=== design 1 ===
**Design 1: metal layers overlaid**

Scale bar: 50 um. Two of the layers only.
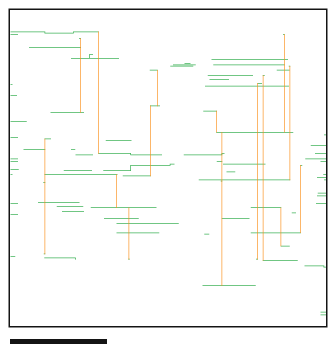

### src/rtl/tone_voice_scheduler.sv
// rtl/tone_voice_scheduler.sv - timed note command FIFO feeding a four-voice tone player
module tone_voice_scheduler #(
    parameter int TICK_DIV   = 25000,
    parameter int FIFO_DEPTH = 8
) (
    input  logic                          clk,
    input  logic                          reset,
    input  logic [15:0]                   cmd_data,
    input  logic                          cmd_valid,
    output logic                          cmd_ready,
    input  logic                          flush,
    output logic [31:0]                   note_word,
    output logic                          note_we,
    output logic [3:0]                    voice_active,
    output logic [$clog2(FIFO_DEPTH):0]   fifo_count
);

    localparam int AW = $clog2(FIFO_DEPTH);
    localparam int TW = $clog2(TICK_DIV);

    typedef enum logic [2:0] {
        S_IDLE,
        S_ASSIGN,
        S_DROP,
        S_WRITE,
        S_FLUSH
    } state_e;

    state_e state_q, state_d;

    // Command FIFO
    logic [15:0]   fifo_mem_q [FIFO_DEPTH];
    logic [AW-1:0] wr_ptr_q, rd_ptr_q;
    logic [AW:0]   count_q;
    logic          full, push, pop;
    logic [15:0]   head;

    assign full      = (count_q == (AW+1)'(FIFO_DEPTH));
    assign cmd_ready = ~reset & ~full;
    assign push      = cmd_valid & cmd_ready & ~flush;
    assign pop       = (state_q == S_ASSIGN) || (state_q == S_DROP);
    assign head      = fifo_mem_q[rd_ptr_q];

    always_ff @(posedge clk) begin
        if (push) begin
            fifo_mem_q[(state_q == S_FLUSH) ? '0 : wr_ptr_q] <= cmd_data;
        end
    end

    // A push arriving in the FLUSH cycle itself survives the clear as the sole entry.
    always_ff @(posedge clk) begin
        if (reset) begin
            wr_ptr_q <= '0;
            rd_ptr_q <= '0;
            count_q  <= '0;
        end else if (state_q == S_FLUSH) begin
            rd_ptr_q <= '0;
            wr_ptr_q <= push ? AW'(1) : '0;
            count_q  <= push ? (AW+1)'(1) : '0;
        end else begin
            if (push) wr_ptr_q <= wr_ptr_q + AW'(1);
            if (pop)  rd_ptr_q <= rd_ptr_q + AW'(1);
            count_q <= count_q + {{AW{1'b0}}, push} - {{AW{1'b0}}, pop};
        end
    end

    assign fifo_count = count_q;

    // Free-running duration tick
    logic [TW-1:0] tick_cnt_q;
    logic          tick;

    assign tick = (tick_cnt_q == TW'(TICK_DIV - 1));

    always_ff @(posedge clk) begin
        if (reset) begin
            tick_cnt_q <= '0;
        end else begin
            tick_cnt_q <= tick ? '0 : tick_cnt_q + TW'(1);
        end
    end

    // Voice state
    logic [6:0] note_q [4];
    logic [6:0] note_d [4];
    logic [8:0] dur_q  [4];
    logic [8:0] dur_d  [4];
    logic [3:0] active_q, active_d;
    logic       dirty_q, dirty_d;
    logic [1:0] sel_q, free_idx;
    logic       any_free, head_empty_dur;

    assign any_free       = ~&active_q;
    assign head_empty_dur = (count_q != '0) && (head[15:7] == 9'd0);

    always_comb begin
        free_idx = 2'd0;
        for (int i = 3; i >= 0; i--) begin
            if (!active_q[i]) free_idx = 2'(i);
        end
    end

    always_comb begin
        state_d = state_q;
        case (state_q)
            S_IDLE: begin
                if (head_empty_dur)                      state_d = S_DROP;
                else if ((count_q != '0) && any_free)    state_d = S_ASSIGN;
                else if (dirty_q)                        state_d = S_WRITE;
            end
            S_ASSIGN: state_d = S_WRITE;
            S_DROP:   state_d = S_IDLE;
            S_WRITE:  state_d = S_IDLE;
            S_FLUSH:  state_d = S_WRITE;
            default:  state_d = S_IDLE;
        endcase
        if (flush) state_d = S_FLUSH;
    end

    // The voice picked in ASSIGN was free, so the tick loop never touches it that cycle.
    always_comb begin
        note_d   = note_q;
        dur_d    = dur_q;
        active_d = active_q;
        dirty_d  = dirty_q;
        if (state_q == S_WRITE) dirty_d = 1'b0;
        for (int i = 0; i < 4; i++) begin
            if (active_q[i] && tick) begin
                dur_d[i] = dur_q[i] - 9'd1;
                if (dur_q[i] == 9'd1) begin
                    note_d[i]   = 7'd0;
                    active_d[i] = 1'b0;
                    dirty_d     = 1'b1;
                end
            end
        end
        if (state_q == S_ASSIGN) begin
            note_d[sel_q]   = head[6:0];
            dur_d[sel_q]    = head[15:7];
            active_d[sel_q] = 1'b1;
        end
        if (state_q == S_FLUSH) begin
            for (int i = 0; i < 4; i++) begin
                note_d[i] = 7'd0;
                dur_d[i]  = 9'd0;
            end
            active_d = 4'd0;
            dirty_d  = 1'b0;
        end
    end

    always_ff @(posedge clk) begin
        if (reset) begin
            state_q  <= S_IDLE;
            sel_q    <= 2'd0;
            active_q <= 4'd0;
            dirty_q  <= 1'b0;
            for (int i = 0; i < 4; i++) begin
                note_q[i] <= 7'd0;
                dur_q[i]  <= 9'd0;
            end
        end else begin
            state_q  <= state_d;
            sel_q    <= (state_q == S_IDLE) ? free_idx : sel_q;
            active_q <= active_d;
            dirty_q  <= dirty_d;
            note_q   <= note_d;
            dur_q    <= dur_d;
        end
    end

    assign note_word    = {1'b0, note_q[3], 1'b0, note_q[2], 1'b0, note_q[1], 1'b0, note_q[0]};
    assign note_we      = (state_q == S_WRITE);
    assign voice_active = active_q;

endmodule

### config.mk
export PLATFORM = sky130hd
export DESIGN_NAME = tone_voice_scheduler
export DESIGN_NICKNAME = d
export VERILOG_FILES = /design/src/rtl/tone_voice_scheduler.sv
export SDC_FILE = /design/constraint.sdc
export NUM_CORES = 1
export LEC_CHECK = 0
export ABC_AREA = 1
export CORE_MARGIN = 2
export CORE_UTILIZATION = 42
export DETAILED_ROUTE_END_ITERATION = 6
export PLACE_DENSITY_LB_ADDON = 0.1
export REMOVE_ABC_BUFFERS = 1
export SLEW_MARGIN = 20
export SYNTH_ARGS = -nofsm -noshare
export SYNTH_HDL_FRONTEND = slang
export SYNTH_SLANG_ARGS = --single-unit
### constraint.sdc
create_clock -name clk -period 2 [get_ports clk]
set_clock_uncertainty 0.1 [all_clocks]
set_input_delay 0.4 -clock clk [delete_from_list [all_inputs] [get_ports clk]]
set_output_delay 0.4 -clock clk [all_outputs]
set_load 0.01 [all_outputs]
=== design 2 ===
File: config.mk
export PLATFORM = sky130hd
export DESIGN_NAME = latch_mem_ctrl
export DESIGN_NICKNAME = d
export VERILOG_FILES = /design/src/rtl/latch_mem_pkg.sv /design/src/rtl/latch_mem_ctrl_arb.sv /design/src/rtl/latch_mem_ctrl.sv
export SDC_FILE = /design/constraint.sdc
export NUM_CORES = 1
export LEC_CHECK = 0
export CORE_MARGIN = 1.5
export CORE_UTILIZATION = 42
export DETAILED_ROUTE_END_ITERATION = 8
export PLACE_DENSITY_LB_ADDON = 0.05
export SLEW_MARGIN = 20
export SYNTH_ARGS = -nofsm -noshare
export SYNTH_HDL_FRONTEND = slang
export SYNTH_HIERARCHICAL = 1
export SYNTH_SLANG_ARGS = --single-unit
File: constraint.sdc
create_clock -name CLK -period 3.1 [get_ports CLK]
set_clock_uncertainty 0.05 [all_clocks]
set_input_delay 0.62 -clock CLK [delete_from_list [all_inputs] [get_ports CLK]]
set_output_delay 0.62 -clock CLK [all_outputs]
set_load 0.03 [all_outputs]
File: src/rtl/latch_mem_pkg.sv
// Shared types and helpers for the latch-based memory controller.
// Word count, address width, FSM states and the word-line decode.
package latch_mem_pkg;

    localparam int unsigned NWORDS = 4;
    localparam int unsigned ADDR_W = 2;

    typedef enum logic [2:0] {
        S_IDLE,
        S_WSETUP,
        S_WPULSE,
        S_WHOLD,
        S_RSEL,
        S_RCAP
    } state_t;

    // Captured request; write data is held directly in the DIN flops.
    typedef struct packed {
        logic              id;
        logic [ADDR_W-1:0] addr;
    } req_t;

    function automatic logic [NWORDS-1:0] onehot_dec(input logic [ADDR_W-1:0] a);
        onehot_dec    = '0;
        onehot_dec[a] = 1'b1;
    endfunction

endpackage

File: src/rtl/latch_mem_ctrl_arb.sv
// Two-input round-robin arbiter; bit 0 = port A, bit 1 = port B.
// The last-grant register resets to B so A wins the first contention.
module rr_arb2 (
    input  logic       clk,
    input  logic       rst,
    input  logic       en,
    input  logic [1:0] req,
    output logic [1:0] gnt
);

    logic last_b;

    always_comb begin
        gnt = '0;
        if (en) begin
            if (req == 2'b11)
                gnt = last_b ? 2'b01 : 2'b10;
            else
                gnt = req;
        end
    end

    always_ff @(posedge clk or posedge rst) begin
        if (rst)
            last_b <= 1'b1;
        else if (|gnt)
            last_b <= gnt[1];
    end

endmodule

File: src/rtl/latch_mem_ctrl.sv
// Arbitration and word-line sequencing for the 4-word latch array.
// Word lines and DIN come straight from flops so latch enables never glitch.
module latch_mem_ctrl
    import latch_mem_pkg::*;
#(
    parameter int unsigned WIDTH = 8
) (
    input  logic              CLK,
    input  logic              RST,
    input  logic              REQ_A,
    input  logic              REQ_B,
    input  logic              WE_A,
    input  logic              WE_B,
    input  logic [ADDR_W-1:0] ADDR_A,
    input  logic [ADDR_W-1:0] ADDR_B,
    input  logic [WIDTH-1:0]  WDATA_A,
    input  logic [WIDTH-1:0]  WDATA_B,
    output logic              GNT_A,
    output logic              GNT_B,
    output logic              RVALID_A,
    output logic              RVALID_B,
    output logic [WIDTH-1:0]  RDATA,
    output logic              BUSY,
    output logic [NWORDS-1:0] RWL,
    output logic [NWORDS-1:0] WWL,
    output logic [WIDTH-1:0]  DIN,
    input  logic [WIDTH-1:0]  DOUT
);

    state_t             state, state_nxt;
    req_t               cap;
    logic [1:0]         gnt;
    logic               win_b;
    logic               win_we;
    logic [ADDR_W-1:0]  win_addr;
    logic [WIDTH-1:0]   win_wdata;

    rr_arb2 u_arb (
        .clk (CLK),
        .rst (RST),
        .en  (state == S_IDLE),
        .req ({REQ_B, REQ_A}),
        .gnt (gnt)
    );

    assign GNT_A     = gnt[0];
    assign GNT_B     = gnt[1];
    assign BUSY      = (state != S_IDLE);
    assign win_b     = gnt[1];
    assign win_we    = win_b ? WE_B    : WE_A;
    assign win_addr  = win_b ? ADDR_B  : ADDR_A;
    assign win_wdata = win_b ? WDATA_B : WDATA_A;

    always_comb begin
        state_nxt = state;
        unique case (state)
            S_IDLE:   if (|gnt) state_nxt = win_we ? S_WSETUP : S_RSEL;
            S_WSETUP: state_nxt = S_WPULSE;
            S_WPULSE: state_nxt = S_WHOLD;
            S_WHOLD:  state_nxt = S_IDLE;
            S_RSEL:   state_nxt = S_RCAP;
            S_RCAP:   state_nxt = S_IDLE;
            default:  state_nxt = S_IDLE;
        endcase
    end

    always_ff @(posedge CLK or posedge RST) begin
        if (RST) begin
            state    <= S_IDLE;
            cap      <= '0;
            RWL      <= '0;
            WWL      <= '0;
            DIN      <= '0;
            RDATA    <= '0;
            RVALID_A <= 1'b0;
            RVALID_B <= 1'b0;
        end else begin
            state    <= state_nxt;
            RVALID_A <= 1'b0;
            RVALID_B <= 1'b0;
            unique case (state)
                S_IDLE: begin
                    if (|gnt) begin
                        cap.id   <= win_b;
                        cap.addr <= win_addr;
                        // RWL is loaded at grant so the read mux sees it in RSEL.
                        if (win_we)
                            DIN <= win_wdata;
                        else
                            RWL <= onehot_dec(win_addr);
                    end
                end
                S_WSETUP: WWL <= onehot_dec(cap.addr);
                S_WPULSE: WWL <= '0;
                S_RCAP: begin
                    RDATA    <= DOUT;
                    RWL      <= '0;
                    RVALID_A <= ~cap.id;
                    RVALID_B <= cap.id;
                end
                default: ;
            endcase
        end
    end

endmodule

=== design 3 ===
$ cat config.mk
export PLATFORM = sky130hd
export DESIGN_NAME = mem_burst_arbiter_flat
export DESIGN_NICKNAME = d
export VERILOG_FILES = /design/src/rtl/mem_burst_arbiter_pkg.sv /design/src/rtl/mem_burst_arbiter_if.sv /design/src/rtl/mem_burst_arbiter_rr.sv /design/src/rtl/mem_burst_arbiter.sv /design/src/flat_wrapper.sv
export SDC_FILE = /design/constraint.sdc
export NUM_CORES = 1
export LEC_CHECK = 0
export CORE_UTILIZATION = 34
export CTS_CLUSTER_SIZE = 16
export DETAILED_ROUTE_END_ITERATION = 7
export GPL_TIMING_DRIVEN = 0
export PLACE_DENSITY = 0.79
export SLEW_MARGIN = 5
export SYNTH_ARGS = -nofsm -noshare
export SYNTH_HDL_FRONTEND = slang
export SYNTH_SLANG_ARGS = --single-unit
$ cat constraint.sdc
create_clock -name clk -period 1.5 [get_ports clk]
set_input_delay 0.225 -clock clk [delete_from_list [all_inputs] [get_ports clk]]
set_output_delay 0.225 -clock clk [all_outputs]
set_load 0.01 [all_outputs]
$ cat src/rtl/mem_burst_arbiter_pkg.sv
// mem_arb_pkg: default geometry and FSM state type shared by mem_burst_arbiter files
package mem_arb_pkg;
  localparam int DEF_ADDR_W = 9;
  localparam int DEF_DATA_W = 16;
  localparam int DEF_BURST_LEN = 4;
  localparam int OFS_W = $clog2(DEF_BURST_LEN);
  typedef enum logic [1:0] {IDLE = 2'd0, XFER = 2'd1, DONE = 2'd2} state_t;
endpackage

$ cat src/rtl/mem_burst_arbiter_if.sv
// mem_burst_arbiter_if: requester handshakes and memory ports; master = arbiter, slave = requesters + memory
interface mem_burst_arbiter_if import mem_arb_pkg::*; #(
  parameter int ADDR_W = DEF_ADDR_W,
  parameter int DATA_W = DEF_DATA_W
);
  logic req0, req1, we0, we1;
  logic [ADDR_W-1:0] addr0, addr1;
  logic [DATA_W-1:0] wdata0, wdata1;
  logic wack0, wack1, rvalid0, rvalid1, done0, done1;
  logic [DATA_W-1:0] rdata;
  logic [ADDR_W-1:0] mem_rd_addr, mem_wr_addr;
  logic [DATA_W-1:0] mem_rd_data, mem_wr_data;
  logic mem_we;
  modport master (
    input  req0, req1, we0, we1, addr0, addr1, wdata0, wdata1, mem_rd_data,
    output wack0, wack1, rvalid0, rvalid1, done0, done1, rdata,
    output mem_rd_addr, mem_we, mem_wr_addr, mem_wr_data
  );
  modport slave (
    output req0, req1, we0, we1, addr0, addr1, wdata0, wdata1, mem_rd_data,
    input  wack0, wack1, rvalid0, rvalid1, done0, done1, rdata,
    input  mem_rd_addr, mem_we, mem_wr_addr, mem_wr_data
  );
endinterface

$ cat src/rtl/mem_burst_arbiter_rr.sv
// rr_arbiter2: two-way round-robin; on a tie the requester not granted last wins
module rr_arbiter2 import mem_arb_pkg::*; (
  input  logic [1:0] req,
  input  logic       last,
  output logic [1:0] gnt
);
  always_comb gnt = (req == 2'b11) ? (last ? 2'b01 : 2'b10) : req;
endmodule

$ cat src/rtl/mem_burst_arbiter.sv
// mem_burst_arbiter: round-robin line-burst sequencer for two cache requesters onto a 1R1W memory
// Define MEM_ARB_CWF_EN to start read bursts at the requested word (critical word first).
module mem_burst_arbiter import mem_arb_pkg::*; #(
  parameter int ADDR_W = DEF_ADDR_W,
  parameter int DATA_W = DEF_DATA_W,
  parameter int BURST_LEN = DEF_BURST_LEN
) (
  input logic clk,
  input logic rst_n,
  mem_burst_arbiter_if.master bus
);
  localparam int OW = $clog2(BURST_LEN);
  localparam logic [1:0] S_IDLE = IDLE;
  localparam logic [1:0] S_XFER = XFER;
  localparam logic [1:0] S_DONE = DONE;
  logic [1:0] r_state;
  logic r_gnt, r_dir, r_last, r_rv;
  logic [ADDR_W-1:0] r_base, r_rd_addr;
  logic [OW-1:0] r_start, r_beat;
  logic [DATA_W-1:0] r_rdata;
  logic [1:0] w_gnt;
  logic w_sel, w_we, w_xfer, w_rd, w_wr;
  logic [ADDR_W-1:0] w_req_addr, w_addr;
  logic [OW-1:0] w_start, w_ofs;
  rr_arbiter2 u_rr (.req({bus.req1, bus.req0}), .last(r_last), .gnt(w_gnt));
  assign w_sel = w_gnt[1];
  assign w_we = w_sel ? bus.we1 : bus.we0;
  assign w_req_addr = w_sel ? bus.addr1 : bus.addr0;
`ifdef MEM_ARB_CWF_EN
  assign w_start = w_we ? '0 : w_req_addr[OW-1:0];
`else
  assign w_start = '0;
`endif
  // offset arithmetic is OW bits wide, so the burst wraps inside its line
  assign w_ofs = r_start + r_beat;
  assign w_addr = r_base | ADDR_W'(w_ofs);
  assign w_xfer = r_state == S_XFER;
  assign w_rd = w_xfer & ~r_dir;
  assign w_wr = w_xfer & r_dir;
  always_ff @(posedge clk or negedge rst_n)
    if (!rst_n) begin
      r_state <= S_IDLE;
      r_gnt <= 1'b0;
      r_dir <= 1'b0;
      r_last <= 1'b1;
      r_rv <= 1'b0;
      r_base <= '0;
      r_start <= '0;
      r_beat <= '0;
      r_rdata <= '0;
      r_rd_addr <= '0;
    end else begin
      if (r_state == S_IDLE && w_gnt != 2'b00) begin
        r_state <= S_XFER;
        r_gnt <= w_sel;
        r_dir <= w_we;
        r_base <= w_req_addr & ~ADDR_W'(BURST_LEN - 1);
        r_start <= w_start;
        r_beat <= '0;
      end else if (w_xfer) begin
        r_beat <= r_beat + 1'b1;
        r_state <= (r_beat == OW'(BURST_LEN - 1)) ? S_DONE : S_XFER;
      end else if (r_state == S_DONE) begin
        r_last <= r_gnt;
        r_state <= S_IDLE;
      end
      r_rv <= w_rd;
      if (w_rd) begin
        r_rdata <= bus.mem_rd_data;
        r_rd_addr <= w_addr;
      end
    end
  assign bus.wack0 = w_wr & ~r_gnt;
  assign bus.wack1 = w_wr & r_gnt;
  assign bus.rvalid0 = r_rv & ~r_gnt;
  assign bus.rvalid1 = r_rv & r_gnt;
  assign bus.done0 = (r_state == S_DONE) & ~r_gnt;
  assign bus.done1 = (r_state == S_DONE) & r_gnt;
  assign bus.rdata = r_rdata;
  assign bus.mem_rd_addr = w_rd ? w_addr : r_rd_addr;
  assign bus.mem_we = w_wr;
  assign bus.mem_wr_addr = w_wr ? w_addr : '0;
  assign bus.mem_wr_data = w_wr ? (r_gnt ? bus.wdata1 : bus.wdata0) : '0;
endmodule

$ cat src/flat_wrapper.sv
// flat-port wrapper written by rule: the top's interface ports become plain ports
module mem_burst_arbiter_flat import mem_arb_pkg::*;
#(
  parameter int ADDR_W = DEF_ADDR_W,
  parameter int DATA_W = DEF_DATA_W,
  parameter int BURST_LEN = DEF_BURST_LEN
)
  (clk, rst_n, bus_req0, bus_req1, bus_we0, bus_we1, bus_addr0, bus_addr1, bus_wdata0, bus_wdata1, bus_mem_rd_data, bus_wack0, bus_wack1, bus_rvalid0, bus_rvalid1, bus_done0, bus_done1, bus_rdata, bus_mem_rd_addr, bus_mem_we, bus_mem_wr_addr, bus_mem_wr_data);
  mem_burst_arbiter_if #(.ADDR_W(ADDR_W), .DATA_W(DATA_W)) bus_i ();
  input logic clk;
  input logic rst_n;
  input wire logic [$bits(bus_i.req0)-1:0] bus_req0;
  input wire logic [$bits(bus_i.req1)-1:0] bus_req1;
  input wire logic [$bits(bus_i.we0)-1:0] bus_we0;
  input wire logic [$bits(bus_i.we1)-1:0] bus_we1;
  input wire logic [$bits(bus_i.addr0)-1:0] bus_addr0;
  input wire logic [$bits(bus_i.addr1)-1:0] bus_addr1;
  input wire logic [$bits(bus_i.wdata0)-1:0] bus_wdata0;
  input wire logic [$bits(bus_i.wdata1)-1:0] bus_wdata1;
  input wire logic [$bits(bus_i.mem_rd_data)-1:0] bus_mem_rd_data;
  output wire logic [$bits(bus_i.wack0)-1:0] bus_wack0;
  output wire logic [$bits(bus_i.wack1)-1:0] bus_wack1;
  output wire logic [$bits(bus_i.rvalid0)-1:0] bus_rvalid0;
  output wire logic [$bits(bus_i.rvalid1)-1:0] bus_rvalid1;
  output wire logic [$bits(bus_i.done0)-1:0] bus_done0;
  output wire logic [$bits(bus_i.done1)-1:0] bus_done1;
  output wire logic [$bits(bus_i.rdata)-1:0] bus_rdata;
  output wire logic [$bits(bus_i.mem_rd_addr)-1:0] bus_mem_rd_addr;
  output wire logic [$bits(bus_i.mem_we)-1:0] bus_mem_we;
  output wire logic [$bits(bus_i.mem_wr_addr)-1:0] bus_mem_wr_addr;
  output wire logic [$bits(bus_i.mem_wr_data)-1:0] bus_mem_wr_data;
  assign bus_i.req0 = bus_req0;
  assign bus_i.req1 = bus_req1;
  assign bus_i.we0 = bus_we0;
  assign bus_i.we1 = bus_we1;
  assign bus_i.addr0 = bus_addr0;
  assign bus_i.addr1 = bus_addr1;
  assign bus_i.wdata0 = bus_wdata0;
  assign bus_i.wdata1 = bus_wdata1;
  assign bus_i.mem_rd_data = bus_mem_rd_data;
  assign bus_wack0 = bus_i.wack0;
  assign bus_wack1 = bus_i.wack1;
  assign bus_rvalid0 = bus_i.rvalid0;
  assign bus_rvalid1 = bus_i.rvalid1;
  assign bus_done0 = bus_i.done0;
  assign bus_done1 = bus_i.done1;
  assign bus_rdata = bus_i.rdata;
  assign bus_mem_rd_addr = bus_i.mem_rd_addr;
  assign bus_mem_we = bus_i.mem_we;
  assign bus_mem_wr_addr = bus_i.mem_wr_addr;
  assign bus_mem_wr_data = bus_i.mem_wr_data;
  mem_burst_arbiter #(.ADDR_W(ADDR_W), .DATA_W(DATA_W), .BURST_LEN(BURST_LEN)) u_core (.clk(clk), .rst_n(rst_n), .bus(bus_i));
endmodule

==> notes/layouts.md <==
Pictures saved along the way, in no particular order.

PDN straps and rails.
picture 1
Scale bar: 20 um. Pins as bars on the die edge. Tap cells in grey.
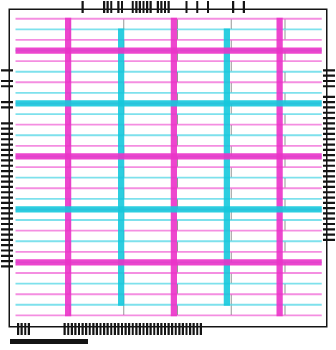
picture 2
Scale bar: 50 um. Pins as bars on the die edge. Tap cells in grey.
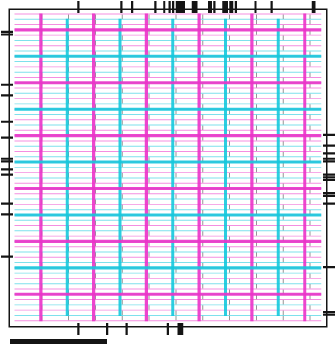
picture 3
Scale bar: 20 um. Pins as bars on the die edge. Tap cells in grey.
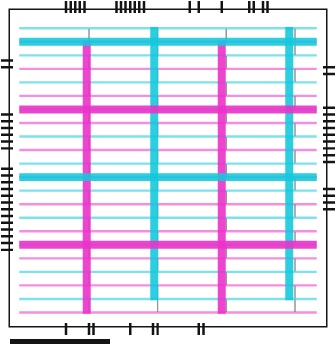
| from | picture |
|---|---|
| design 3 | picture 1 |
| design 1 | picture 2 |
| design 2 | picture 3 |

**Design 3: placement by cell class**

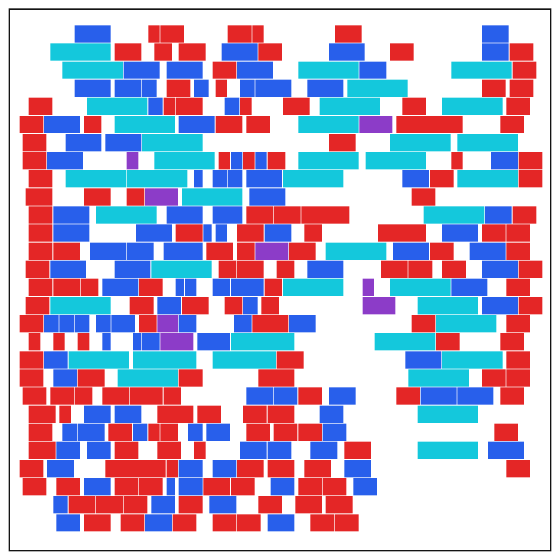
Key: purple = clock drivers and dummy loads [cells 8]; blue = remaining logic cells [cells 110]; cyan = sequential cells [cells 40]; red = remaining buffers and delay cells [cells 160]
Placement Rows: 28
Core ar.: 5990 um^2
fin area: 3980 um^2
flop share of the area: 0.252
final core utilization: 0.665

==> Slide: Implementation Results, design 3 <==
Physical Implementation Snapshot

Synth
  • Count of library flops with an enable pin: 0
  • Count leader, synth: dfrtp_1
  • Synth Seq Share: 0.471
  • Yosys top cell by area: dfrtp_1
  • Syn. warnings: 0
  • Yosys simple share: 0.105

STA
  • Max-slew headroom: 0.701
  • Final setup violation count: 58
  • Final worst-path setup slack: -0.353 ns
  • Worst Skew: 0.00738 ns

CTS
  • CTS Buf Count: 5
  • Hold-fix buffers at CTS: 1

Setup path
  • Family with the most delay on the worst path: buffers and inverters
  • R2R cell count: 6
  • CP Capture Type: output port

Pwr
  • Internal Power: 5440 uW
  • Leakage Power: 0.00187 uW

Drt
  • M1 wire length: 2420 um
  • Routed WL: 5840 um

Status
  • Failing checks: negative setup slack
  • Status: finished, violations left

Cells and area
  • Fraction of layout cells with a size suffix above 1: 0.481

Floorplanning
  • I/O pins: 129

Job
  • Reported max-cap violation count: 0
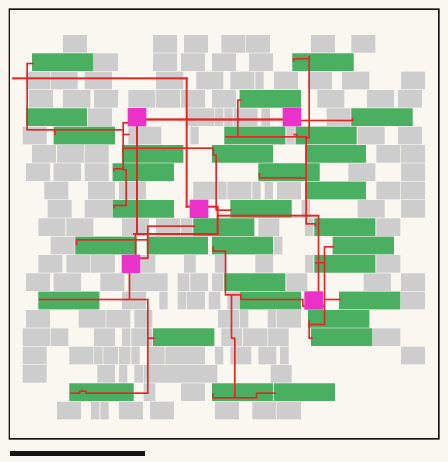
**Above:** design 2 (clock network drawn from the DEF).
Scale bar: 20 um.
Key: green = flip-flops [count 33]; red = clock wires [length 422 um]; magenta = clock-net drivers [count 5]
There are 6 routed clock nets.
Clock Latency Late Sink: 0.34 ns
Clock group: 339 uW

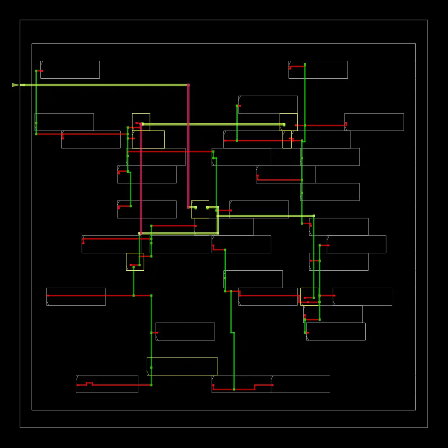
**Above:** design 2 (clock nets).
flop count: 33
clk sink count: 33

==> Slide: Implementation Results, design 2 <==
Physical Implementation Snapshot

Setup path
  • Family with the most delay on the worst path: buffers and inverters

Drt
  • Pre-antenna DRT Iters: 4
  • Drt wl/cell: 14.0 um
  • Met2 WL post-DR: 1730 um
  • Number of DRC markers in iteration 0: 39

Placed design
  • Post-DP HPWL: 2510 um

Status
  • Status: finished, final reports clean

Cells and area
  • Comb area share: 0.286
  • Largest class: sequential cells
  • Area Growth Syn to Fin: 48.7%

STA
  • Hold violation count in the final report: 0
  • RSZ-0062 raised after global routing: no
  • Post-route clock period utilization: 0.933
  • Max-slew headroom: 0.596
  • Period minus WS final: 2.89 ns

CTS
  • CTS Root Cell: clkbuf_4
  • Hold-fix buffers at CTS: 0
  • CTS Buf Count: 5

Synth
  • Mux area share: 0.236
  • Synth cell count leaders: 32 x dfrtp_1, 26 x mux2_2, 13 x nand2_1
  • FA/HA/MAJ Cells, Area Fraction: 0
  • Top cell area share: 0.521

Min path
  • Hold path endpoint: RVALID_A
  • Worst hold-check path type: reg -> reg

Pwr
  • Internal Power: 1390 uW

GRT
  • GRT Util Overall: 0.186
  • First-pass GRT wire length: 5720 um
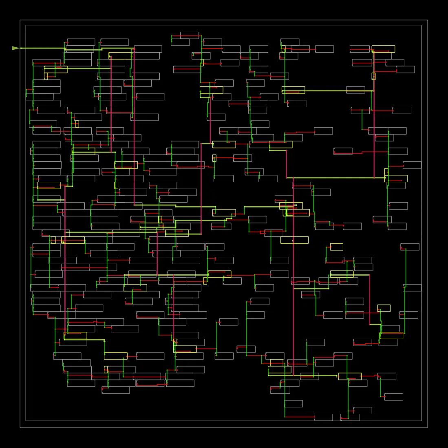
**Above:** design 1 (clock nets).
flop count: 230
CTS Buf Count: 26
clk sink count: 230
clk_buf instances: 36

About 'metal layers overlaid' of design 1:
Key: orange = M4 [wire length 696 um]; green = M3 [wire length 1010 um]
vias: 8169
GRT Util Overall: 0.202
drt wl/cell: 16.1 um
Routed WL: 26600 um

==> Slide: Implementation Results, design 1 <==
Physical Implementation Snapshot

Floorplanning
  • I/O pins: 62
  • Die Height: 163 um
  • Die X: 163 um

Pwr
  • P_comb: 2830 uW
  • Leakage Power: 0.00532 uW
  • Clock group: 4340 uW

Synth
  • Commonest flop: edfxtp_1
  • Syn. warnings: 0

Cells and area
  • Register area: 5900 um^2
  • Flop share of the area: 0.451

CTS
  • CTS Root Cell: clkbuf_16
  • Post CTS Setup Buffer Count: 0

Setup path
  • Max stage delay cell, worst path: clkdlybuf4s50_1
  • Startpoint Class: flip-flop
  • Cell Chain, Critical Path: clkdlybuf4s50_1

Status
  • Status: finished, final reports clean

STA
  • Slew Limit Fails: 0

Min path
  • Hold Path Depth: 2

Drt
  • Routed vias/inst: 4.95
  • DR top layer: met4

GRT
  • Most Crowded Layer GR: met2
  • Initial antenna violation count: 0

=== design 4 ===
## config.mk

```make
export PLATFORM = sky130hd
export DESIGN_NAME = gcd_stim_gen
export DESIGN_NICKNAME = d
export VERILOG_FILES = /design/src/rtl/gcd_stim_pkg.sv /design/src/rtl/gcd_stim_lfsr.sv /design/src/rtl/gcd_stim_gen.sv
export SDC_FILE = /design/constraint.sdc
export NUM_CORES = 1
export LEC_CHECK = 0
export CAP_MARGIN = 10
export CORE_UTILIZATION = 40
export DETAILED_ROUTE_END_ITERATION = 6
export MAX_ROUTING_LAYER = met4
export REMOVE_ABC_BUFFERS = 1
export SYNTH_ARGS = -nofsm -noshare
export SYNTH_HDL_FRONTEND = slang
export SYNTH_HIERARCHICAL = 1
export SYNTH_SLANG_ARGS = --single-unit
```

## constraint.sdc

```tcl
create_clock -name clk -period 3.4 [get_ports clk]
set_clock_uncertainty 0.2 [all_clocks]
set_input_delay 0.68 -clock clk [delete_from_list [all_inputs] [get_ports clk]]
set_output_delay 0.68 -clock clk [all_outputs]
set_load 0.02 [all_outputs]
```

## src/rtl/gcd_stim_pkg.sv

```systemverilog
// Shared types and helpers for the gcd miter stimulus generator.
// Latency: n/a (types, constants and pure functions only).
// Backpressure: n/a.
package gcd_stim_pkg;

  // Default operand width; the LFSR is twice this wide.
  localparam int DEF_WIDTH = 6;

  // Campaign sequencer states.
  typedef enum logic [2:0] {
    IDLE   = 3'd0,
    LAUNCH = 3'd1,
    WAIT   = 3'd2,
    CHECK  = 3'd3,
    DONE   = 3'd4
  } stim_state_t;

  // Fibonacci tap masks (bit i set = l[i] feeds the XOR). The 12-bit
  // mask gives l[11]^l[5]^l[3]^l[0].
  localparam logic [31:0] TAPS_4  = 32'h0000_000C;
  localparam logic [31:0] TAPS_8  = 32'h0000_00B8;
  localparam logic [31:0] TAPS_10 = 32'h0000_0240;
  localparam logic [31:0] TAPS_12 = 32'h0000_0829;
  localparam logic [31:0] TAPS_16 = 32'h0000_D008;

  // Pick a tap mask for an n-bit register; other sizes fall back to the
  // two top bits, which still shifts but may not be maximal length.
  function automatic logic [31:0] lfsr_taps(input int n);
    logic [31:0] m;
    case (n)
      4:       m = TAPS_4;
      8:       m = TAPS_8;
      10:      m = TAPS_10;
      12:      m = TAPS_12;
      16:      m = TAPS_16;
      default: m = (32'h1 << (n - 1)) | (32'h1 << (n - 2));
    endcase
    return m;
  endfunction

  // A zero operand would keep the GCD engine spinning forever, so the
  // low w bits of v are replaced by 1 when they are all zero.
  function automatic logic [31:0] nz_operand(input logic [31:0] v, input int w);
    logic [31:0] mask;
    mask = (w >= 32) ? 32'hFFFF_FFFF : ((32'h1 << w) - 32'h1);
    return ((v & mask) == 32'h0) ? 32'h1 : (v & mask);
  endfunction

endpackage

```

## src/rtl/gcd_stim_lfsr.sv

```systemverilog
// Seedable Fibonacci LFSR feeding the operand pair of each vector.
// Latency: state changes on the clock edge after load or step is high.
// Backpressure: holds its value whenever neither load nor step is asserted.
module gcd_stim_lfsr
  import gcd_stim_pkg::*;
#(
  parameter int           N    = 12,
  parameter logic [N-1:0] SEED = 12'hACE
) (
  input  logic         clk,
  input  logic         reset_n,
  input  logic         i_load,
  input  logic         i_step,
  output logic [N-1:0] o_state
);

  // All-zero is the lock-up state of an XOR LFSR, so a zero seed becomes 1.
  localparam logic [N-1:0] SEED_NZ = (SEED == '0) ? N'(1) : SEED;
  localparam logic [N-1:0] TAPS    = N'(lfsr_taps(N));

  logic [N-1:0] r_lfsr;
  logic         w_fb;

  assign w_fb    = ^(r_lfsr & TAPS);
  assign o_state = r_lfsr;

  // Reload the seed on load, otherwise shift the feedback in at the LSB.
  always_ff @(posedge clk or negedge reset_n) begin
    if (!reset_n) begin
      r_lfsr <= SEED_NZ;
    end else if (i_load) begin
      r_lfsr <= SEED_NZ;
    end else if (i_step) begin
      r_lfsr <= {r_lfsr[N-2:0], w_fb};
    end
  end

endmodule

```

## src/rtl/gcd_stim_gen.sv

```systemverilog
// Campaign sequencer: launches LFSR operand pairs at the gcd miter and tallies equiv.
// Latency: start/busy/done are registered one edge behind the state; NUM_VECTORS*(SETTLE_CYCLES+2)+1 edges to done.
// Backpressure: run low aborts to IDLE at the next edge; STOP_ON_FAIL_EN ends the campaign at the first failing vector.
module gcd_stim_gen
  import gcd_stim_pkg::*;
#(
  parameter int                 WIDTH         = DEF_WIDTH,
  parameter int                 SETTLE_CYCLES = 16,
  parameter int                 NUM_VECTORS   = 64,
  parameter logic [2*WIDTH-1:0] LFSR_SEED     = 12'hACE
) (
  input  logic             clk,
  input  logic             reset_n,
  input  logic             run,
  output logic             start,
  output logic [WIDTH-1:0] Ain,
  output logic [WIDTH-1:0] Bin,
  input  logic             equiv,
  output logic             busy,
  output logic             done,
  output logic             fail,
  output logic [7:0]       pass_count,
  output logic [7:0]       fail_count,
  output logic [WIDTH-1:0] fail_a,
  output logic [WIDTH-1:0] fail_b
);

  localparam int         LW       = 2 * WIDTH;
  localparam logic [7:0] SETTLE_L = 8'(SETTLE_CYCLES);
  localparam logic [7:0] LAST_IDX = 8'(NUM_VECTORS - 1);

  stim_state_t      r_state;
  logic             r_start;
  logic             r_busy;
  logic             r_done;
  logic             r_fail;
  logic [WIDTH-1:0] r_ain;
  logic [WIDTH-1:0] r_bin;
  logic [WIDTH-1:0] r_fail_a;
  logic [WIDTH-1:0] r_fail_b;
  logic [7:0]       r_pass_cnt;
  logic [7:0]       r_fail_cnt;
  logic [7:0]       r_wait_cnt;
  logic [7:0]       r_idx;
  logic             r_vec_err;

  logic [LW-1:0]    w_lfsr;
  logic             w_lfsr_load;
  logic             w_lfsr_step;
  logic [WIDTH-1:0] w_op_a;
  logic [WIDTH-1:0] w_op_b;
  logic             w_chk_err;
  logic             w_active;

  // Seed reload happens as the campaign starts; one step per checked vector.
  assign w_lfsr_load = (r_state == IDLE) && run;
  assign w_lfsr_step = (r_state == CHECK) && run;

  gcd_stim_lfsr #(
    .N    (LW),
    .SEED (LFSR_SEED)
  ) u_lfsr (
    .clk     (clk),
    .reset_n (reset_n),
    .i_load  (w_lfsr_load),
    .i_step  (w_lfsr_step),
    .o_state (w_lfsr)
  );

  // Upper half is A, lower half is B, each forced non-zero.
  assign w_op_a = WIDTH'(nz_operand(32'(w_lfsr[LW-1:WIDTH]), WIDTH));
  assign w_op_b = WIDTH'(nz_operand(32'(w_lfsr[WIDTH-1:0]), WIDTH));

  // equiv is still observed during CHECK, so fold it into the vector verdict.
  assign w_chk_err = r_vec_err | ~equiv;
  assign w_active  = (r_state == LAUNCH) || (r_state == WAIT) || (r_state == CHECK);

  // Sequencer with registered outputs; leaving run low from any busy
  // state abandons the current vector without counting it.
  always_ff @(posedge clk or negedge reset_n) begin
    if (!reset_n) begin
      r_state    <= IDLE;
      r_start    <= 1'b0;
      r_busy     <= 1'b0;
      r_done     <= 1'b0;
      r_fail     <= 1'b0;
      r_ain      <= '0;
      r_bin      <= '0;
      r_fail_a   <= '0;
      r_fail_b   <= '0;
      r_pass_cnt <= '0;
      r_fail_cnt <= '0;
      r_wait_cnt <= '0;
      r_idx      <= '0;
      r_vec_err  <= 1'b0;
    end else begin
      r_start <= 1'b0;
      r_busy  <= run && w_active;
      r_done  <= run && (r_state == DONE);
      case (r_state)
        IDLE: begin
          if (run) begin
            r_pass_cnt <= '0;
            r_fail_cnt <= '0;
            r_fail     <= 1'b0;
            r_fail_a   <= '0;
            r_fail_b   <= '0;
            r_idx      <= '0;
            r_state    <= LAUNCH;
          end
        end
        LAUNCH: begin
          if (!run) begin
            r_state <= IDLE;
          end else begin
            r_start    <= 1'b1;
            r_ain      <= w_op_a;
            r_bin      <= w_op_b;
            r_vec_err  <= 1'b0;
            r_wait_cnt <= SETTLE_L;
            r_state    <= WAIT;
          end
        end
        WAIT: begin
          if (!run) begin
            r_state <= IDLE;
          end else begin
            if (!equiv) begin
              r_vec_err <= 1'b1;
            end
            r_wait_cnt <= r_wait_cnt - 8'd1;
            if (r_wait_cnt <= 8'd1) begin
              r_state <= CHECK;
            end
          end
        end
        CHECK: begin
          if (!run) begin
            r_state <= IDLE;
          end else begin
            if (w_chk_err) begin
              r_fail_cnt <= r_fail_cnt + 8'd1;
              r_fail     <= 1'b1;
              if (!r_fail) begin
                r_fail_a <= r_ain;
                r_fail_b <= r_bin;
              end
            end else begin
              r_pass_cnt <= r_pass_cnt + 8'd1;
            end
            r_idx <= r_idx + 8'd1;
`ifdef STOP_ON_FAIL_EN
            if ((r_idx == LAST_IDX) || w_chk_err) begin
`else
            if (r_idx == LAST_IDX) begin
`endif
              r_state <= DONE;
            end else begin
              r_state <= LAUNCH;
            end
          end
        end
        DONE: begin
          if (!run) begin
            r_state <= IDLE;
          end
        end
        default: begin
          r_state <= IDLE;
        end
      endcase
    end
  end

  assign start      = r_start;
  assign busy       = r_busy;
  assign done       = r_done;
  assign fail       = r_fail;
  assign Ain        = r_ain;
  assign Bin        = r_bin;
  assign fail_a     = r_fail_a;
  assign fail_b     = r_fail_b;
  assign pass_count = r_pass_cnt;
  assign fail_count = r_fail_cnt;

endmodule

```

=== design 5 ===
**config.mk**
```make
export PLATFORM = sky130hd
export DESIGN_NAME = syn_gpu_line_drawer
export DESIGN_NICKNAME = d
export VERILOG_FILES = /design/src/rtl/syn_gpu_pkg.sv /design/src/rtl/syn_gpu_bres_step.sv /design/src/rtl/syn_gpu_line_drawer.sv
export SDC_FILE = /design/constraint.sdc
export NUM_CORES = 1
export LEC_CHECK = 0
export CAP_MARGIN = 20
export CORE_MARGIN = 8
export CORE_UTILIZATION = 60
export CTS_BUF_LIST = sky130_fd_sc_hd__clkbuf_4 sky130_fd_sc_hd__clkbuf_8
export CTS_CLUSTER_SIZE = 28
export DETAILED_ROUTE_END_ITERATION = 10
export GPL_TIMING_DRIVEN = 0
export MAX_ROUTING_LAYER = met4
export PLACE_DENSITY = 0.86
export SLEW_MARGIN = 15
export SYNTH_ARGS = -nofsm -noshare
export SYNTH_HDL_FRONTEND = slang
export SYNTH_HIERARCHICAL = 1
export SYNTH_SLANG_ARGS = --single-unit
```
**constraint.sdc**
```tcl
create_clock -name clk_ir -period 11.4 [get_ports clk_ir]
set_clock_uncertainty 0.05 [all_clocks]
set_input_delay 2.28 -clock clk_ir [delete_from_list [all_inputs] [get_ports clk_ir]]
set_output_delay 2.28 -clock clk_ir [all_outputs]
set_load 0.01 [all_outputs]
```
**src/rtl/syn_gpu_pkg.sv**
```systemverilog
// Shared GPU pixel-path types: pixel format, coordinate widths and line-rasteriser command/state types.
package syn_gpu_pkg;

  localparam int P_X_W        = 8;
  localparam int P_Y_W        = 8;
  localparam int P_LINE_ERR_W = ((P_X_W > P_Y_W) ? P_X_W : P_Y_W) + 2;

  typedef struct packed {
    logic [7:0] h;
    logic [3:0] s;
    logic [3:0] i;
  } pxl_hsi_t;

  typedef enum logic [1:0] {
    IDLE  = 2'd0,
    SETUP = 2'd1,
    DRAW  = 2'd2,
    DONE  = 2'd3
  } line_fsm_t;

  typedef struct packed {
    logic [P_X_W-1:0] x0;
    logic [P_Y_W-1:0] y0;
    logic [P_X_W-1:0] x1;
    logic [P_Y_W-1:0] y1;
    pxl_hsi_t         colour;
  } line_cmd_t;

endpackage

```
**src/rtl/syn_gpu_bres_step.sv**
```systemverilog
// One Bresenham step: next error term and coordinates from the current walk state.
module syn_gpu_bres_step #(
  parameter int E_W    = 10,
  parameter int WIDTHX = 8,
  parameter int WIDTHY = 8
) (
  input  logic signed [E_W-1:0]    err,
  input  logic signed [E_W-1:0]    dx,
  input  logic signed [E_W-1:0]    dy,
  input  logic signed [E_W-1:0]    sx,
  input  logic signed [E_W-1:0]    sy,
  input  logic        [WIDTHX-1:0] x,
  input  logic        [WIDTHY-1:0] y,
  output logic signed [E_W-1:0]    err_nxt,
  output logic        [WIDTHX-1:0] x_nxt,
  output logic        [WIDTHY-1:0] y_nxt
);

  localparam logic signed [E_W-1:0] ZERO = '0;

  logic signed [E_W:0] e2;
  logic                step_x;
  logic                step_y;

  // Both decisions use the pre-update error; one extra bit keeps 2*err exact.
  always_comb begin
    e2      = {err, 1'b0};
    step_x  = (e2 >= (E_W+1)'(dy));
    step_y  = (e2 <= (E_W+1)'(dx));
    err_nxt = err + (step_x ? dy : ZERO) + (step_y ? dx : ZERO);
    x_nxt   = step_x ? WIDTHX'(E_W'(x) + sx) : x;
    y_nxt   = step_y ? WIDTHY'(E_W'(y) + sy) : y;
  end

endmodule

```
**src/rtl/syn_gpu_line_drawer.sv**
```systemverilog
// Bresenham line rasteriser: one command in, one pixel write per accepted cycle out.
module syn_gpu_line_drawer
  import syn_gpu_pkg::*;
#(
  parameter type PIXEL_TYPE = pxl_hsi_t,
  parameter int  WIDTHX     = P_X_W,
  parameter int  WIDTHY     = P_Y_W
) (
  input  logic              clk_ir,
  input  logic              rst_il,
  input  logic              start,
  input  logic              abort,
  input  logic [WIDTHX-1:0] x0,
  input  logic [WIDTHX-1:0] x1,
  input  logic [WIDTHY-1:0] y0,
  input  logic [WIDTHY-1:0] y1,
  input  PIXEL_TYPE         colour,
  output logic              busy,
  output logic              done,
  output PIXEL_TYPE         pxl,
  output logic              pxl_wr_valid,
  input  logic              pxl_wr_ready,
  output logic [WIDTHX-1:0] posx,
  output logic [WIDTHY-1:0] posy
);

  localparam int E_W = ((WIDTHX > WIDTHY) ? WIDTHX : WIDTHY) + 2;

  function automatic logic signed [E_W-1:0] span(input logic [E_W-1:0] a,
                                                 input logic [E_W-1:0] b);
    logic signed [E_W-1:0] d;
    d = signed'(a - b);
    return (d < 0) ? -d : d;
  endfunction

  function automatic logic signed [E_W-1:0] dir(input logic [E_W-1:0] from,
                                                input logic [E_W-1:0] to);
    return (from < to) ? E_W'(1) : '1;
  endfunction

  line_fsm_t             state;
  logic [WIDTHX-1:0]     cmd_x0;
  logic [WIDTHX-1:0]     cmd_x1;
  logic [WIDTHY-1:0]     cmd_y0;
  logic [WIDTHY-1:0]     cmd_y1;
  PIXEL_TYPE             cmd_colour;
  logic signed [E_W-1:0] dx;
  logic signed [E_W-1:0] dy;
  logic signed [E_W-1:0] sx;
  logic signed [E_W-1:0] sy;
  logic signed [E_W-1:0] err;
  logic signed [E_W-1:0] err_nxt;
  logic [WIDTHX-1:0]     x_nxt;
  logic [WIDTHY-1:0]     y_nxt;
  logic                  accept;
  logic                  at_end;

  assign busy   = (state != IDLE);
  assign done   = (state == DONE);
  assign accept = pxl_wr_valid && pxl_wr_ready;
  assign at_end = (posx == cmd_x1) && (posy == cmd_y1);

  syn_gpu_bres_step #(
    .E_W   (E_W),
    .WIDTHX(WIDTHX),
    .WIDTHY(WIDTHY)
  ) u_step (
    .err    (err),
    .dx     (dx),
    .dy     (dy),
    .sx     (sx),
    .sy     (sy),
    .x      (posx),
    .y      (posy),
    .err_nxt(err_nxt),
    .x_nxt  (x_nxt),
    .y_nxt  (y_nxt)
  );

  always_ff @(posedge clk_ir or negedge rst_il) begin
    if (!rst_il) begin
      state        <= IDLE;
      cmd_x0       <= '0;
      cmd_x1       <= '0;
      cmd_y0       <= '0;
      cmd_y1       <= '0;
      cmd_colour   <= '0;
      dx           <= '0;
      dy           <= '0;
      sx           <= '0;
      sy           <= '0;
      err          <= '0;
      posx         <= '0;
      posy         <= '0;
      pxl          <= '0;
      pxl_wr_valid <= 1'b0;
    end else begin
      case (state)
        IDLE: begin
          if (start) begin
            cmd_x0     <= x0;
            cmd_x1     <= x1;
            cmd_y0     <= y0;
            cmd_y1     <= y1;
            cmd_colour <= colour;
            state      <= SETUP;
          end
        end
        SETUP: begin
          if (abort) begin
            state <= IDLE;
          end else begin
            dx           <= span(E_W'(cmd_x1), E_W'(cmd_x0));
            dy           <= -span(E_W'(cmd_y1), E_W'(cmd_y0));
            err          <= span(E_W'(cmd_x1), E_W'(cmd_x0)) - span(E_W'(cmd_y1), E_W'(cmd_y0));
            sx           <= dir(E_W'(cmd_x0), E_W'(cmd_x1));
            sy           <= dir(E_W'(cmd_y0), E_W'(cmd_y1));
            posx         <= cmd_x0;
            posy         <= cmd_y0;
            pxl          <= cmd_colour;
            pxl_wr_valid <= 1'b1;
            state        <= DRAW;
          end
        end
        DRAW: begin
          // Abort wins over advancement; without an accept everything holds.
          if (abort) begin
            pxl_wr_valid <= 1'b0;
            state        <= IDLE;
          end else if (accept) begin
            if (at_end) begin
              pxl_wr_valid <= 1'b0;
              state        <= DONE;
            end else begin
              err  <= err_nxt;
              posx <= x_nxt;
              posy <= y_nxt;
            end
          end
        end
        DONE: state <= IDLE;
        default: state <= IDLE;
      endcase
    end
  end

endmodule

```
=== design 6 ===
File: config.mk
export PLATFORM = sky130hd
export DESIGN_NAME = inpkt_parser
export DESIGN_NICKNAME = d
export VERILOG_FILES = /design/src/rtl/inpkt_parser.sv
export SDC_FILE = /design/constraint.sdc
export NUM_CORES = 1
export LEC_CHECK = 0
export CAP_MARGIN = 20
export CORE_ASPECT_RATIO = 1.4
export CORE_UTILIZATION = 50
export DETAILED_ROUTE_END_ITERATION = 10
export GPL_ROUTABILITY_DRIVEN = 1
export PLACE_DENSITY = 0.68
export SLEW_MARGIN = 20
export SYNTH_ARGS = -nofsm -noshare
export SYNTH_HDL_FRONTEND = slang
export SYNTH_SLANG_ARGS = --single-unit
File: constraint.sdc
create_clock -name clk -period 5.2 [get_ports clk]
set_input_delay 0.52 -clock clk [delete_from_list [all_inputs] [get_ports clk]]
set_output_delay 0.52 -clock clk [all_outputs]
set_load 0.02 [all_outputs]
File: src/rtl/inpkt_parser.sv
// inpkt_parser: strips header/trailer from a byte stream,
// forwards the payload and verifies header and trailer checksums.
module inpkt_parser #(
  parameter logic [7:0]  PKT_VERSION = 8'd2,
  parameter logic [23:0] MAX_LEN     = 24'd65536
) (
  input  logic        clk,
  input  logic        rst_n,
  input  logic [7:0]  din,
  input  logic        empty,
  output logic        rd_en,
  output logic [7:0]  dout,
  output logic        dout_valid,
  input  logic        dout_ready,
  output logic        dout_last,
  output logic [7:0]  pkt_type,
  output logic [15:0] pkt_id,
  output logic [23:0] pkt_len,
  output logic        pkt_done,
  output logic        err,
  output logic [2:0]  err_code
);

  typedef enum logic [1:0] {
    HDR, PAYLOAD, TRAILER, ERROR
  } state_t;

  state_t      state_q, state_d;
  logic [23:0] cnt_q, cnt_d;
  logic [7:0]  ver_q, ver_d;
  logic [7:0]  type_q, type_d;
  logic [15:0] id_q, id_d;
  logic [23:0] len_q, len_d;
  logic [7:0]  hx_q, hx_d;
  logic [23:0] wbuf_q, wbuf_d;
  logic [31:0] sum_q, sum_d;
  logic        done_q, done_d;
  logic        err_q, err_d;
  logic [2:0]  code_q, code_d;
  logic        rd, vld;
  logic [2:0]  hcode;
  logic        is_last;

  assign is_last = (cnt_q == len_q - 24'd1);

  // Header check priority, evaluated while the checksum byte is on din
  always_comb begin
    hcode = 3'd0;
    if (ver_q != PKT_VERSION)
      hcode = 3'd1;
    else if (type_q == 8'd0)
      hcode = 3'd2;
    else if (len_q == 24'd0 || len_q > MAX_LEN ||
             len_q[1:0] != 2'b00)
      hcode = 3'd3;
    else if (hx_q != din)
      hcode = 3'd4;
  end

  // Next-state, field capture, payload sum and handshake logic
  always_comb begin
    state_d = state_q;
    cnt_d   = cnt_q;
    ver_d   = ver_q;
    type_d  = type_q;
    id_d    = id_q;
    len_d   = len_q;
    hx_d    = hx_q;
    wbuf_d  = wbuf_q;
    sum_d   = sum_q;
    done_d  = 1'b0;
    err_d   = err_q;
    code_d  = code_q;
    rd      = 1'b0;
    vld     = 1'b0;
    unique case (state_q)
      HDR: begin
        rd = ~empty;
        if (rd) begin
          cnt_d = cnt_q + 24'd1;
          hx_d  = hx_q ^ din;
          unique case (cnt_q[2:0])
            3'd0: begin
              ver_d = din;
              hx_d  = din;
            end
            3'd1: type_d = din;
            3'd2: len_d[7:0] = din;
            3'd3: len_d[15:8] = din;
            3'd4: len_d[23:16] = din;
            3'd5: id_d[7:0] = din;
            3'd6: id_d[15:8] = din;
            3'd7: begin
              cnt_d = 24'd0;
              if (hcode != 3'd0) begin
                state_d = ERROR;
                err_d   = 1'b1;
                code_d  = hcode;
              end else begin
                state_d = PAYLOAD;
              end
            end
          endcase
        end
      end
      PAYLOAD: begin
        vld = ~empty;
        rd  = ~empty & dout_ready;
        if (rd) begin
          unique case (cnt_q[1:0])
            2'd0: wbuf_d[7:0] = din;
            2'd1: wbuf_d[15:8] = din;
            2'd2: wbuf_d[23:16] = din;
            2'd3: sum_d = sum_q + {din, wbuf_q};
          endcase
          if (is_last) begin
            state_d = TRAILER;
            cnt_d   = 24'd0;
          end else begin
            cnt_d = cnt_q + 24'd1;
          end
        end
      end
      TRAILER: begin
        rd = ~empty;
        if (rd) begin
          cnt_d = cnt_q + 24'd1;
          unique case (cnt_q[1:0])
            2'd0: wbuf_d[7:0] = din;
            2'd1: wbuf_d[15:8] = din;
            2'd2: wbuf_d[23:16] = din;
            2'd3: begin
              cnt_d = 24'd0;
              if ({din, wbuf_q} == sum_q) begin
                state_d = HDR;
                done_d  = 1'b1;
                sum_d   = 32'd0;
              end else begin
                state_d = ERROR;
                err_d   = 1'b1;
                code_d  = 3'd5;
              end
            end
          endcase
        end
      end
      ERROR: begin
        rd  = 1'b0;
        vld = 1'b0;
      end
      default: state_d = ERROR;
    endcase
  end

  // State and datapath registers, all cleared by reset
  always_ff @(posedge clk or negedge rst_n) begin
    if (!rst_n) begin
      state_q <= HDR;
      cnt_q   <= '0;
      ver_q   <= '0;
      type_q  <= '0;
      id_q    <= '0;
      len_q   <= '0;
      hx_q    <= '0;
      wbuf_q  <= '0;
      sum_q   <= '0;
      done_q  <= 1'b0;
      err_q   <= 1'b0;
      code_q  <= '0;
    end else begin
      state_q <= state_d;
      cnt_q   <= cnt_d;
      ver_q   <= ver_d;
      type_q  <= type_d;
      id_q    <= id_d;
      len_q   <= len_d;
      hx_q    <= hx_d;
      wbuf_q  <= wbuf_d;
      sum_q   <= sum_d;
      done_q  <= done_d;
      err_q   <= err_d;
      code_q  <= code_d;
    end
  end

  assign rd_en      = rst_n & rd;
  assign dout_valid = rst_n & vld;
  assign dout       = din;
  assign dout_last  = dout_valid & is_last;
  assign pkt_type   = type_q;
  assign pkt_id     = id_q;
  assign pkt_len    = len_q;
  assign pkt_done   = done_q;
  assign err        = err_q;
  assign err_code   = code_q;

endmodule

=== design 7 ===
## config.mk

```make
export PLATFORM = sky130hd
export DESIGN_NAME = seed_random_4_card_dealer
export DESIGN_NICKNAME = d
export VERILOG_FILES = /design/src/rtl/seed_random_4_card_dealer_pkg.sv /design/src/rtl/seed_random_4_pos_counter.sv /design/src/rtl/seed_random_4_card_dealer.sv
export SDC_FILE = /design/constraint.sdc
export NUM_CORES = 1
export LEC_CHECK = 0
export CORE_ASPECT_RATIO = 1.75
export CORE_MARGIN = 1
export CORE_UTILIZATION = 35
export CTS_CLUSTER_DIAMETER = 60
export DETAILED_ROUTE_END_ITERATION = 7
export PLACE_DENSITY = 0.62
export SYNTH_ARGS = -nofsm -noshare
export SYNTH_HDL_FRONTEND = slang
export SYNTH_SLANG_ARGS = --single-unit
```

## constraint.sdc

```tcl
create_clock -name clk_dp_c_i -period 3.1 [get_ports clk_dp_c_i]
set_clock_uncertainty 0.2 [all_clocks]
set_input_delay 0.465 -clock clk_dp_c_i [delete_from_list [all_inputs] [get_ports clk_dp_c_i]]
set_output_delay 0.465 -clock clk_dp_c_i [all_outputs]
set_load 0.02 [all_outputs]
```

## src/rtl/seed_random_4_card_dealer_pkg.sv

```systemverilog
// ---------------------------------------------------------------------------
// seed_random_4_card_dealer_pkg
//
// Shared definitions for the seed-random card dealer:
//   - default shoe geometry (cards per deck, decks per shoe)
//   - dealer FSM state encoding (IDLE = 1'b0, SCAN = 1'b1)
//   - width helper: ceil(log2(n)) with a floor of one bit, so that a
//     single-deck shoe still has a 1-bit deck index
// No ports; imported by the dealer top and its position counter.
// ---------------------------------------------------------------------------
package seed_random_4_card_dealer_pkg;

  localparam int unsigned DEF_DECK_SIZE = 52;
  localparam int unsigned DEF_NUM_DECKS = 1;

  typedef enum logic {
    ST_IDLE = 1'b0,
    ST_SCAN = 1'b1
  } state_e;

  // Index width for a range of n values, never narrower than one bit.
  function automatic int unsigned min1_clog2(input int unsigned n);
    return (n <= 1) ? 1 : $clog2(n);
  endfunction

endpackage

```

## src/rtl/seed_random_4_pos_counter.sv

```systemverilog
// ---------------------------------------------------------------------------
// seed_random_4_pos_counter
//
// (deck, card) wrap counter. The card field wraps DECK_SIZE-1 -> 0 and
// carries into the deck field, which wraps NUM_DECKS-1 -> 0, so the pair
// walks every shoe slot in order and returns to (0,0).
//
// Ports:
//   clk_i        in   rising-edge clock
//   rst_ni       in   asynchronous active-low reset, counter -> (0,0)
//   en_i         in   advance one slot this cycle
//   load_i       in   synchronous load of (load_deck_i, load_card_i);
//                     takes priority over en_i
//   load_deck_i  in   deck value to load
//   load_card_i  in   card value to load
//   deck_o       out  current deck index
//   card_o       out  current card index
// ---------------------------------------------------------------------------
module seed_random_4_pos_counter
  import seed_random_4_card_dealer_pkg::*;
#(
  parameter int unsigned DECK_SIZE = DEF_DECK_SIZE,
  parameter int unsigned NUM_DECKS = DEF_NUM_DECKS,
  parameter int unsigned CW        = $clog2(DECK_SIZE),
  parameter int unsigned DW        = min1_clog2(NUM_DECKS)
) (
  input  logic          clk_i,
  input  logic          rst_ni,
  input  logic          en_i,
  input  logic          load_i,
  input  logic [DW-1:0] load_deck_i,
  input  logic [CW-1:0] load_card_i,
  output logic [DW-1:0] deck_o,
  output logic [CW-1:0] card_o
);

  localparam logic [CW-1:0] CARD_LAST = CW'(DECK_SIZE - 1);
  localparam logic [DW-1:0] DECK_LAST = DW'(NUM_DECKS - 1);

  logic [CW-1:0] card_q, card_d;
  logic [DW-1:0] deck_q, deck_d;

  always_comb begin
    // NOTE: every combinational output gets a default first, so no path
    // through the block leaves it unassigned and no latch is inferred.
    card_d = card_q;
    deck_d = deck_q;
    if (load_i) begin
      card_d = load_card_i;
      deck_d = load_deck_i;
    end else if (en_i) begin
      if (card_q == CARD_LAST) begin
        card_d = '0;
        deck_d = (deck_q == DECK_LAST) ? '0 : deck_q + DW'(1);
      end else begin
        card_d = card_q + CW'(1);
      end
    end
  end

  always_ff @(posedge clk_i or negedge rst_ni) begin
    // NOTE: state registers use non-blocking assignments so every flop
    // samples the pre-edge values regardless of statement order.
    if (!rst_ni) begin
      card_q <= '0;
      deck_q <= '0;
    end else begin
      card_q <= card_d;
      deck_q <= deck_d;
    end
  end

  assign deck_o = deck_q;
  assign card_o = card_q;

endmodule

```

## src/rtl/seed_random_4_card_dealer.sv

```systemverilog
// ---------------------------------------------------------------------------
// seed_random_4_card_dealer
//
// Deals cards from a multi-deck shoe without replacement. A free-running
// (deck, card) position counter provides timing entropy while run_i is high.
// A request copies the current position into a scan pointer, which walks
// forward past already-dealt slots until it finds a free one; that slot is
// marked dealt and reported.
//
// Ports:
//   clk_dp_c_i    in   clock, all state on rising edge
//   rst_dp_c_i    in   asynchronous active-low reset
//   run_i         in   position counter advances one slot per cycle
//   req_i         in   deal request, sampled only in IDLE
//   shuffle_i     in   clear dealt bitmap and refill shoe (aborts a scan)
//   card_o        out  last dealt card index, 0..DECK_SIZE-1
//   deck_o        out  deck of last dealt card, 0..NUM_DECKS-1
//   card_valid_o  out  one-cycle pulse, card_o/deck_o freshly dealt
//   busy_o        out  high while scanning
//   empty_o       out  no undealt cards remain
//   err_empty_o   out  one-cycle pulse, request refused on an empty shoe
//   remaining_o   out  number of undealt cards
// ---------------------------------------------------------------------------
module seed_random_4_card_dealer
  import seed_random_4_card_dealer_pkg::*;
#(
  parameter int unsigned DECK_SIZE = DEF_DECK_SIZE,
  parameter int unsigned NUM_DECKS = DEF_NUM_DECKS,
  parameter int unsigned TOTAL     = DECK_SIZE * NUM_DECKS,
  parameter int unsigned CW        = $clog2(DECK_SIZE),
  parameter int unsigned DW        = min1_clog2(NUM_DECKS),
  parameter int unsigned RW        = $clog2(TOTAL + 1)
) (
  input  logic          clk_dp_c_i,
  input  logic          rst_dp_c_i,
  input  logic          run_i,
  input  logic          req_i,
  input  logic          shuffle_i,
  output logic [CW-1:0] card_o,
  output logic [DW-1:0] deck_o,
  output logic          card_valid_o,
  output logic          busy_o,
  output logic          empty_o,
  output logic          err_empty_o,
  output logic [RW-1:0] remaining_o
);

  localparam int unsigned SW = min1_clog2(TOTAL);

  state_e           state_q;
  logic [TOTAL-1:0] bitmap_q;
  logic [RW-1:0]    remaining_q, remaining_d;
  logic [CW-1:0]    card_q;
  logic [DW-1:0]    deck_q;
  logic             card_valid_q;
  logic             err_empty_q;
  logic             empty_q;

  logic [DW-1:0]    pos_deck, ptr_deck;
  logic [CW-1:0]    pos_card, ptr_card;
  logic [SW-1:0]    ptr_slot;
  logic             slot_taken;
  logic             start_scan, refuse, deal, step;

  // Free-running entropy source.
  seed_random_4_pos_counter #(
    .DECK_SIZE (DECK_SIZE),
    .NUM_DECKS (NUM_DECKS),
    .CW        (CW),
    .DW        (DW)
  ) u_pos (
    .clk_i       (clk_dp_c_i),
    .rst_ni      (rst_dp_c_i),
    .en_i        (run_i),
    .load_i      (1'b0),
    .load_deck_i ('0),
    .load_card_i ('0),
    .deck_o      (pos_deck),
    .card_o      (pos_card)
  );

  // Scan pointer: loaded with the pre-edge position on request, then
  // stepped past each dealt slot.
  seed_random_4_pos_counter #(
    .DECK_SIZE (DECK_SIZE),
    .NUM_DECKS (NUM_DECKS),
    .CW        (CW),
    .DW        (DW)
  ) u_ptr (
    .clk_i       (clk_dp_c_i),
    .rst_ni      (rst_dp_c_i),
    .en_i        (step),
    .load_i      (start_scan),
    .load_deck_i (pos_deck),
    .load_card_i (pos_card),
    .deck_o      (ptr_deck),
    .card_o      (ptr_card)
  );

  assign ptr_slot   = SW'(32'(ptr_deck) * DECK_SIZE + 32'(ptr_card));
  assign slot_taken = bitmap_q[ptr_slot];

  // Shuffle outranks everything in both states.
  assign refuse     = (state_q == ST_IDLE) && !shuffle_i && req_i && (remaining_q == '0);
  assign start_scan = (state_q == ST_IDLE) && !shuffle_i && req_i && (remaining_q != '0);
  assign deal       = (state_q == ST_SCAN) && !shuffle_i && !slot_taken;
  assign step       = (state_q == ST_SCAN) && !shuffle_i &&  slot_taken;

  // Next remaining count; empty_o is registered from this so it changes on
  // the same edge as remaining_o rather than one cycle later.
  always_comb begin
    remaining_d = remaining_q;
    if (shuffle_i) begin
      remaining_d = RW'(TOTAL);
    end else if (deal) begin
      remaining_d = remaining_q - RW'(1);
    end
  end

  always_ff @(posedge clk_dp_c_i or negedge rst_dp_c_i) begin
    if (!rst_dp_c_i) begin
      state_q      <= ST_IDLE;
      // NOTE: the dealt bitmap is reset because its contents are
      // architectural: a stale bit would silently remove a card from play.
      bitmap_q     <= '0;
      remaining_q  <= RW'(TOTAL);
      empty_q      <= 1'b0;
      card_q       <= '0;
      deck_q       <= '0;
      card_valid_q <= 1'b0;
      err_empty_q  <= 1'b0;
    end else begin
      card_valid_q <= 1'b0;
      err_empty_q  <= 1'b0;
      remaining_q  <= remaining_d;
      empty_q      <= (remaining_d == '0);

      case (state_q)
        ST_IDLE: begin
          if (shuffle_i) begin
            bitmap_q <= '0;
          end else if (refuse) begin
            err_empty_q <= 1'b1;
          end else if (start_scan) begin
            state_q <= ST_SCAN;
          end
        end

        ST_SCAN: begin
          if (shuffle_i) begin
            bitmap_q <= '0;
            state_q  <= ST_IDLE;
          end else if (deal) begin
            bitmap_q[ptr_slot] <= 1'b1;
            card_q             <= ptr_card;
            deck_q             <= ptr_deck;
            card_valid_q       <= 1'b1;
            state_q            <= ST_IDLE;
          end
          // Otherwise the pointer steps (see u_ptr.en_i). Entry requires
          // remaining > 0, so a free slot is always reached.
        end
      endcase
    end
  end

  assign card_o       = card_q;
  assign deck_o       = deck_q;
  assign card_valid_o = card_valid_q;
  assign busy_o       = (state_q == ST_SCAN);
  assign empty_o      = empty_q;
  assign err_empty_o  = err_empty_q;
  assign remaining_o  = remaining_q;

endmodule

```


## Gallery

Clock nets.
image #1
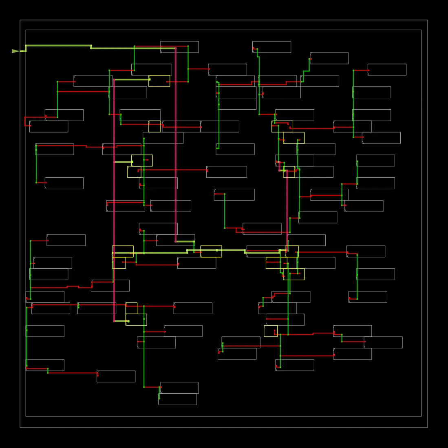
image #2
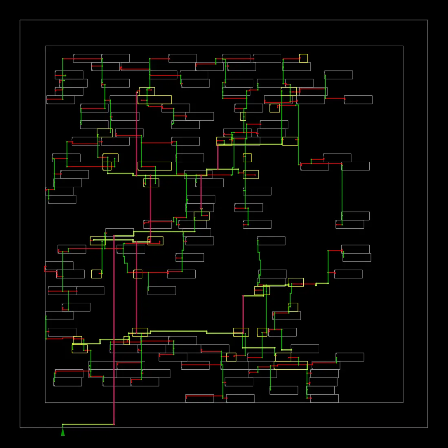
image #3
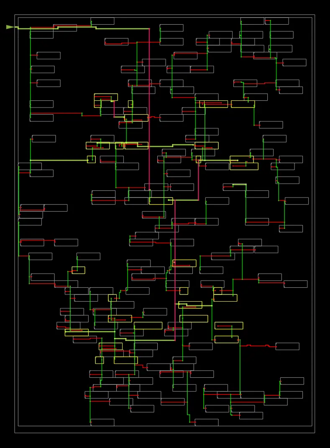
image #4
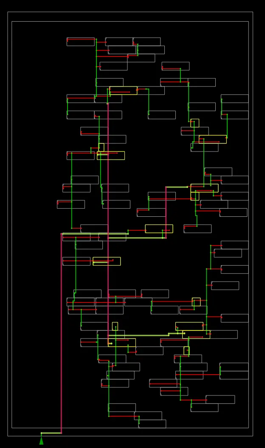
| picture | from |
|---|---|
| image #2 | design 5 |
| image #4 | design 7 |
| image #1 | design 4 |
| image #3 | design 6 |
- most sequential cells: image #3

**Design 4: placement by cell class**

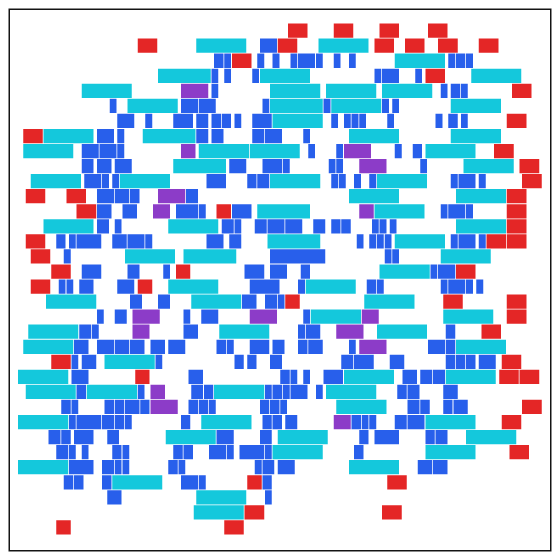
Key: purple = clock drivers and dummy loads [cells 16]; blue = remaining logic cells [cells 282]; red = remaining buffers and delay cells [cells 53]; cyan = sequential cells [cells 76]
Placement Rows: 34
flop share of the area: 0.435

==> Slide: Implementation Results, design 4 <==
Physical Implementation Snapshot

Status
  • Status: finished, final reports clean

Synth
  • Xor/xnor share: 0.0216

GRT
  • Met2 usage: 0.242
  • GR Util met1: 0.252
  • Most Crowded Layer GR: met1

Drt
  • DRC: 0
  • Post-route ant nets: 0

Cells and area
  • MI comb area: 1600 um^2
  • Non-clock buffering overhead: 0.117
  • Flop count: 76
  • Most numerous logic cell after layout: nand2_1

Setup path
  • CP max stage delay: 0.69 ns
  • Setup crit start: run

Min path
  • Worst hold-check path type: in -> async

Floorplanning
  • Die area: 9520 um^2
  • Core ar.: 8760 um^2

STA
  • Post-route clock period utilization: 0.750
  • Hold violation count in the final report: 0
  • Final setup violation count: 0

CTS
  • CTS resizes: 0
  • Clk sink count: 76
  • Reg clk slew, reported paths: 0.09 ns

Job
  • Reported max-cap violation count: 0

Placed design
  • Pre-CTS setup slack: 0.465 ns
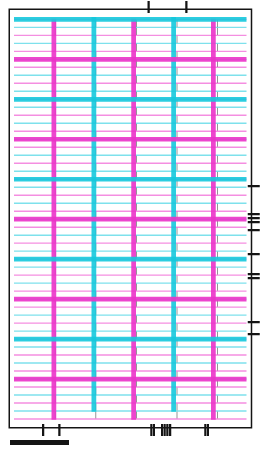
**Above:** design 7 (PDN straps and rails).
Scale bar: 20 um. Pins as bars on the die edge. Tap cells in grey.
Key: magenta = VSS; cyan = VDD
5 straps on met4. 22 signal pins sit on the boundary. 130 tap cells.
Die Height: 142 um
Core ar.: 10800 um^2

==> Slide: Implementation Results, design 7 <==
Physical Implementation Snapshot

Placed design
  • I/O Buffers: 20

Drt
  • Vias: 3020
  • Post-route ant nets: 0
  • Routed WL: 9480 um
  • Drt wl/cell: 17.7 um

Cells and area
  • Most numerous logic cell after layout: dfrtp_1
  • Fin area: 4570 um^2
  • NumNets Final: 410
  • Register area: 2010 um^2
  • Max reg flops: 52
  • Clk cell area share: 0.0575
  • Clk_buf instances: 9
  • Non-clock buffering overhead: 0.0848

Setup path
  • CP Capture Type: flip-flop
  • Cell Chain, Critical Path: buf_4 > mux2_4 > o31ai_1 > o21ai_1 > or3_4 > nor2_4 > buf_12 > mux2_2
  • Flop-to-flop setup slack: 0.28 ns

CTS
  • Clock Latency Late Sink: 0.34 ns

Status
  • Status: finished, final reports clean

Synth
  • Dominant combinational family: simple AND/OR/NAND/NOR gates
  • Gate Count Post-Synth: 380
  • Async SR Flop Fraction: 1.00
  • Xor/xnor share: 0.00895
  • Mux area share: 0.103
  • Count of library flops with an enable pin: 0

GRT
  • Vias in the first global route: 3022

Floorplanning
  • Die X: 82.0 um

STA
  • Post-route clock period utilization: 0.911
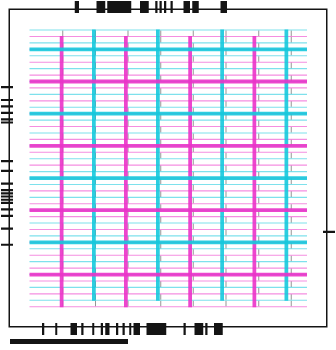
**Above:** design 5 (PDN straps and rails).
Scale bar: 50 um. Pins as bars on the die edge. Tap cells in grey.
Key: magenta = VSS; cyan = VDD
44 met1 rails follow the rows. 8 straps on met4. 8 straps on met5.
Core ar.: 13700 um^2
Die Height: 134 um

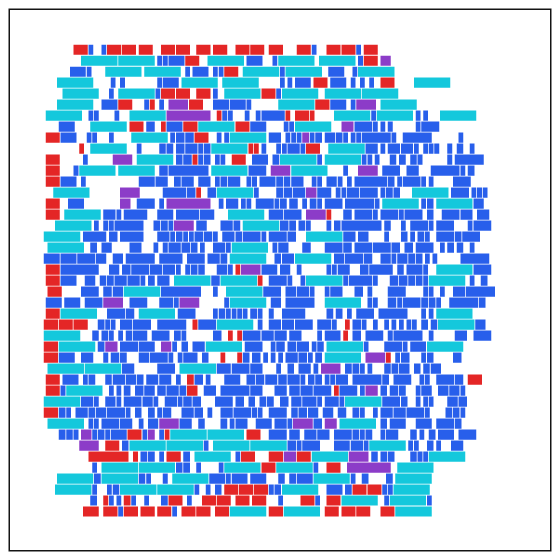
**Above:** design 5 (placement by cell class).
Key: purple = clock drivers and dummy loads [cells 32]; blue = remaining logic cells [cells 771]; red = remaining buffers and delay cells [cells 116]; cyan = sequential cells [cells 116]
final core utilization: 0.717
flop share of the area: 0.295
Placement Rows: 43
fin area: 9840 um^2

==> Slide: Implementation Results, design 5 <==
Physical Implementation Snapshot

Synth
  • Async SR Flop Fraction: 1.00
  • Mapped Area: 8300 um^2
  • Xor/xnor share: 0.0832

Placed design
  • I/O Buffers: 87

Cells and area
  • Buffers excl. clock: 116
  • MI comb area: 5030 um^2

Status
  • Status: finished, final reports clean

CTS
  • CTS resizes: 0
  • Clk sink count: 116

Setup path
  • CP arrival: 5.24 ns
  • Buffer and inverter count on the worst path: 2

GRT
  • GR Util met1: 0.313

Drt
  • Pre-antenna DRT Iters: 7

Floorplanning
  • I/O pins: 88
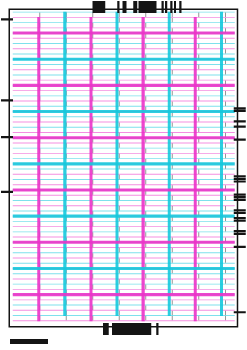
**Above:** design 6 (PDN straps and rails).
Scale bar: 20 um. Pins as bars on the die edge. Tap cells in grey.
Key: magenta = VSS; cyan = VDD
60 met1 rails follow the rows. 76 signal pins sit on the boundary. The core has 59 rows.
Die Height: 164 um
Core ar.: 18500 um^2

==> Slide: Implementation Results, design 6 <==
Physical Implementation Snapshot

Status
  • Status: finished, final reports clean

STA
  • Period minus WS final: 4.35 ns
  • Worst Skew: 0.00928 ns
  • Final worst-path setup slack: 0.849 ns

Cells and area
  • Fin area: 10900 um^2
  • NumNets Final: 1056
  • Final core utilization: 0.586
  • Largest class: logic gates
  • Most numerous logic cell after layout: dfrtp_1

GRT
  • GR Util met3: 0.0382
  • GRT Util Overall: 0.263

Floorplanning
  • # Taps: 244

Synth
  • Count of library flops with an enable pin: 0
  • Cells in synth_stat.txt: 957
  • Yosys top cell by area: dfrtp_1
  • Commonest flop: dfrtp_1
  • Async SR Flop Fraction: 1.00

Drt
  • WL met3: 788 um
  • Drt wl/cell: 19.7 um

Placed design
  • Pre-CTS setup slack: 0.887 ns

CTS
  • H-tree level count: 4
  • Clk sink count: 151
  • CTS Root Cell: clkbuf_16
  • CTS tree: done

Min path
  • Worst hold-check path type: in -> async

Setup path
  • CP arrival: 4.66 ns

=== design 8 ===
**Design 8: placement by cell class**

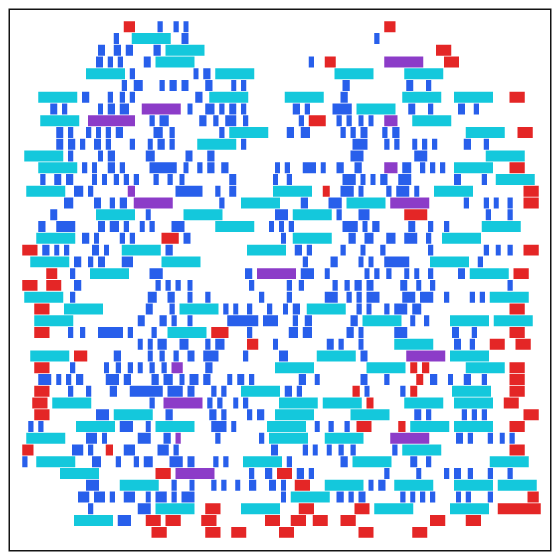

## config.mk

```make
export PLATFORM = sky130hd
export DESIGN_NAME = pc_image_receiver_flat
export DESIGN_NICKNAME = d
export VERILOG_FILES = /design/src/rtl/pc_image_receiver_pkg.sv /design/src/rtl/pc_image_receiver_if.sv /design/src/rtl/pc_image_receiver_rx_timeout_counter.sv /design/src/rtl/pc_image_receiver.sv /design/src/flat_wrapper.sv
export SDC_FILE = /design/constraint.sdc
export NUM_CORES = 1
export LEC_CHECK = 0
export ABC_AREA = 1
export CELL_PAD_IN_SITES_DETAIL_PLACEMENT = 1
export CELL_PAD_IN_SITES_GLOBAL_PLACEMENT = 2
export CORE_MARGIN = 2
export CORE_UTILIZATION = 33
export DETAILED_ROUTE_END_ITERATION = 12
export GPL_ROUTABILITY_DRIVEN = 0
export GPL_TIMING_DRIVEN = 0
export PLACE_DENSITY = 0.77
export SETUP_SLACK_MARGIN = 0.05
export SYNTH_ARGS = -nofsm -noshare
export SYNTH_HDL_FRONTEND = slang
export SYNTH_SLANG_ARGS = --single-unit
```

## constraint.sdc

```tcl
create_clock -name clk -period 2.3 [get_ports clk]
set_input_delay 0.46 -clock clk [delete_from_list [all_inputs] [get_ports clk]]
set_output_delay 0.46 -clock clk [all_outputs]
set_load 0.02 [all_outputs]
```

## src/rtl/pc_image_receiver_pkg.sv

```systemverilog
// Shared types and protocol constants for the PC image receiver.
package pc_image_receiver_pkg;

    typedef enum logic [2:0] {
        IDLE,
        SYNC,
        DATA_HI,
        DATA_LO,
        CHECKSUM,
        ACK
    } rx_state_t;

    localparam logic [7:0] SOF0     = 8'hAA;
    localparam logic [7:0] SOF1     = 8'h55;
    localparam logic [7:0] ACK_BYTE = 8'h06;
    localparam logic [7:0] NAK_BYTE = 8'h15;

endpackage

```

## src/rtl/pc_image_receiver_if.sv

```systemverilog
// Byte stream in, frame-buffer write port and ACK/NAK response out.
interface pc_image_receiver_if #(
    parameter int ADDR_WIDTH = 16
);
    logic [7:0]            rx_data;
    logic                  rx_valid;
    logic                  fb_we;
    logic [ADDR_WIDTH-1:0] fb_wAddr;
    logic [15:0]           fb_wData;
    logic                  ack_valid;
    logic [7:0]            ack_data;
    logic                  ack_ready;
    logic                  busy;
    logic                  img_valid;
    logic                  frame_done;
    logic                  frame_err;

    // Byte source / response sink side
    modport master (
        output rx_data, rx_valid, ack_ready,
        input  fb_we, fb_wAddr, fb_wData, ack_valid, ack_data,
               busy, img_valid, frame_done, frame_err
    );

    // Receiver side
    modport slave (
        input  rx_data, rx_valid, ack_ready,
        output fb_we, fb_wAddr, fb_wData, ack_valid, ack_data,
               busy, img_valid, frame_done, frame_err
    );
endinterface

```

## src/rtl/pc_image_receiver_rx_timeout_counter.sv

```systemverilog
// Idle-cycle watchdog: counts enabled cycles since the last clear and flags
// the cycle on which the limit is reached.
module rx_timeout_counter #(
    parameter int CYCLES = 1_000_000
) (
    input  logic clk,
    input  logic reset,
    input  logic i_clear,
    input  logic i_enable,
    output logic o_expired
);
    localparam int CW = (CYCLES > 1) ? $clog2(CYCLES) : 1;

    logic [CW-1:0] r_cnt;

    // Expiry fires on the CYCLES-th consecutive enabled, uncleared cycle
    assign o_expired = i_enable && !i_clear && (r_cnt == CW'(CYCLES - 1));

    // Count idle cycles; saturate at the limit, restart on clear
    always_ff @(posedge clk or negedge reset) begin
        if (!reset)
            r_cnt <= '0;
        else if (i_clear)
            r_cnt <= '0;
        else if (i_enable && !o_expired)
            r_cnt <= r_cnt + 1'b1;
    end
endmodule

```

## src/rtl/pc_image_receiver.sv

```systemverilog
// Framed RGB565 receiver: AA 55 header, 2N pixel bytes (high first), XOR
// checksum. Writes pixels to the frame buffer and answers with ACK/NAK.
module pc_image_receiver
    import pc_image_receiver_pkg::*;
#(
    parameter int IMG_WIDTH      = 176,
    parameter int IMG_HEIGHT     = 240,
    parameter int ADDR_WIDTH     = $clog2(IMG_WIDTH * IMG_HEIGHT),
    parameter int TIMEOUT_CYCLES = 1_000_000
) (
    input  logic                 clk,
    input  logic                 reset,
    pc_image_receiver_if.slave   bus
);
    localparam int                    N         = IMG_WIDTH * IMG_HEIGHT;
    localparam logic [ADDR_WIDTH-1:0] LAST_ADDR = ADDR_WIDTH'(N - 1);

    rx_state_t             r_state, w_state_nxt;
    logic [ADDR_WIDTH-1:0] r_addr, w_addr_nxt;
    logic [7:0]            r_hi, w_hi_nxt;
    logic [7:0]            r_csum, w_csum_nxt;
    logic                  r_we, w_we_nxt;
    logic [ADDR_WIDTH-1:0] r_wAddr, w_wAddr_nxt;
    logic [15:0]           r_wData, w_wData_nxt;
    logic                  r_ack_valid, w_ack_valid_nxt;
    logic [7:0]            r_ack_data, w_ack_data_nxt;
    logic                  r_img_valid, w_img_valid_nxt;
    logic                  r_done, w_done_nxt;
    logic                  r_err, w_err_nxt;
    logic                  w_timed;
    logic                  w_expired;

    // Only the payload and checksum phases are guarded; a stuck header is harmless
    assign w_timed = (r_state == DATA_HI) || (r_state == DATA_LO) || (r_state == CHECKSUM);

    rx_timeout_counter #(.CYCLES(TIMEOUT_CYCLES)) u_timeout (
        .clk       (clk),
        .reset     (reset),
        .i_clear   (bus.rx_valid || !w_timed),
        .i_enable  (w_timed),
        .o_expired (w_expired)
    );

    // Next-state and datapath updates for the frame parser
    always_comb begin
        w_state_nxt     = r_state;
        w_addr_nxt      = r_addr;
        w_hi_nxt        = r_hi;
        w_csum_nxt      = r_csum;
        w_we_nxt        = 1'b0;
        w_wAddr_nxt     = r_wAddr;
        w_wData_nxt     = r_wData;
        w_ack_valid_nxt = r_ack_valid;
        w_ack_data_nxt  = r_ack_data;
        w_img_valid_nxt = r_img_valid;
        w_done_nxt      = 1'b0;
        w_err_nxt       = 1'b0;

        case (r_state)
            IDLE: begin
                if (bus.rx_valid && bus.rx_data == SOF0)
                    w_state_nxt = SYNC;
            end
            SYNC: begin
                if (bus.rx_valid) begin
                    if (bus.rx_data == SOF1) begin
                        w_state_nxt     = DATA_HI;
                        w_img_valid_nxt = 1'b0;
                        w_addr_nxt      = '0;
                        w_csum_nxt      = '0;
                    end else if (bus.rx_data != SOF0) begin
                        w_state_nxt = IDLE;
                    end
                end
            end
            DATA_HI: begin
                if (bus.rx_valid) begin
                    w_hi_nxt    = bus.rx_data;
                    w_csum_nxt  = r_csum ^ bus.rx_data;
                    w_state_nxt = DATA_LO;
                end
            end
            DATA_LO: begin
                if (bus.rx_valid) begin
                    w_csum_nxt  = r_csum ^ bus.rx_data;
                    w_we_nxt    = 1'b1;
                    w_wAddr_nxt = r_addr;
                    w_wData_nxt = {r_hi, bus.rx_data};
                    if (r_addr == LAST_ADDR) begin
                        w_state_nxt = CHECKSUM;
                    end else begin
                        w_addr_nxt  = r_addr + 1'b1;
                        w_state_nxt = DATA_HI;
                    end
                end
            end
            CHECKSUM: begin
                if (bus.rx_valid) begin
                    w_state_nxt     = ACK;
                    w_ack_valid_nxt = 1'b1;
                    if (bus.rx_data == r_csum) begin
                        w_img_valid_nxt = 1'b1;
                        w_done_nxt      = 1'b1;
                        w_ack_data_nxt  = ACK_BYTE;
                    end else begin
                        w_err_nxt      = 1'b1;
                        w_ack_data_nxt = NAK_BYTE;
                    end
                end
            end
            ACK: begin
                // Incoming bytes are ignored until the response is taken
                if (bus.ack_ready) begin
                    w_ack_valid_nxt = 1'b0;
                    w_state_nxt     = IDLE;
                end
            end
            default: w_state_nxt = IDLE;
        endcase

        // Expiry only asserts in a guarded state with no byte this cycle
        if (w_expired) begin
            w_state_nxt     = ACK;
            w_err_nxt       = 1'b1;
            w_ack_valid_nxt = 1'b1;
            w_ack_data_nxt  = NAK_BYTE;
        end
    end

    // State and registered outputs
    always_ff @(posedge clk or negedge reset) begin
        if (!reset) begin
            r_state     <= IDLE;
            r_addr      <= '0;
            r_hi        <= '0;
            r_csum      <= '0;
            r_we        <= 1'b0;
            r_wAddr     <= '0;
            r_wData     <= '0;
            r_ack_valid <= 1'b0;
            r_ack_data  <= '0;
            r_img_valid <= 1'b0;
            r_done      <= 1'b0;
            r_err       <= 1'b0;
        end else begin
            r_state     <= w_state_nxt;
            r_addr      <= w_addr_nxt;
            r_hi        <= w_hi_nxt;
            r_csum      <= w_csum_nxt;
            r_we        <= w_we_nxt;
            r_wAddr     <= w_wAddr_nxt;
            r_wData     <= w_wData_nxt;
            r_ack_valid <= w_ack_valid_nxt;
            r_ack_data  <= w_ack_data_nxt;
            r_img_valid <= w_img_valid_nxt;
            r_done      <= w_done_nxt;
            r_err       <= w_err_nxt;
        end
    end

    assign bus.fb_we      = r_we;
    assign bus.fb_wAddr   = r_wAddr;
    assign bus.fb_wData   = r_wData;
    assign bus.ack_valid  = r_ack_valid;
    assign bus.ack_data   = r_ack_data;
    assign bus.img_valid  = r_img_valid;
    assign bus.frame_done = r_done;
    assign bus.frame_err  = r_err;
    assign bus.busy       = (r_state != IDLE);

endmodule

```

## src/flat_wrapper.sv

```systemverilog
// flat-port wrapper written by rule: the top's interface ports become plain ports
module pc_image_receiver_flat import pc_image_receiver_pkg::*;
#(
    parameter int IMG_WIDTH      = 176,
    parameter int IMG_HEIGHT     = 240,
    parameter int ADDR_WIDTH     = $clog2(IMG_WIDTH * IMG_HEIGHT),
    parameter int TIMEOUT_CYCLES = 1_000_000
)
  (clk, reset, bus_rx_data, bus_rx_valid, bus_ack_ready, bus_fb_we, bus_fb_wAddr, bus_fb_wData, bus_ack_valid, bus_ack_data, bus_busy, bus_img_valid, bus_frame_done, bus_frame_err);
  pc_image_receiver_if #(.ADDR_WIDTH(ADDR_WIDTH)) bus_i ();
  input  logic clk;
  input  logic reset;
  input wire logic [$bits(bus_i.rx_data)-1:0] bus_rx_data;
  input wire logic [$bits(bus_i.rx_valid)-1:0] bus_rx_valid;
  input wire logic [$bits(bus_i.ack_ready)-1:0] bus_ack_ready;
  output wire logic [$bits(bus_i.fb_we)-1:0] bus_fb_we;
  output wire logic [$bits(bus_i.fb_wAddr)-1:0] bus_fb_wAddr;
  output wire logic [$bits(bus_i.fb_wData)-1:0] bus_fb_wData;
  output wire logic [$bits(bus_i.ack_valid)-1:0] bus_ack_valid;
  output wire logic [$bits(bus_i.ack_data)-1:0] bus_ack_data;
  output wire logic [$bits(bus_i.busy)-1:0] bus_busy;
  output wire logic [$bits(bus_i.img_valid)-1:0] bus_img_valid;
  output wire logic [$bits(bus_i.frame_done)-1:0] bus_frame_done;
  output wire logic [$bits(bus_i.frame_err)-1:0] bus_frame_err;
  assign bus_i.rx_data = bus_rx_data;
  assign bus_i.rx_valid = bus_rx_valid;
  assign bus_i.ack_ready = bus_ack_ready;
  assign bus_fb_we = bus_i.fb_we;
  assign bus_fb_wAddr = bus_i.fb_wAddr;
  assign bus_fb_wData = bus_i.fb_wData;
  assign bus_ack_valid = bus_i.ack_valid;
  assign bus_ack_data = bus_i.ack_data;
  assign bus_busy = bus_i.busy;
  assign bus_img_valid = bus_i.img_valid;
  assign bus_frame_done = bus_i.frame_done;
  assign bus_frame_err = bus_i.frame_err;
  pc_image_receiver #(.IMG_WIDTH(IMG_WIDTH), .IMG_HEIGHT(IMG_HEIGHT), .ADDR_WIDTH(ADDR_WIDTH), .TIMEOUT_CYCLES(TIMEOUT_CYCLES)) u_core (.clk(clk), .reset(reset), .bus(bus_i));
endmodule
```

=== design 9 ===
File: config.mk
export PLATFORM = sky130hd
export DESIGN_NAME = usb_rx_deframer
export DESIGN_NICKNAME = d
export VERILOG_FILES = /design/src/rtl/usb_rx_deframer.sv
export SDC_FILE = /design/constraint.sdc
export NUM_CORES = 1
export LEC_CHECK = 0
export ABC_AREA = 1
export CAP_MARGIN = 20
export CORE_MARGIN = 1
export CORE_UTILIZATION = 40
export DETAILED_ROUTE_END_ITERATION = 8
export PLACE_DENSITY = 0.57
export SYNTH_ARGS = -nofsm -noshare
export SYNTH_HDL_FRONTEND = slang
export SYNTH_SLANG_ARGS = --single-unit
File: constraint.sdc
create_clock -name clk -period 1.93 [get_ports clk]
set_input_delay 0.4825 -clock clk [delete_from_list [all_inputs] [get_ports clk]]
set_output_delay 0.4825 -clock clk [all_outputs]
set_load 0.02 [all_outputs]
File: src/rtl/usb_rx_deframer.sv
// USB host receive deframer: NRZI decode, SYNC hunt, bit unstuffing and EOP detection.
// Define USB_RX_BYTE_PACK_EN to pack the unstuffed bits LSB-first into bytes.
module usb_rx_deframer #(
  parameter int STUFF_LIMIT  = 6,
  parameter int MAX_PKT_BITS = 1024,
  parameter int IDLE_J_BITS  = 8
) (
  input  logic       clk,
  input  logic       rst,
  input  logic       DP,
  input  logic       DM,
  output logic       bit_out,
  output logic       bit_valid,
  output logic       pkt_start,
  output logic       pkt_end,
  output logic       err_sync,
  output logic       err_stuff,
  output logic       err_eop,
  output logic       err_len,
  output logic       busy,
  output logic [7:0] byte_out,
  output logic       byte_valid,
  output logic       err_align
);

  localparam int OW = $clog2(STUFF_LIMIT + 1);
  localparam int BW = $clog2(MAX_PKT_BITS + 1);
  localparam int JW = $clog2(IDLE_J_BITS + 1);
  localparam logic [OW-1:0] STUFF_MAX = OW'(STUFF_LIMIT);
  localparam logic [BW-1:0] BITS_MAX  = BW'(MAX_PKT_BITS);
  localparam logic [JW-1:0] J_LAST    = JW'(IDLE_J_BITS - 1);

  typedef enum logic [2:0] {
    ST_IDLE, ST_SYNC, ST_DATA, ST_EOP1, ST_EOP2, ST_ERR
  } state_t;

  state_t          state;
  logic            prev_j;
  logic [6:0]      sync_sr;
  logic [2:0]      sync_cnt;
  logic [OW-1:0]   ones_cnt;
  logic [BW-1:0]   bit_cnt;
  logic [JW-1:0]   j_cnt;

  logic is_j, is_k, is_se0, is_se1, dec_bit;

  assign is_j    = DP & ~DM;
  assign is_k    = ~DP & DM;
  assign is_se0  = ~DP & ~DM;
  assign is_se1  = DP & DM;
  // NRZI: an unchanged J/K level is a 1, a transition is a 0
  assign dec_bit = (is_j & prev_j) | (is_k & ~prev_j);

  assign busy = (state != ST_IDLE);

`ifdef USB_RX_BYTE_PACK_EN
  logic [2:0] pack_cnt;
  logic [7:0] pack_sr;
`else
  assign byte_out   = 8'h00;
  assign byte_valid = 1'b0;
  assign err_align  = 1'b0;
`endif

  always_ff @(posedge clk) begin
    if (rst) begin
      state     <= ST_IDLE;
      prev_j    <= 1'b1;
      sync_cnt  <= '0;
      ones_cnt  <= '0;
      bit_cnt   <= '0;
      j_cnt     <= '0;
      bit_out   <= 1'b0;
      bit_valid <= 1'b0;
      pkt_start <= 1'b0;
      pkt_end   <= 1'b0;
      err_sync  <= 1'b0;
      err_stuff <= 1'b0;
      err_eop   <= 1'b0;
      err_len   <= 1'b0;
`ifdef USB_RX_BYTE_PACK_EN
      pack_cnt   <= '0;
      byte_out   <= 8'h00;
      byte_valid <= 1'b0;
      err_align  <= 1'b0;
`endif
    end else begin
      bit_valid <= 1'b0;
      pkt_start <= 1'b0;
      pkt_end   <= 1'b0;
      err_sync  <= 1'b0;
      err_stuff <= 1'b0;
      err_eop   <= 1'b0;
      err_len   <= 1'b0;
      j_cnt     <= '0;
`ifdef USB_RX_BYTE_PACK_EN
      byte_valid <= 1'b0;
      err_align  <= 1'b0;
`endif
      if (is_j | is_k) prev_j <= is_j;

      case (state)
        ST_IDLE: begin
          if (is_k) begin
            state    <= ST_SYNC;
            sync_sr  <= '0;
            sync_cnt <= 3'd1;
          end
        end
        ST_SYNC: begin
          if (is_se0 | is_se1) begin
            err_sync <= 1'b1;
            state    <= ST_ERR;
          end else if (sync_cnt == 3'd7) begin
            // SYNC is seven decoded 0s followed by a single 1
            if (sync_sr == '0 && dec_bit) begin
              pkt_start <= 1'b1;
              ones_cnt  <= OW'(1);
              bit_cnt   <= '0;
              state     <= ST_DATA;
`ifdef USB_RX_BYTE_PACK_EN
              pack_cnt  <= '0;
`endif
            end else begin
              err_sync <= 1'b1;
              state    <= ST_ERR;
            end
          end else begin
            sync_sr  <= {dec_bit, sync_sr[6:1]};
            sync_cnt <= sync_cnt + 3'd1;
          end
        end
        ST_DATA: begin
          if (is_se0) begin
            state <= ST_EOP1;
          end else if (is_se1) begin
            err_eop <= 1'b1;
            state   <= ST_ERR;
          end else if (ones_cnt == STUFF_MAX) begin
            if (dec_bit) begin
              err_stuff <= 1'b1;
              state     <= ST_ERR;
            end else begin
              ones_cnt <= '0;
            end
          end else if (bit_cnt == BITS_MAX) begin
            err_len <= 1'b1;
            state   <= ST_ERR;
          end else begin
            bit_valid <= 1'b1;
            bit_out   <= dec_bit;
            bit_cnt   <= bit_cnt + BW'(1);
            ones_cnt  <= dec_bit ? ones_cnt + OW'(1) : '0;
`ifdef USB_RX_BYTE_PACK_EN
            pack_sr  <= {dec_bit, pack_sr[7:1]};
            pack_cnt <= pack_cnt + 3'd1;
            if (pack_cnt == 3'd7) begin
              byte_out   <= {dec_bit, pack_sr[7:1]};
              byte_valid <= 1'b1;
            end
`endif
          end
        end
        ST_EOP1: begin
          if (is_se0) begin
            state <= ST_EOP2;
          end else begin
            err_eop <= 1'b1;
            state   <= ST_ERR;
          end
        end
        ST_EOP2: begin
          if (is_j) begin
            pkt_end <= 1'b1;
            prev_j  <= 1'b1;
            state   <= ST_IDLE;
`ifdef USB_RX_BYTE_PACK_EN
            err_align <= (bit_cnt[2:0] != 3'd0);
`endif
          end else begin
            err_eop <= 1'b1;
            state   <= ST_ERR;
          end
        end
        ST_ERR: begin
          // leave only after an unbroken run of J (idle) samples
          if (is_j) begin
            if (j_cnt == J_LAST) begin
              state  <= ST_IDLE;
              prev_j <= 1'b1;
            end else begin
              j_cnt <= j_cnt + JW'(1);
            end
          end
        end
        default: state <= ST_IDLE;
      endcase
    end
  end

endmodule


## Gallery

Metal layers overlaid.
Scale bar: 20 um. Two of the layers only.
shot_01.png
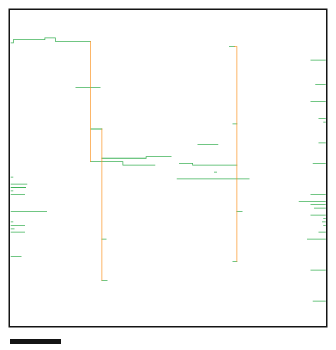
shot_02.png
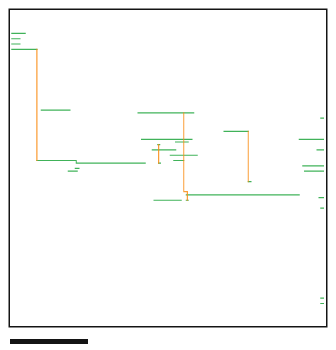
- most wire: shot_01.png
- largest die: shot_01.png
shot_01.png comes from design 8.
shot_02.png comes from design 9.

Key to shot_01.png:
Key: green = M3 [wire length 305 um]; orange = M4 [wire length 193 um]

**Design 9: clock network drawn from the DEF**

Scale bar: 20 um.
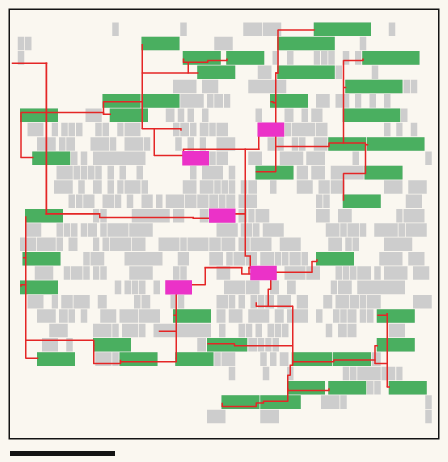
Key: green = flip-flops [count 40]; red = clock wires [length 533 um]; magenta = clock-net drivers [count 5]
There are 6 routed clock nets. Position of the flops: widely spread.
clock share of power: 0.191
Clock group: 671 uW

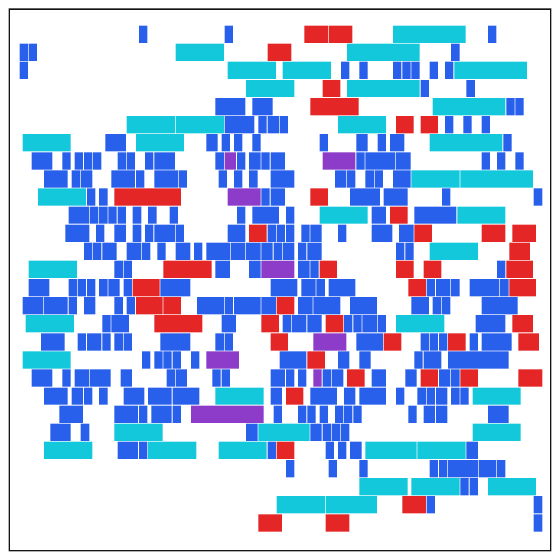
**Above:** design 9 (placement by cell class).
Key: purple = clock drivers and dummy loads [cells 8]; red = remaining buffers and delay cells [cells 44]; cyan = sequential cells [cells 40]; blue = remaining logic cells [cells 284]
Placement Rows: 28
fin area: 3080 um^2
Core ar.: 5990 um^2
flop share of the area: 0.284
final core utilization: 0.514

==> Slide: Implementation Results, design 9 <==
Physical Implementation Snapshot

Setup path
  • Buffer and inverter count on the worst path: 3
  • Crit Path Max Fanout: 4
  • Reg-to-reg endpoint: ones_cnt[0]
  • Crit path depth: 13
  • Family with the most delay on the worst path: simple AND/OR/NAND/NOR gates

Drt
  • DRC: 0
  • Post-route ant nets: 0
  • M1 wire length: 2270 um
  • Number of DRC markers in iteration 0: 125
  • Met2 WL post-DR: 2520 um

Cells and area
  • Top Layout Cells: 74 x nand2_1, 50 x nor2_1, 30 x dfxtp_1, 28 x inv_1, 24 x buf_4
  • Comb gates: 249
  • Invs w/o clock: 35
  • Largest regs: bit_cnt: 11 flops, sync_sr: 7 flops, j_cnt: 4 flops
  • Register area: 875 um^2

Placed design
  • Placed Cells: 437

Synth
  • FA/HA/MAJ Cells, Area Fraction: 0.0599
  • Gate Count Post-Synth: 333
  • Mean Syn Cell Area: 7.53 um^2
  • Syn. warnings: 0

CTS
  • H-tree level count: 2

Min path
  • Hold path endpoint: j_cnt[0]

Status
  • Status: finished, final reports clean

STA
  • Final worst-path setup slack: 0.153 ns

Pwr
  • P_comb: 1790 uW
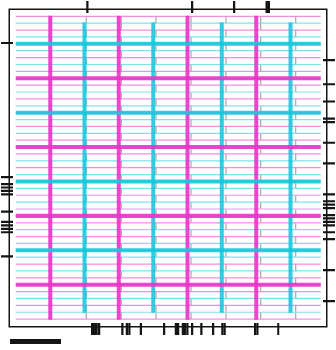
**Above:** design 8 (PDN straps and rails).
Scale bar: 20 um. Pins as bars on the die edge. Tap cells in grey.
Key: cyan = VDD; magenta = VSS
8 straps on met5. 45 met1 rails follow the rows. The core has 44 rows.
maximum VDD drop: 0.354 mV
Die Height: 125 um
Die X: 125 um
Core ar.: 14400 um^2

Notes on 'placement by cell class' of design 8 above:
Key: cyan = sequential cells [cells 95]; blue = remaining logic cells [cells 475]; red = remaining buffers and delay cells [cells 73]; purple = clock drivers and dummy loads [cells 15]
fin area: 5910 um^2
flop share of the area: 0.402
final core utilization: 0.410

==> Slide: Implementation Results, design 8 <==
Physical Implementation Snapshot

Drt
  • DR top layer: met4
  • Vias: 4090
  • Met2 WL post-DR: 6110 um
  • DRC: 0
  • Routed WL: 12800 um
  • WL met3: 305 um

Status
  • Status: finished, final reports clean

Synth
  • Gate Count Post-Synth: 586
  • Syn. warnings: 0
  • Mean Syn Cell Area: 8.23 um^2

Floorplanning
  • I/O pins: 58
  • Core utilization at floorplan: 0.334

Pwr
  • Clock group: 1510 uW
  • Internal Power: 3710 uW
  • P_seq: 2310 uW
  • Pwr top: sequential cells

Cells and area
  • Flop count: 95
  • Fraction of layout cells with a size suffix above 1: 0.116

STA
  • Final worst-path setup slack: 0.201 ns

=== design 10 ===
[src/rtl/sparse_tok_pkg.sv]
// rtl/sparse_tok_pkg.sv - sparse token definitions shared by the sparse stream stages
package sparse_tok_pkg;

   localparam int TOK_W = 17;
   localparam logic [TOK_W-1:0] DONE_TOKEN = 17'h10100;

   typedef enum logic [1:0] {
      IDLE,
      RUN,
      HALT
   } joiner_state_t;

   function automatic logic is_ctrl(input logic [TOK_W-1:0] tok);
      return tok[16];
   endfunction

   function automatic logic is_done(input logic [TOK_W-1:0] tok);
      return tok == DONE_TOKEN;
   endfunction

   function automatic logic is_stop(input logic [TOK_W-1:0] tok);
      return tok[16] && (tok[9:8] == 2'b00);
   endfunction

   // Two heads may be joined if both carry data, or both carry the same control token.
   function automatic logic tok_compatible(input logic [TOK_W-1:0] a, input logic [TOK_W-1:0] b);
      return (!a[16] && !b[16]) || (a[16] && b[16] && (a == b));
   endfunction

endpackage

[src/rtl/fiber_stream_joiner_if.sv]
// rtl/fiber_stream_joiner_if.sv - coord/pos input streams and joined output stream
interface fiber_stream_joiner_if;
   import sparse_tok_pkg::*;

   logic [TOK_W-1:0]   coord_in;
   logic               coord_in_valid;
   logic               coord_in_ready;
   logic [TOK_W-1:0]   pos_in;
   logic               pos_in_valid;
   logic               pos_in_ready;
   logic [2*TOK_W-1:0] joined_out;
   logic               joined_valid;
   logic               joined_ready;

   modport master (
      output coord_in, coord_in_valid, pos_in, pos_in_valid, joined_ready,
      input  coord_in_ready, pos_in_ready, joined_out, joined_valid
   );

   modport slave (
      input  coord_in, coord_in_valid, pos_in, pos_in_valid, joined_ready,
      output coord_in_ready, pos_in_ready, joined_out, joined_valid
   );

endinterface

[src/rtl/fiber_stream_joiner_stream_fifo.sv]
// rtl/fiber_stream_joiner_stream_fifo.sv - registered-storage sync FIFO with full/empty flags
module stream_fifo #(
   parameter int WIDTH = 17,
   parameter int DEPTH = 2
) (
   input  logic             clk,
   input  logic             rst,
   input  logic             flush,
   input  logic             push,
   input  logic [WIDTH-1:0] push_data,
   input  logic             pop,
   output logic [WIDTH-1:0] head,
   output logic             full,
   output logic             empty
);

   localparam int AW = (DEPTH > 1) ? $clog2(DEPTH) : 1;

   logic [WIDTH-1:0] mem [DEPTH];
   logic [AW-1:0]    wr_ptr;
   logic [AW-1:0]    rd_ptr;
   logic [AW:0]      count;

   // Pointers wrap naturally because DEPTH is a power of two.
   always_ff @(posedge clk or posedge rst) begin
      if (rst) begin
         for (int i = 0; i < DEPTH; i++) mem[i] <= '0;
         wr_ptr <= '0;
         rd_ptr <= '0;
         count  <= '0;
      end else if (flush) begin
         for (int i = 0; i < DEPTH; i++) mem[i] <= '0;
         wr_ptr <= '0;
         rd_ptr <= '0;
         count  <= '0;
      end else begin
         if (push) begin
            mem[wr_ptr] <= push_data;
            wr_ptr      <= wr_ptr + 1'b1;
         end
         if (pop) rd_ptr <= rd_ptr + 1'b1;
         case ({push, pop})
            2'b10:   count <= count + 1'b1;
            2'b01:   count <= count - 1'b1;
            default: count <= count;
         endcase
      end
   end

   assign head  = mem[rd_ptr];
   assign full  = (count == (AW+1)'(DEPTH));
   assign empty = (count == '0);

endmodule

[src/rtl/fiber_stream_joiner.sv]
// rtl/fiber_stream_joiner.sv - joins coord/pos token streams into pairs, checks control
// alignment and reports per-tile data pair counts on DONE
module fiber_stream_joiner
   import sparse_tok_pkg::*;
#(
   parameter int DEPTH = 2,
   parameter int CNT_W = 16
) (
   input  logic                 clk,
   input  logic                 rst,
   input  logic                 clk_en,
   input  logic                 flush,
   fiber_stream_joiner_if.slave bus,
   output logic                 done_pulse,
   output logic [CNT_W-1:0]     tile_len,
   output logic                 mismatch_err
);

   joiner_state_t    state;
   joiner_state_t    state_nxt;
   logic [TOK_W-1:0] c_head;
   logic [TOK_W-1:0] p_head;
   logic             c_full;
   logic             c_empty;
   logic             p_full;
   logic             p_empty;
   logic             c_push;
   logic             p_push;
   logic             pop;
   logic             both_present;
   logic             heads_ok;
   logic             halted;
   logic [CNT_W-1:0] pair_cnt;

   stream_fifo #(.WIDTH(TOK_W), .DEPTH(DEPTH)) u_coord_fifo (
      .clk(clk), .rst(rst), .flush(flush),
      .push(c_push), .push_data(bus.coord_in), .pop(pop),
      .head(c_head), .full(c_full), .empty(c_empty)
   );

   stream_fifo #(.WIDTH(TOK_W), .DEPTH(DEPTH)) u_pos_fifo (
      .clk(clk), .rst(rst), .flush(flush),
      .push(p_push), .push_data(bus.pos_in), .pop(pop),
      .head(p_head), .full(p_full), .empty(p_empty)
   );

   assign both_present = !c_empty && !p_empty;
   assign heads_ok     = tok_compatible(c_head, p_head);
   // Inputs close as soon as a disagreement is visible, not one cycle later in HALT.
   assign halted       = (state == HALT) || (both_present && !heads_ok);

   assign bus.coord_in_ready = clk_en && !c_full && !halted;
   assign bus.pos_in_ready   = clk_en && !p_full && !halted;
   assign c_push             = bus.coord_in_valid && bus.coord_in_ready;
   assign p_push             = bus.pos_in_valid && bus.pos_in_ready;

   assign bus.joined_valid = clk_en && both_present && heads_ok && (state != HALT);
   assign bus.joined_out   = {c_head, p_head};
   assign pop              = bus.joined_valid && bus.joined_ready;
   assign done_pulse       = pop && is_done(c_head);

   always_comb begin
      state_nxt = state;
      case (state)
         IDLE:    if (c_push || p_push) state_nxt = RUN;
         RUN:     if (done_pulse && !(c_push || p_push)) state_nxt = IDLE;
         HALT:    state_nxt = HALT;
         default: state_nxt = IDLE;
      endcase
      if (clk_en && both_present && !heads_ok) state_nxt = HALT;
   end

   always_ff @(posedge clk or posedge rst) begin
      if (rst) begin
         state        <= IDLE;
         pair_cnt     <= '0;
         tile_len     <= '0;
         mismatch_err <= 1'b0;
      end else if (flush) begin
         state        <= IDLE;
         pair_cnt     <= '0;
         tile_len     <= '0;
         mismatch_err <= 1'b0;
      end else if (clk_en) begin
         state <= state_nxt;
         if (state_nxt == HALT) mismatch_err <= 1'b1;
         if (done_pulse) begin
            tile_len <= pair_cnt;
            pair_cnt <= '0;
         end else if (pop && !is_ctrl(c_head) && (pair_cnt != '1)) begin
            pair_cnt <= pair_cnt + 1'b1;
         end
      end
   end

endmodule
[src/flat_wrapper.sv]
// flat-port wrapper written by rule: the top's interface ports become plain ports
module fiber_stream_joiner_flat import sparse_tok_pkg::*;
#(
   parameter int DEPTH = 2,
   parameter int CNT_W = 16
)
  (clk, rst, clk_en, flush, done_pulse, tile_len, mismatch_err, bus_coord_in, bus_coord_in_valid, bus_pos_in, bus_pos_in_valid, bus_joined_ready, bus_coord_in_ready, bus_pos_in_ready, bus_joined_out, bus_joined_valid);
  fiber_stream_joiner_if bus_i ();
  input  logic clk;
  input  logic rst;
  input  logic clk_en;
  input  logic flush;
  output logic done_pulse;
  output logic [CNT_W-1:0] tile_len;
  output logic mismatch_err;
  input wire logic [$bits(bus_i.coord_in)-1:0] bus_coord_in;
  input wire logic [$bits(bus_i.coord_in_valid)-1:0] bus_coord_in_valid;
  input wire logic [$bits(bus_i.pos_in)-1:0] bus_pos_in;
  input wire logic [$bits(bus_i.pos_in_valid)-1:0] bus_pos_in_valid;
  input wire logic [$bits(bus_i.joined_ready)-1:0] bus_joined_ready;
  output wire logic [$bits(bus_i.coord_in_ready)-1:0] bus_coord_in_ready;
  output wire logic [$bits(bus_i.pos_in_ready)-1:0] bus_pos_in_ready;
  output wire logic [$bits(bus_i.joined_out)-1:0] bus_joined_out;
  output wire logic [$bits(bus_i.joined_valid)-1:0] bus_joined_valid;
  assign bus_i.coord_in = bus_coord_in;
  assign bus_i.coord_in_valid = bus_coord_in_valid;
  assign bus_i.pos_in = bus_pos_in;
  assign bus_i.pos_in_valid = bus_pos_in_valid;
  assign bus_i.joined_ready = bus_joined_ready;
  assign bus_coord_in_ready = bus_i.coord_in_ready;
  assign bus_pos_in_ready = bus_i.pos_in_ready;
  assign bus_joined_out = bus_i.joined_out;
  assign bus_joined_valid = bus_i.joined_valid;
  fiber_stream_joiner #(.DEPTH(DEPTH), .CNT_W(CNT_W)) u_core (.clk(clk), .rst(rst), .clk_en(clk_en), .flush(flush), .bus(bus_i), .done_pulse(done_pulse), .tile_len(tile_len), .mismatch_err(mismatch_err));
endmodule
[config.mk]
export PLATFORM = sky130hd
export DESIGN_NAME = fiber_stream_joiner_flat
export DESIGN_NICKNAME = d
export VERILOG_FILES = /design/src/rtl/sparse_tok_pkg.sv /design/src/rtl/fiber_stream_joiner_if.sv /design/src/rtl/fiber_stream_joiner_stream_fifo.sv /design/src/rtl/fiber_stream_joiner.sv /design/src/flat_wrapper.sv
export SDC_FILE = /design/constraint.sdc
export NUM_CORES = 1
export LEC_CHECK = 0
export CAP_MARGIN = 5
export CORE_AREA = 4 4 112 114
export DETAILED_ROUTE_END_ITERATION = 12
export DIE_AREA = 0 0 116 118
export PLACE_DENSITY = 0.75
export SETUP_SLACK_MARGIN = 0.15
export SLEW_MARGIN = 40
export SYNTH_ARGS = -nofsm -noshare
export SYNTH_HDL_FRONTEND = slang
export SYNTH_SLANG_ARGS = --single-unit
[constraint.sdc]
create_clock -name clk -period 3.7 [get_ports clk]
set_clock_uncertainty 0.05 [all_clocks]
set_input_delay 0.555 -clock clk [delete_from_list [all_inputs] [get_ports clk]]
set_output_delay 0.555 -clock clk [all_outputs]
set_load 0.01 [all_outputs]
=== design 11 ===
**src/rtl/udp_writer_if.sv**
```systemverilog
// Handshake and status bundle between a message source, udp_writer and the UDP transmitter.
// slave: the writer's view. master: the view of whatever drives the writer.
interface udp_writer_if #(
  parameter int CAPACITY = 4
);
  logic                  load;
  logic [CAPACITY*8-1:0] i_data;
  logic                  trig;
  logic                  read_en;
  logic                  valid;
  logic [7:0]            o_data;
  logic [15:0]           data_len;
  logic                  busy;
  logic                  done;
  logic                  ovr_err;
  logic                  und_err;

  modport slave (
    input  load, i_data, read_en,
    output trig, valid, o_data, data_len, busy, done, ovr_err, und_err
  );

  modport master (
    output load, i_data, read_en,
    input  trig, valid, o_data, data_len, busy, done, ovr_err, und_err
  );
endinterface

```
**src/rtl/udp_writer.sv**
```systemverilog
// Holds one CAPACITY-byte message plus a one-deep pending slot and streams it MSB-first on read_en.
// Define UDP_WRITER_TIMEOUT_EN to abort after TIMEOUT idle cycles in ARM/SEND.
module udp_writer #(
  parameter int CAPACITY = 4,
  parameter int TIMEOUT  = 125_000
) (
  input  logic        clk,
  input  logic        rst,
  udp_writer_if.slave bus
);
  localparam int MSG_W = CAPACITY * 8;
  localparam int IDX_W = $clog2(CAPACITY) + 1;
  localparam logic [IDX_W-1:0] IDX_END = IDX_W'(CAPACITY);

  if (CAPACITY < 1 || CAPACITY > 64) begin : g_bad_capacity
    $error("udp_writer: CAPACITY must be in 1..64");
  end
  if (TIMEOUT < 1) begin : g_bad_timeout
    $error("udp_writer: TIMEOUT must be at least 1");
  end

  typedef enum logic [1:0] {IDLE, ARM, SEND, DONE} state_t;

  state_t             r_state;
  state_t             w_state_next;
  logic [MSG_W-1:0]   r_shift;
  logic [MSG_W-1:0]   r_pend_data;
  logic               r_pend_valid;
  logic [IDX_W-1:0]   r_idx;
  logic               r_trig;
  logic               r_valid;
  logic [7:0]         r_o_data;
  logic               r_ovr_err;
  logic               r_und_err;

  logic w_start;
  logic w_active;
  logic w_exhausted;
  logic w_issue;
  logic w_underrun;
  logic w_timeout;
  logic w_pend_take;
  logic w_pend_load;
  logic w_overrun;

  assign w_active    = (r_state == ARM) || (r_state == SEND);
  assign w_exhausted = (r_idx == IDX_END);
  assign w_issue     = w_active && bus.read_en && !w_exhausted;
  assign w_underrun  = bus.read_en && !w_issue;

  // A load goes straight to the shift register only when IDLE has nothing pending;
  // otherwise it targets the pending slot, which may be freed in the same cycle.
  assign w_pend_take = w_start && r_pend_valid;
  assign w_pend_load = bus.load && !(w_start && !r_pend_valid) && (!r_pend_valid || w_pend_take);
  assign w_overrun   = bus.load && r_pend_valid && !w_pend_take;

`ifdef UDP_WRITER_TIMEOUT_EN
  localparam int CNT_W = $clog2(TIMEOUT + 1);
  logic [CNT_W-1:0] r_idle_cnt;

  always_ff @(posedge clk) begin
    if (rst || !w_active || bus.read_en) r_idle_cnt <= '0;
    else                                 r_idle_cnt <= r_idle_cnt + 1'b1;
  end

  assign w_timeout = w_active && !bus.read_en && !w_exhausted &&
                     (r_idle_cnt == CNT_W'(TIMEOUT - 1));
`else
  assign w_timeout = 1'b0;
`endif

  // NOTE: every signal driven here gets a default first, so no path can infer a latch.
  always_comb begin
    w_state_next = r_state;
    w_start      = 1'b0;
    unique case (r_state)
      IDLE: begin
        if (bus.load || r_pend_valid) begin
          w_state_next = ARM;
          w_start      = 1'b1;
        end
      end
      ARM, SEND: begin
        if (w_exhausted)      w_state_next = DONE;
        else if (w_timeout)   w_state_next = IDLE;
        else if (bus.read_en) w_state_next = SEND;
      end
      DONE: begin
        w_state_next = IDLE;
        if (r_pend_valid) begin
          w_state_next = ARM;
          w_start      = 1'b1;
        end
      end
      default: w_state_next = IDLE;
    endcase
  end

  // NOTE: sequential state uses non-blocking assignments so every register samples pre-edge values.
  always_ff @(posedge clk) begin
    if (rst) begin
      r_state      <= IDLE;
      r_pend_valid <= 1'b0;
      r_idx        <= '0;
      r_trig       <= 1'b0;
      r_valid      <= 1'b0;
      r_o_data     <= 8'h00;
      r_ovr_err    <= 1'b0;
      r_und_err    <= 1'b0;
    end else begin
      r_state <= w_state_next;
      r_trig  <= w_start;
      r_valid <= w_issue;

      if (w_start)      r_idx <= '0;
      else if (w_issue) r_idx <= r_idx + 1'b1;

      if (w_issue) r_o_data <= r_shift[MSG_W-1 -: 8];

      if (w_pend_load)      r_pend_valid <= 1'b1;
      else if (w_pend_take) r_pend_valid <= 1'b0;

      if (w_overrun)               r_ovr_err <= 1'b1;
      if (w_underrun || w_timeout) r_und_err <= 1'b1;
    end
  end

  // NOTE: payload storage has no reset; it is only observed after being loaded behind a valid flag.
  always_ff @(posedge clk) begin
    if (w_start)      r_shift <= r_pend_valid ? r_pend_data : bus.i_data;
    else if (w_issue) r_shift <= r_shift << 8;

    if (w_pend_load) r_pend_data <= bus.i_data;
  end

  assign bus.trig     = r_trig;
  assign bus.valid    = r_valid;
  assign bus.o_data   = r_o_data;
  assign bus.data_len = 16'(CAPACITY);
  assign bus.busy     = (r_state != IDLE);
  assign bus.done     = (r_state == DONE);
  assign bus.ovr_err  = r_ovr_err;
  assign bus.und_err  = r_und_err;
endmodule

```
**src/flat_wrapper.sv**
```systemverilog
// flat-port wrapper written by rule: the top's interface ports become plain ports
module udp_writer_flat 
#(
  parameter int CAPACITY = 4,
  parameter int TIMEOUT  = 125_000
)
  (clk, rst, bus_load, bus_i_data, bus_read_en, bus_trig, bus_valid, bus_o_data, bus_data_len, bus_busy, bus_done, bus_ovr_err, bus_und_err);
  udp_writer_if #(.CAPACITY(CAPACITY)) bus_i ();
  input  logic clk;
  input  logic rst;
  input wire logic [$bits(bus_i.load)-1:0] bus_load;
  input wire logic [$bits(bus_i.i_data)-1:0] bus_i_data;
  input wire logic [$bits(bus_i.read_en)-1:0] bus_read_en;
  output wire logic [$bits(bus_i.trig)-1:0] bus_trig;
  output wire logic [$bits(bus_i.valid)-1:0] bus_valid;
  output wire logic [$bits(bus_i.o_data)-1:0] bus_o_data;
  output wire logic [$bits(bus_i.data_len)-1:0] bus_data_len;
  output wire logic [$bits(bus_i.busy)-1:0] bus_busy;
  output wire logic [$bits(bus_i.done)-1:0] bus_done;
  output wire logic [$bits(bus_i.ovr_err)-1:0] bus_ovr_err;
  output wire logic [$bits(bus_i.und_err)-1:0] bus_und_err;
  assign bus_i.load = bus_load;
  assign bus_i.i_data = bus_i_data;
  assign bus_i.read_en = bus_read_en;
  assign bus_trig = bus_i.trig;
  assign bus_valid = bus_i.valid;
  assign bus_o_data = bus_i.o_data;
  assign bus_data_len = bus_i.data_len;
  assign bus_busy = bus_i.busy;
  assign bus_done = bus_i.done;
  assign bus_ovr_err = bus_i.ovr_err;
  assign bus_und_err = bus_i.und_err;
  udp_writer #(.CAPACITY(CAPACITY), .TIMEOUT(TIMEOUT)) u_core (.clk(clk), .rst(rst), .bus(bus_i));
endmodule
```
**config.mk**
```make
export PLATFORM = sky130hd
export DESIGN_NAME = udp_writer_flat
export DESIGN_NICKNAME = d
export VERILOG_FILES = /design/src/rtl/udp_writer_if.sv /design/src/rtl/udp_writer.sv /design/src/flat_wrapper.sv
export SDC_FILE = /design/constraint.sdc
export NUM_CORES = 1
export LEC_CHECK = 0
export CORE_ASPECT_RATIO = 0.8
export CORE_UTILIZATION = 40
export CTS_BUF_LIST = sky130_fd_sc_hd__clkbuf_8 sky130_fd_sc_hd__clkbuf_16
export DETAILED_ROUTE_END_ITERATION = 10
export PLACE_DENSITY_LB_ADDON = 0.3
export SKIP_LAST_GASP = 1
export SLEW_MARGIN = 40
export SYNTH_ARGS = -nofsm -noshare
export SYNTH_HDL_FRONTEND = slang
export SYNTH_SLANG_ARGS = --single-unit
export TNS_END_PERCENT = 50
```
**constraint.sdc**
```tcl
create_clock -name clk -period 2.25 [get_ports clk]
set_input_delay 0.45 -clock clk [delete_from_list [all_inputs] [get_ports clk]]
set_output_delay 0.45 -clock clk [all_outputs]
set_load 0.005 [all_outputs]
```

==> gallery <==
Metal layers overlaid.
Scale bar: 20 um. Two of the layers only.
Plate I
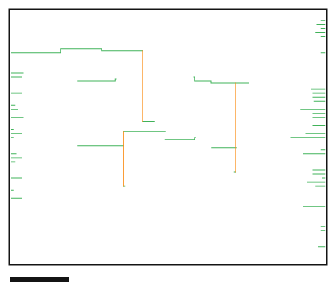
Plate II
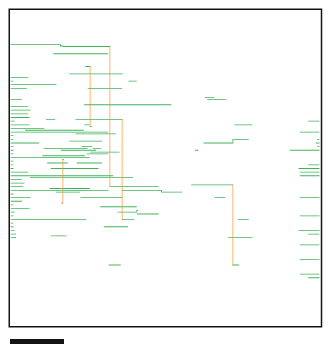
| picture | from |
|---|---|
| Plate II | design 10 |
| Plate I | design 11 |
- most wire: Plate II

**Design 11: clock nets**

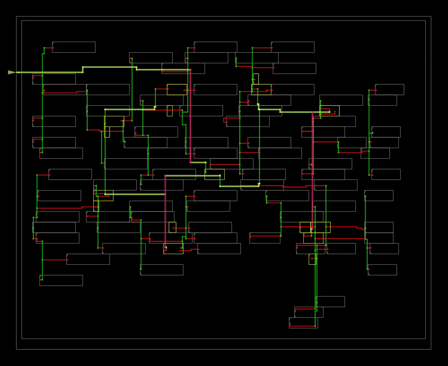
Worst Skew: 0.0119 ns
flop count: 82
CTS Buf Count: 9
Clock Latency Late Sink: 0.35 ns
clk_buf instances: 9

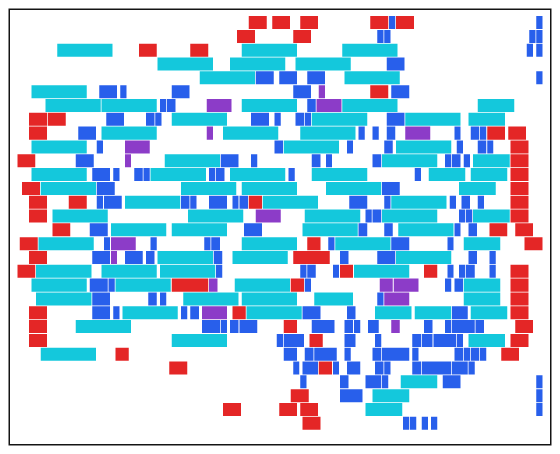
**Above:** design 11 (placement by cell class).
Key: purple = clock drivers and dummy loads [cells 16]; red = remaining buffers and delay cells [cells 61]; blue = remaining logic cells [cells 177]; cyan = sequential cells [cells 82]
Placement Rows: 30
final core utilization: 0.500
flop share of the area: 0.541

==> Slide: Implementation Results, design 11 <==
Physical Implementation Snapshot

Status
  • Status: finished, final reports clean

Setup path
  • Setup crit start: u_core.r_state[0]
  • Cell Chain, Critical Path: inv_1 > ha_1 > inv_1 > clkdlybuf4s50_1
  • CP max stage delay: 0.50 ns

Synth
  • Commonest flop: edfxtp_1
  • Xor/xnor share: 0.00503

Pwr
  • Clock share of power: 0.159

Cells and area
  • Comb gates: 172
  • Register area: 2280 um^2
  • Area Growth Syn to Fin: 21.3%
  • Most numerous logic cell after layout: edfxtp_1

Drt
  • DR top layer: met4

Placed design
  • Placed Cells: 432

CTS
  • Clock tree buffer depth: 2

GRT
  • First-pass GRT wire length: 9160 um
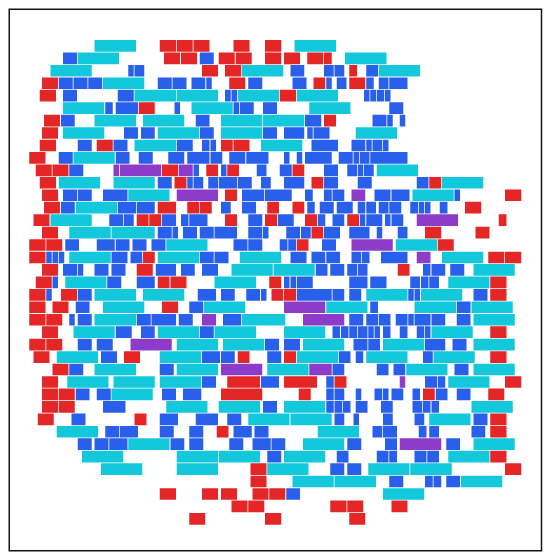
**Above:** design 10 (placement by cell class).
Key: purple = clock drivers and dummy loads [cells 16]; red = remaining buffers and delay cells [cells 134]; blue = remaining logic cells [cells 332]; cyan = sequential cells [cells 111]
Core ar.: 11400 um^2
fin area: 7100 um^2
final core utilization: 0.622
flop share of the area: 0.391

==> Slide: Implementation Results, design 10 <==
Physical Implementation Snapshot

Status
  • Status: finished, final reports clean

STA
  • Post-route clock period utilization: 0.951
  • Setup_tns: 0 ns

Drt
  • Post-route ant nets: 0
  • Routed WL: 14500 um
  • Routed vias/inst: 5.98

Cells and area
  • Largest class: sequential cells
  • Flop count: 111
  • Fraction of layout cells with a size suffix above 1: 0.172
  • Buffers excl. clock: 134

Setup path
  • Worst r2r src: u_core.u_pos_fifo.rd_ptr
  • Startpoint Class: flip-flop
  • CP max stage delay: 0.54 ns
  • Max stage delay cell, worst path: or4_4

Placed design
  • Placed inst area: 6690 um^2

Pwr
  • Clock share of power: 0.362
  • Maximum VDD drop: 0.335 mV
  • Leakage Power: 0.00324 uW

GRT
  • First-pass GRT wire length: 23700 um
  • Largest net degree at the start of global routing: 63

Synth
  • Synth flops: 111
  • Top cell area share: 0.511


==> layout pictures side by side <==
PDN straps and rails.
Scale bar: 20 um. Pins as bars on the die edge. Tap cells in grey.
(a)
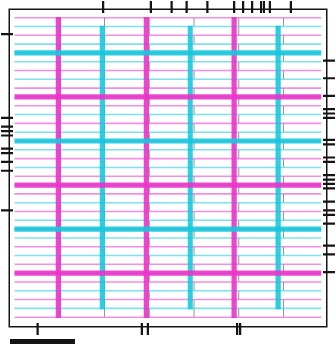
(b)
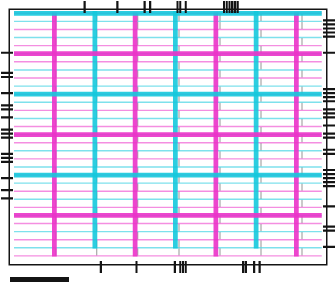
(c)
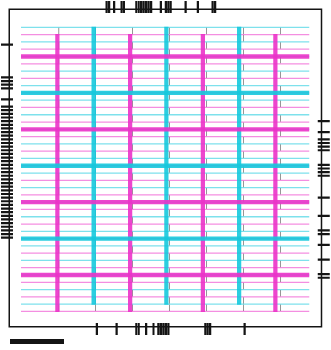
(d)
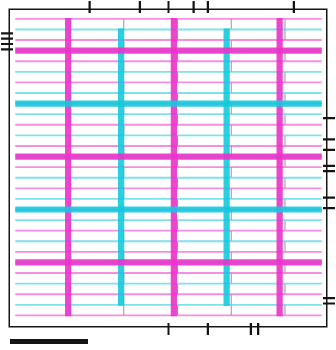
The one with the largest die is (c).
The one with the most pins is (c).
- design 9 = (d)
- design 10 = (c)
- design 11 = (b)
- design 4 = (a)

Key to (d):
Key: cyan = VDD; magenta = VSS
The core has 28 rows. 29 met1 rails follow the rows.


==> notes/layouts.md <==
Pictures saved along the way, in no particular order.

Metal layers overlaid.
panel A
Scale bar: 20 um. Two of the layers only.
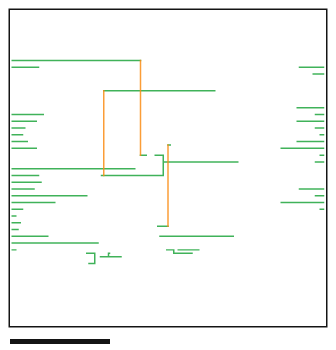
panel B
Scale bar: 20 um. Two of the layers only.
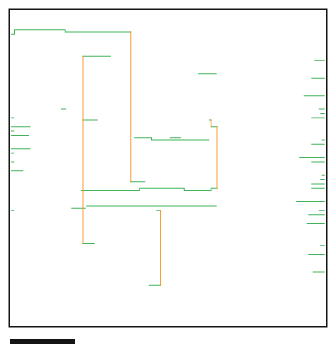
panel C
Scale bar: 20 um. Two of the layers only.
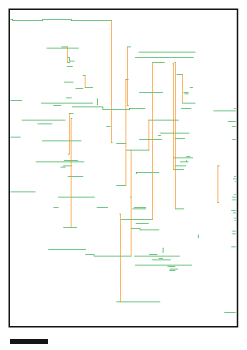
panel D
Scale bar: 50 um. Two of the layers only.
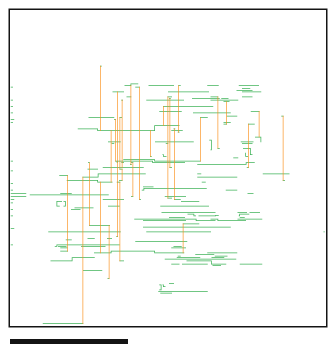
panel E
Scale bar: 20 um. Two of the layers only.
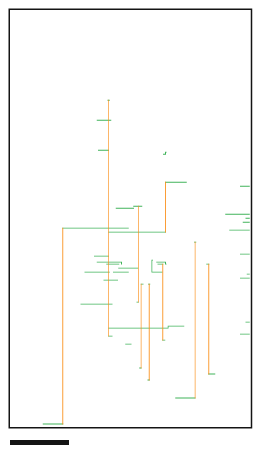
panel F
Scale bar: 20 um. Two of the layers only.
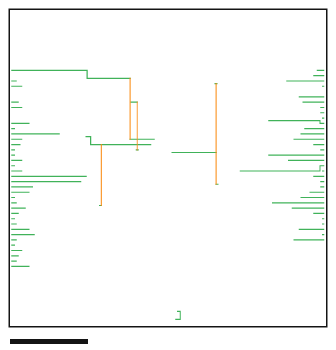
- design 4 = panel B
- design 5 = panel D
- design 3 = panel F
- design 7 = panel E
- design 2 = panel A
- design 6 = panel C

Power figures rest on the tool's default switching activity, not on a simulated workload.
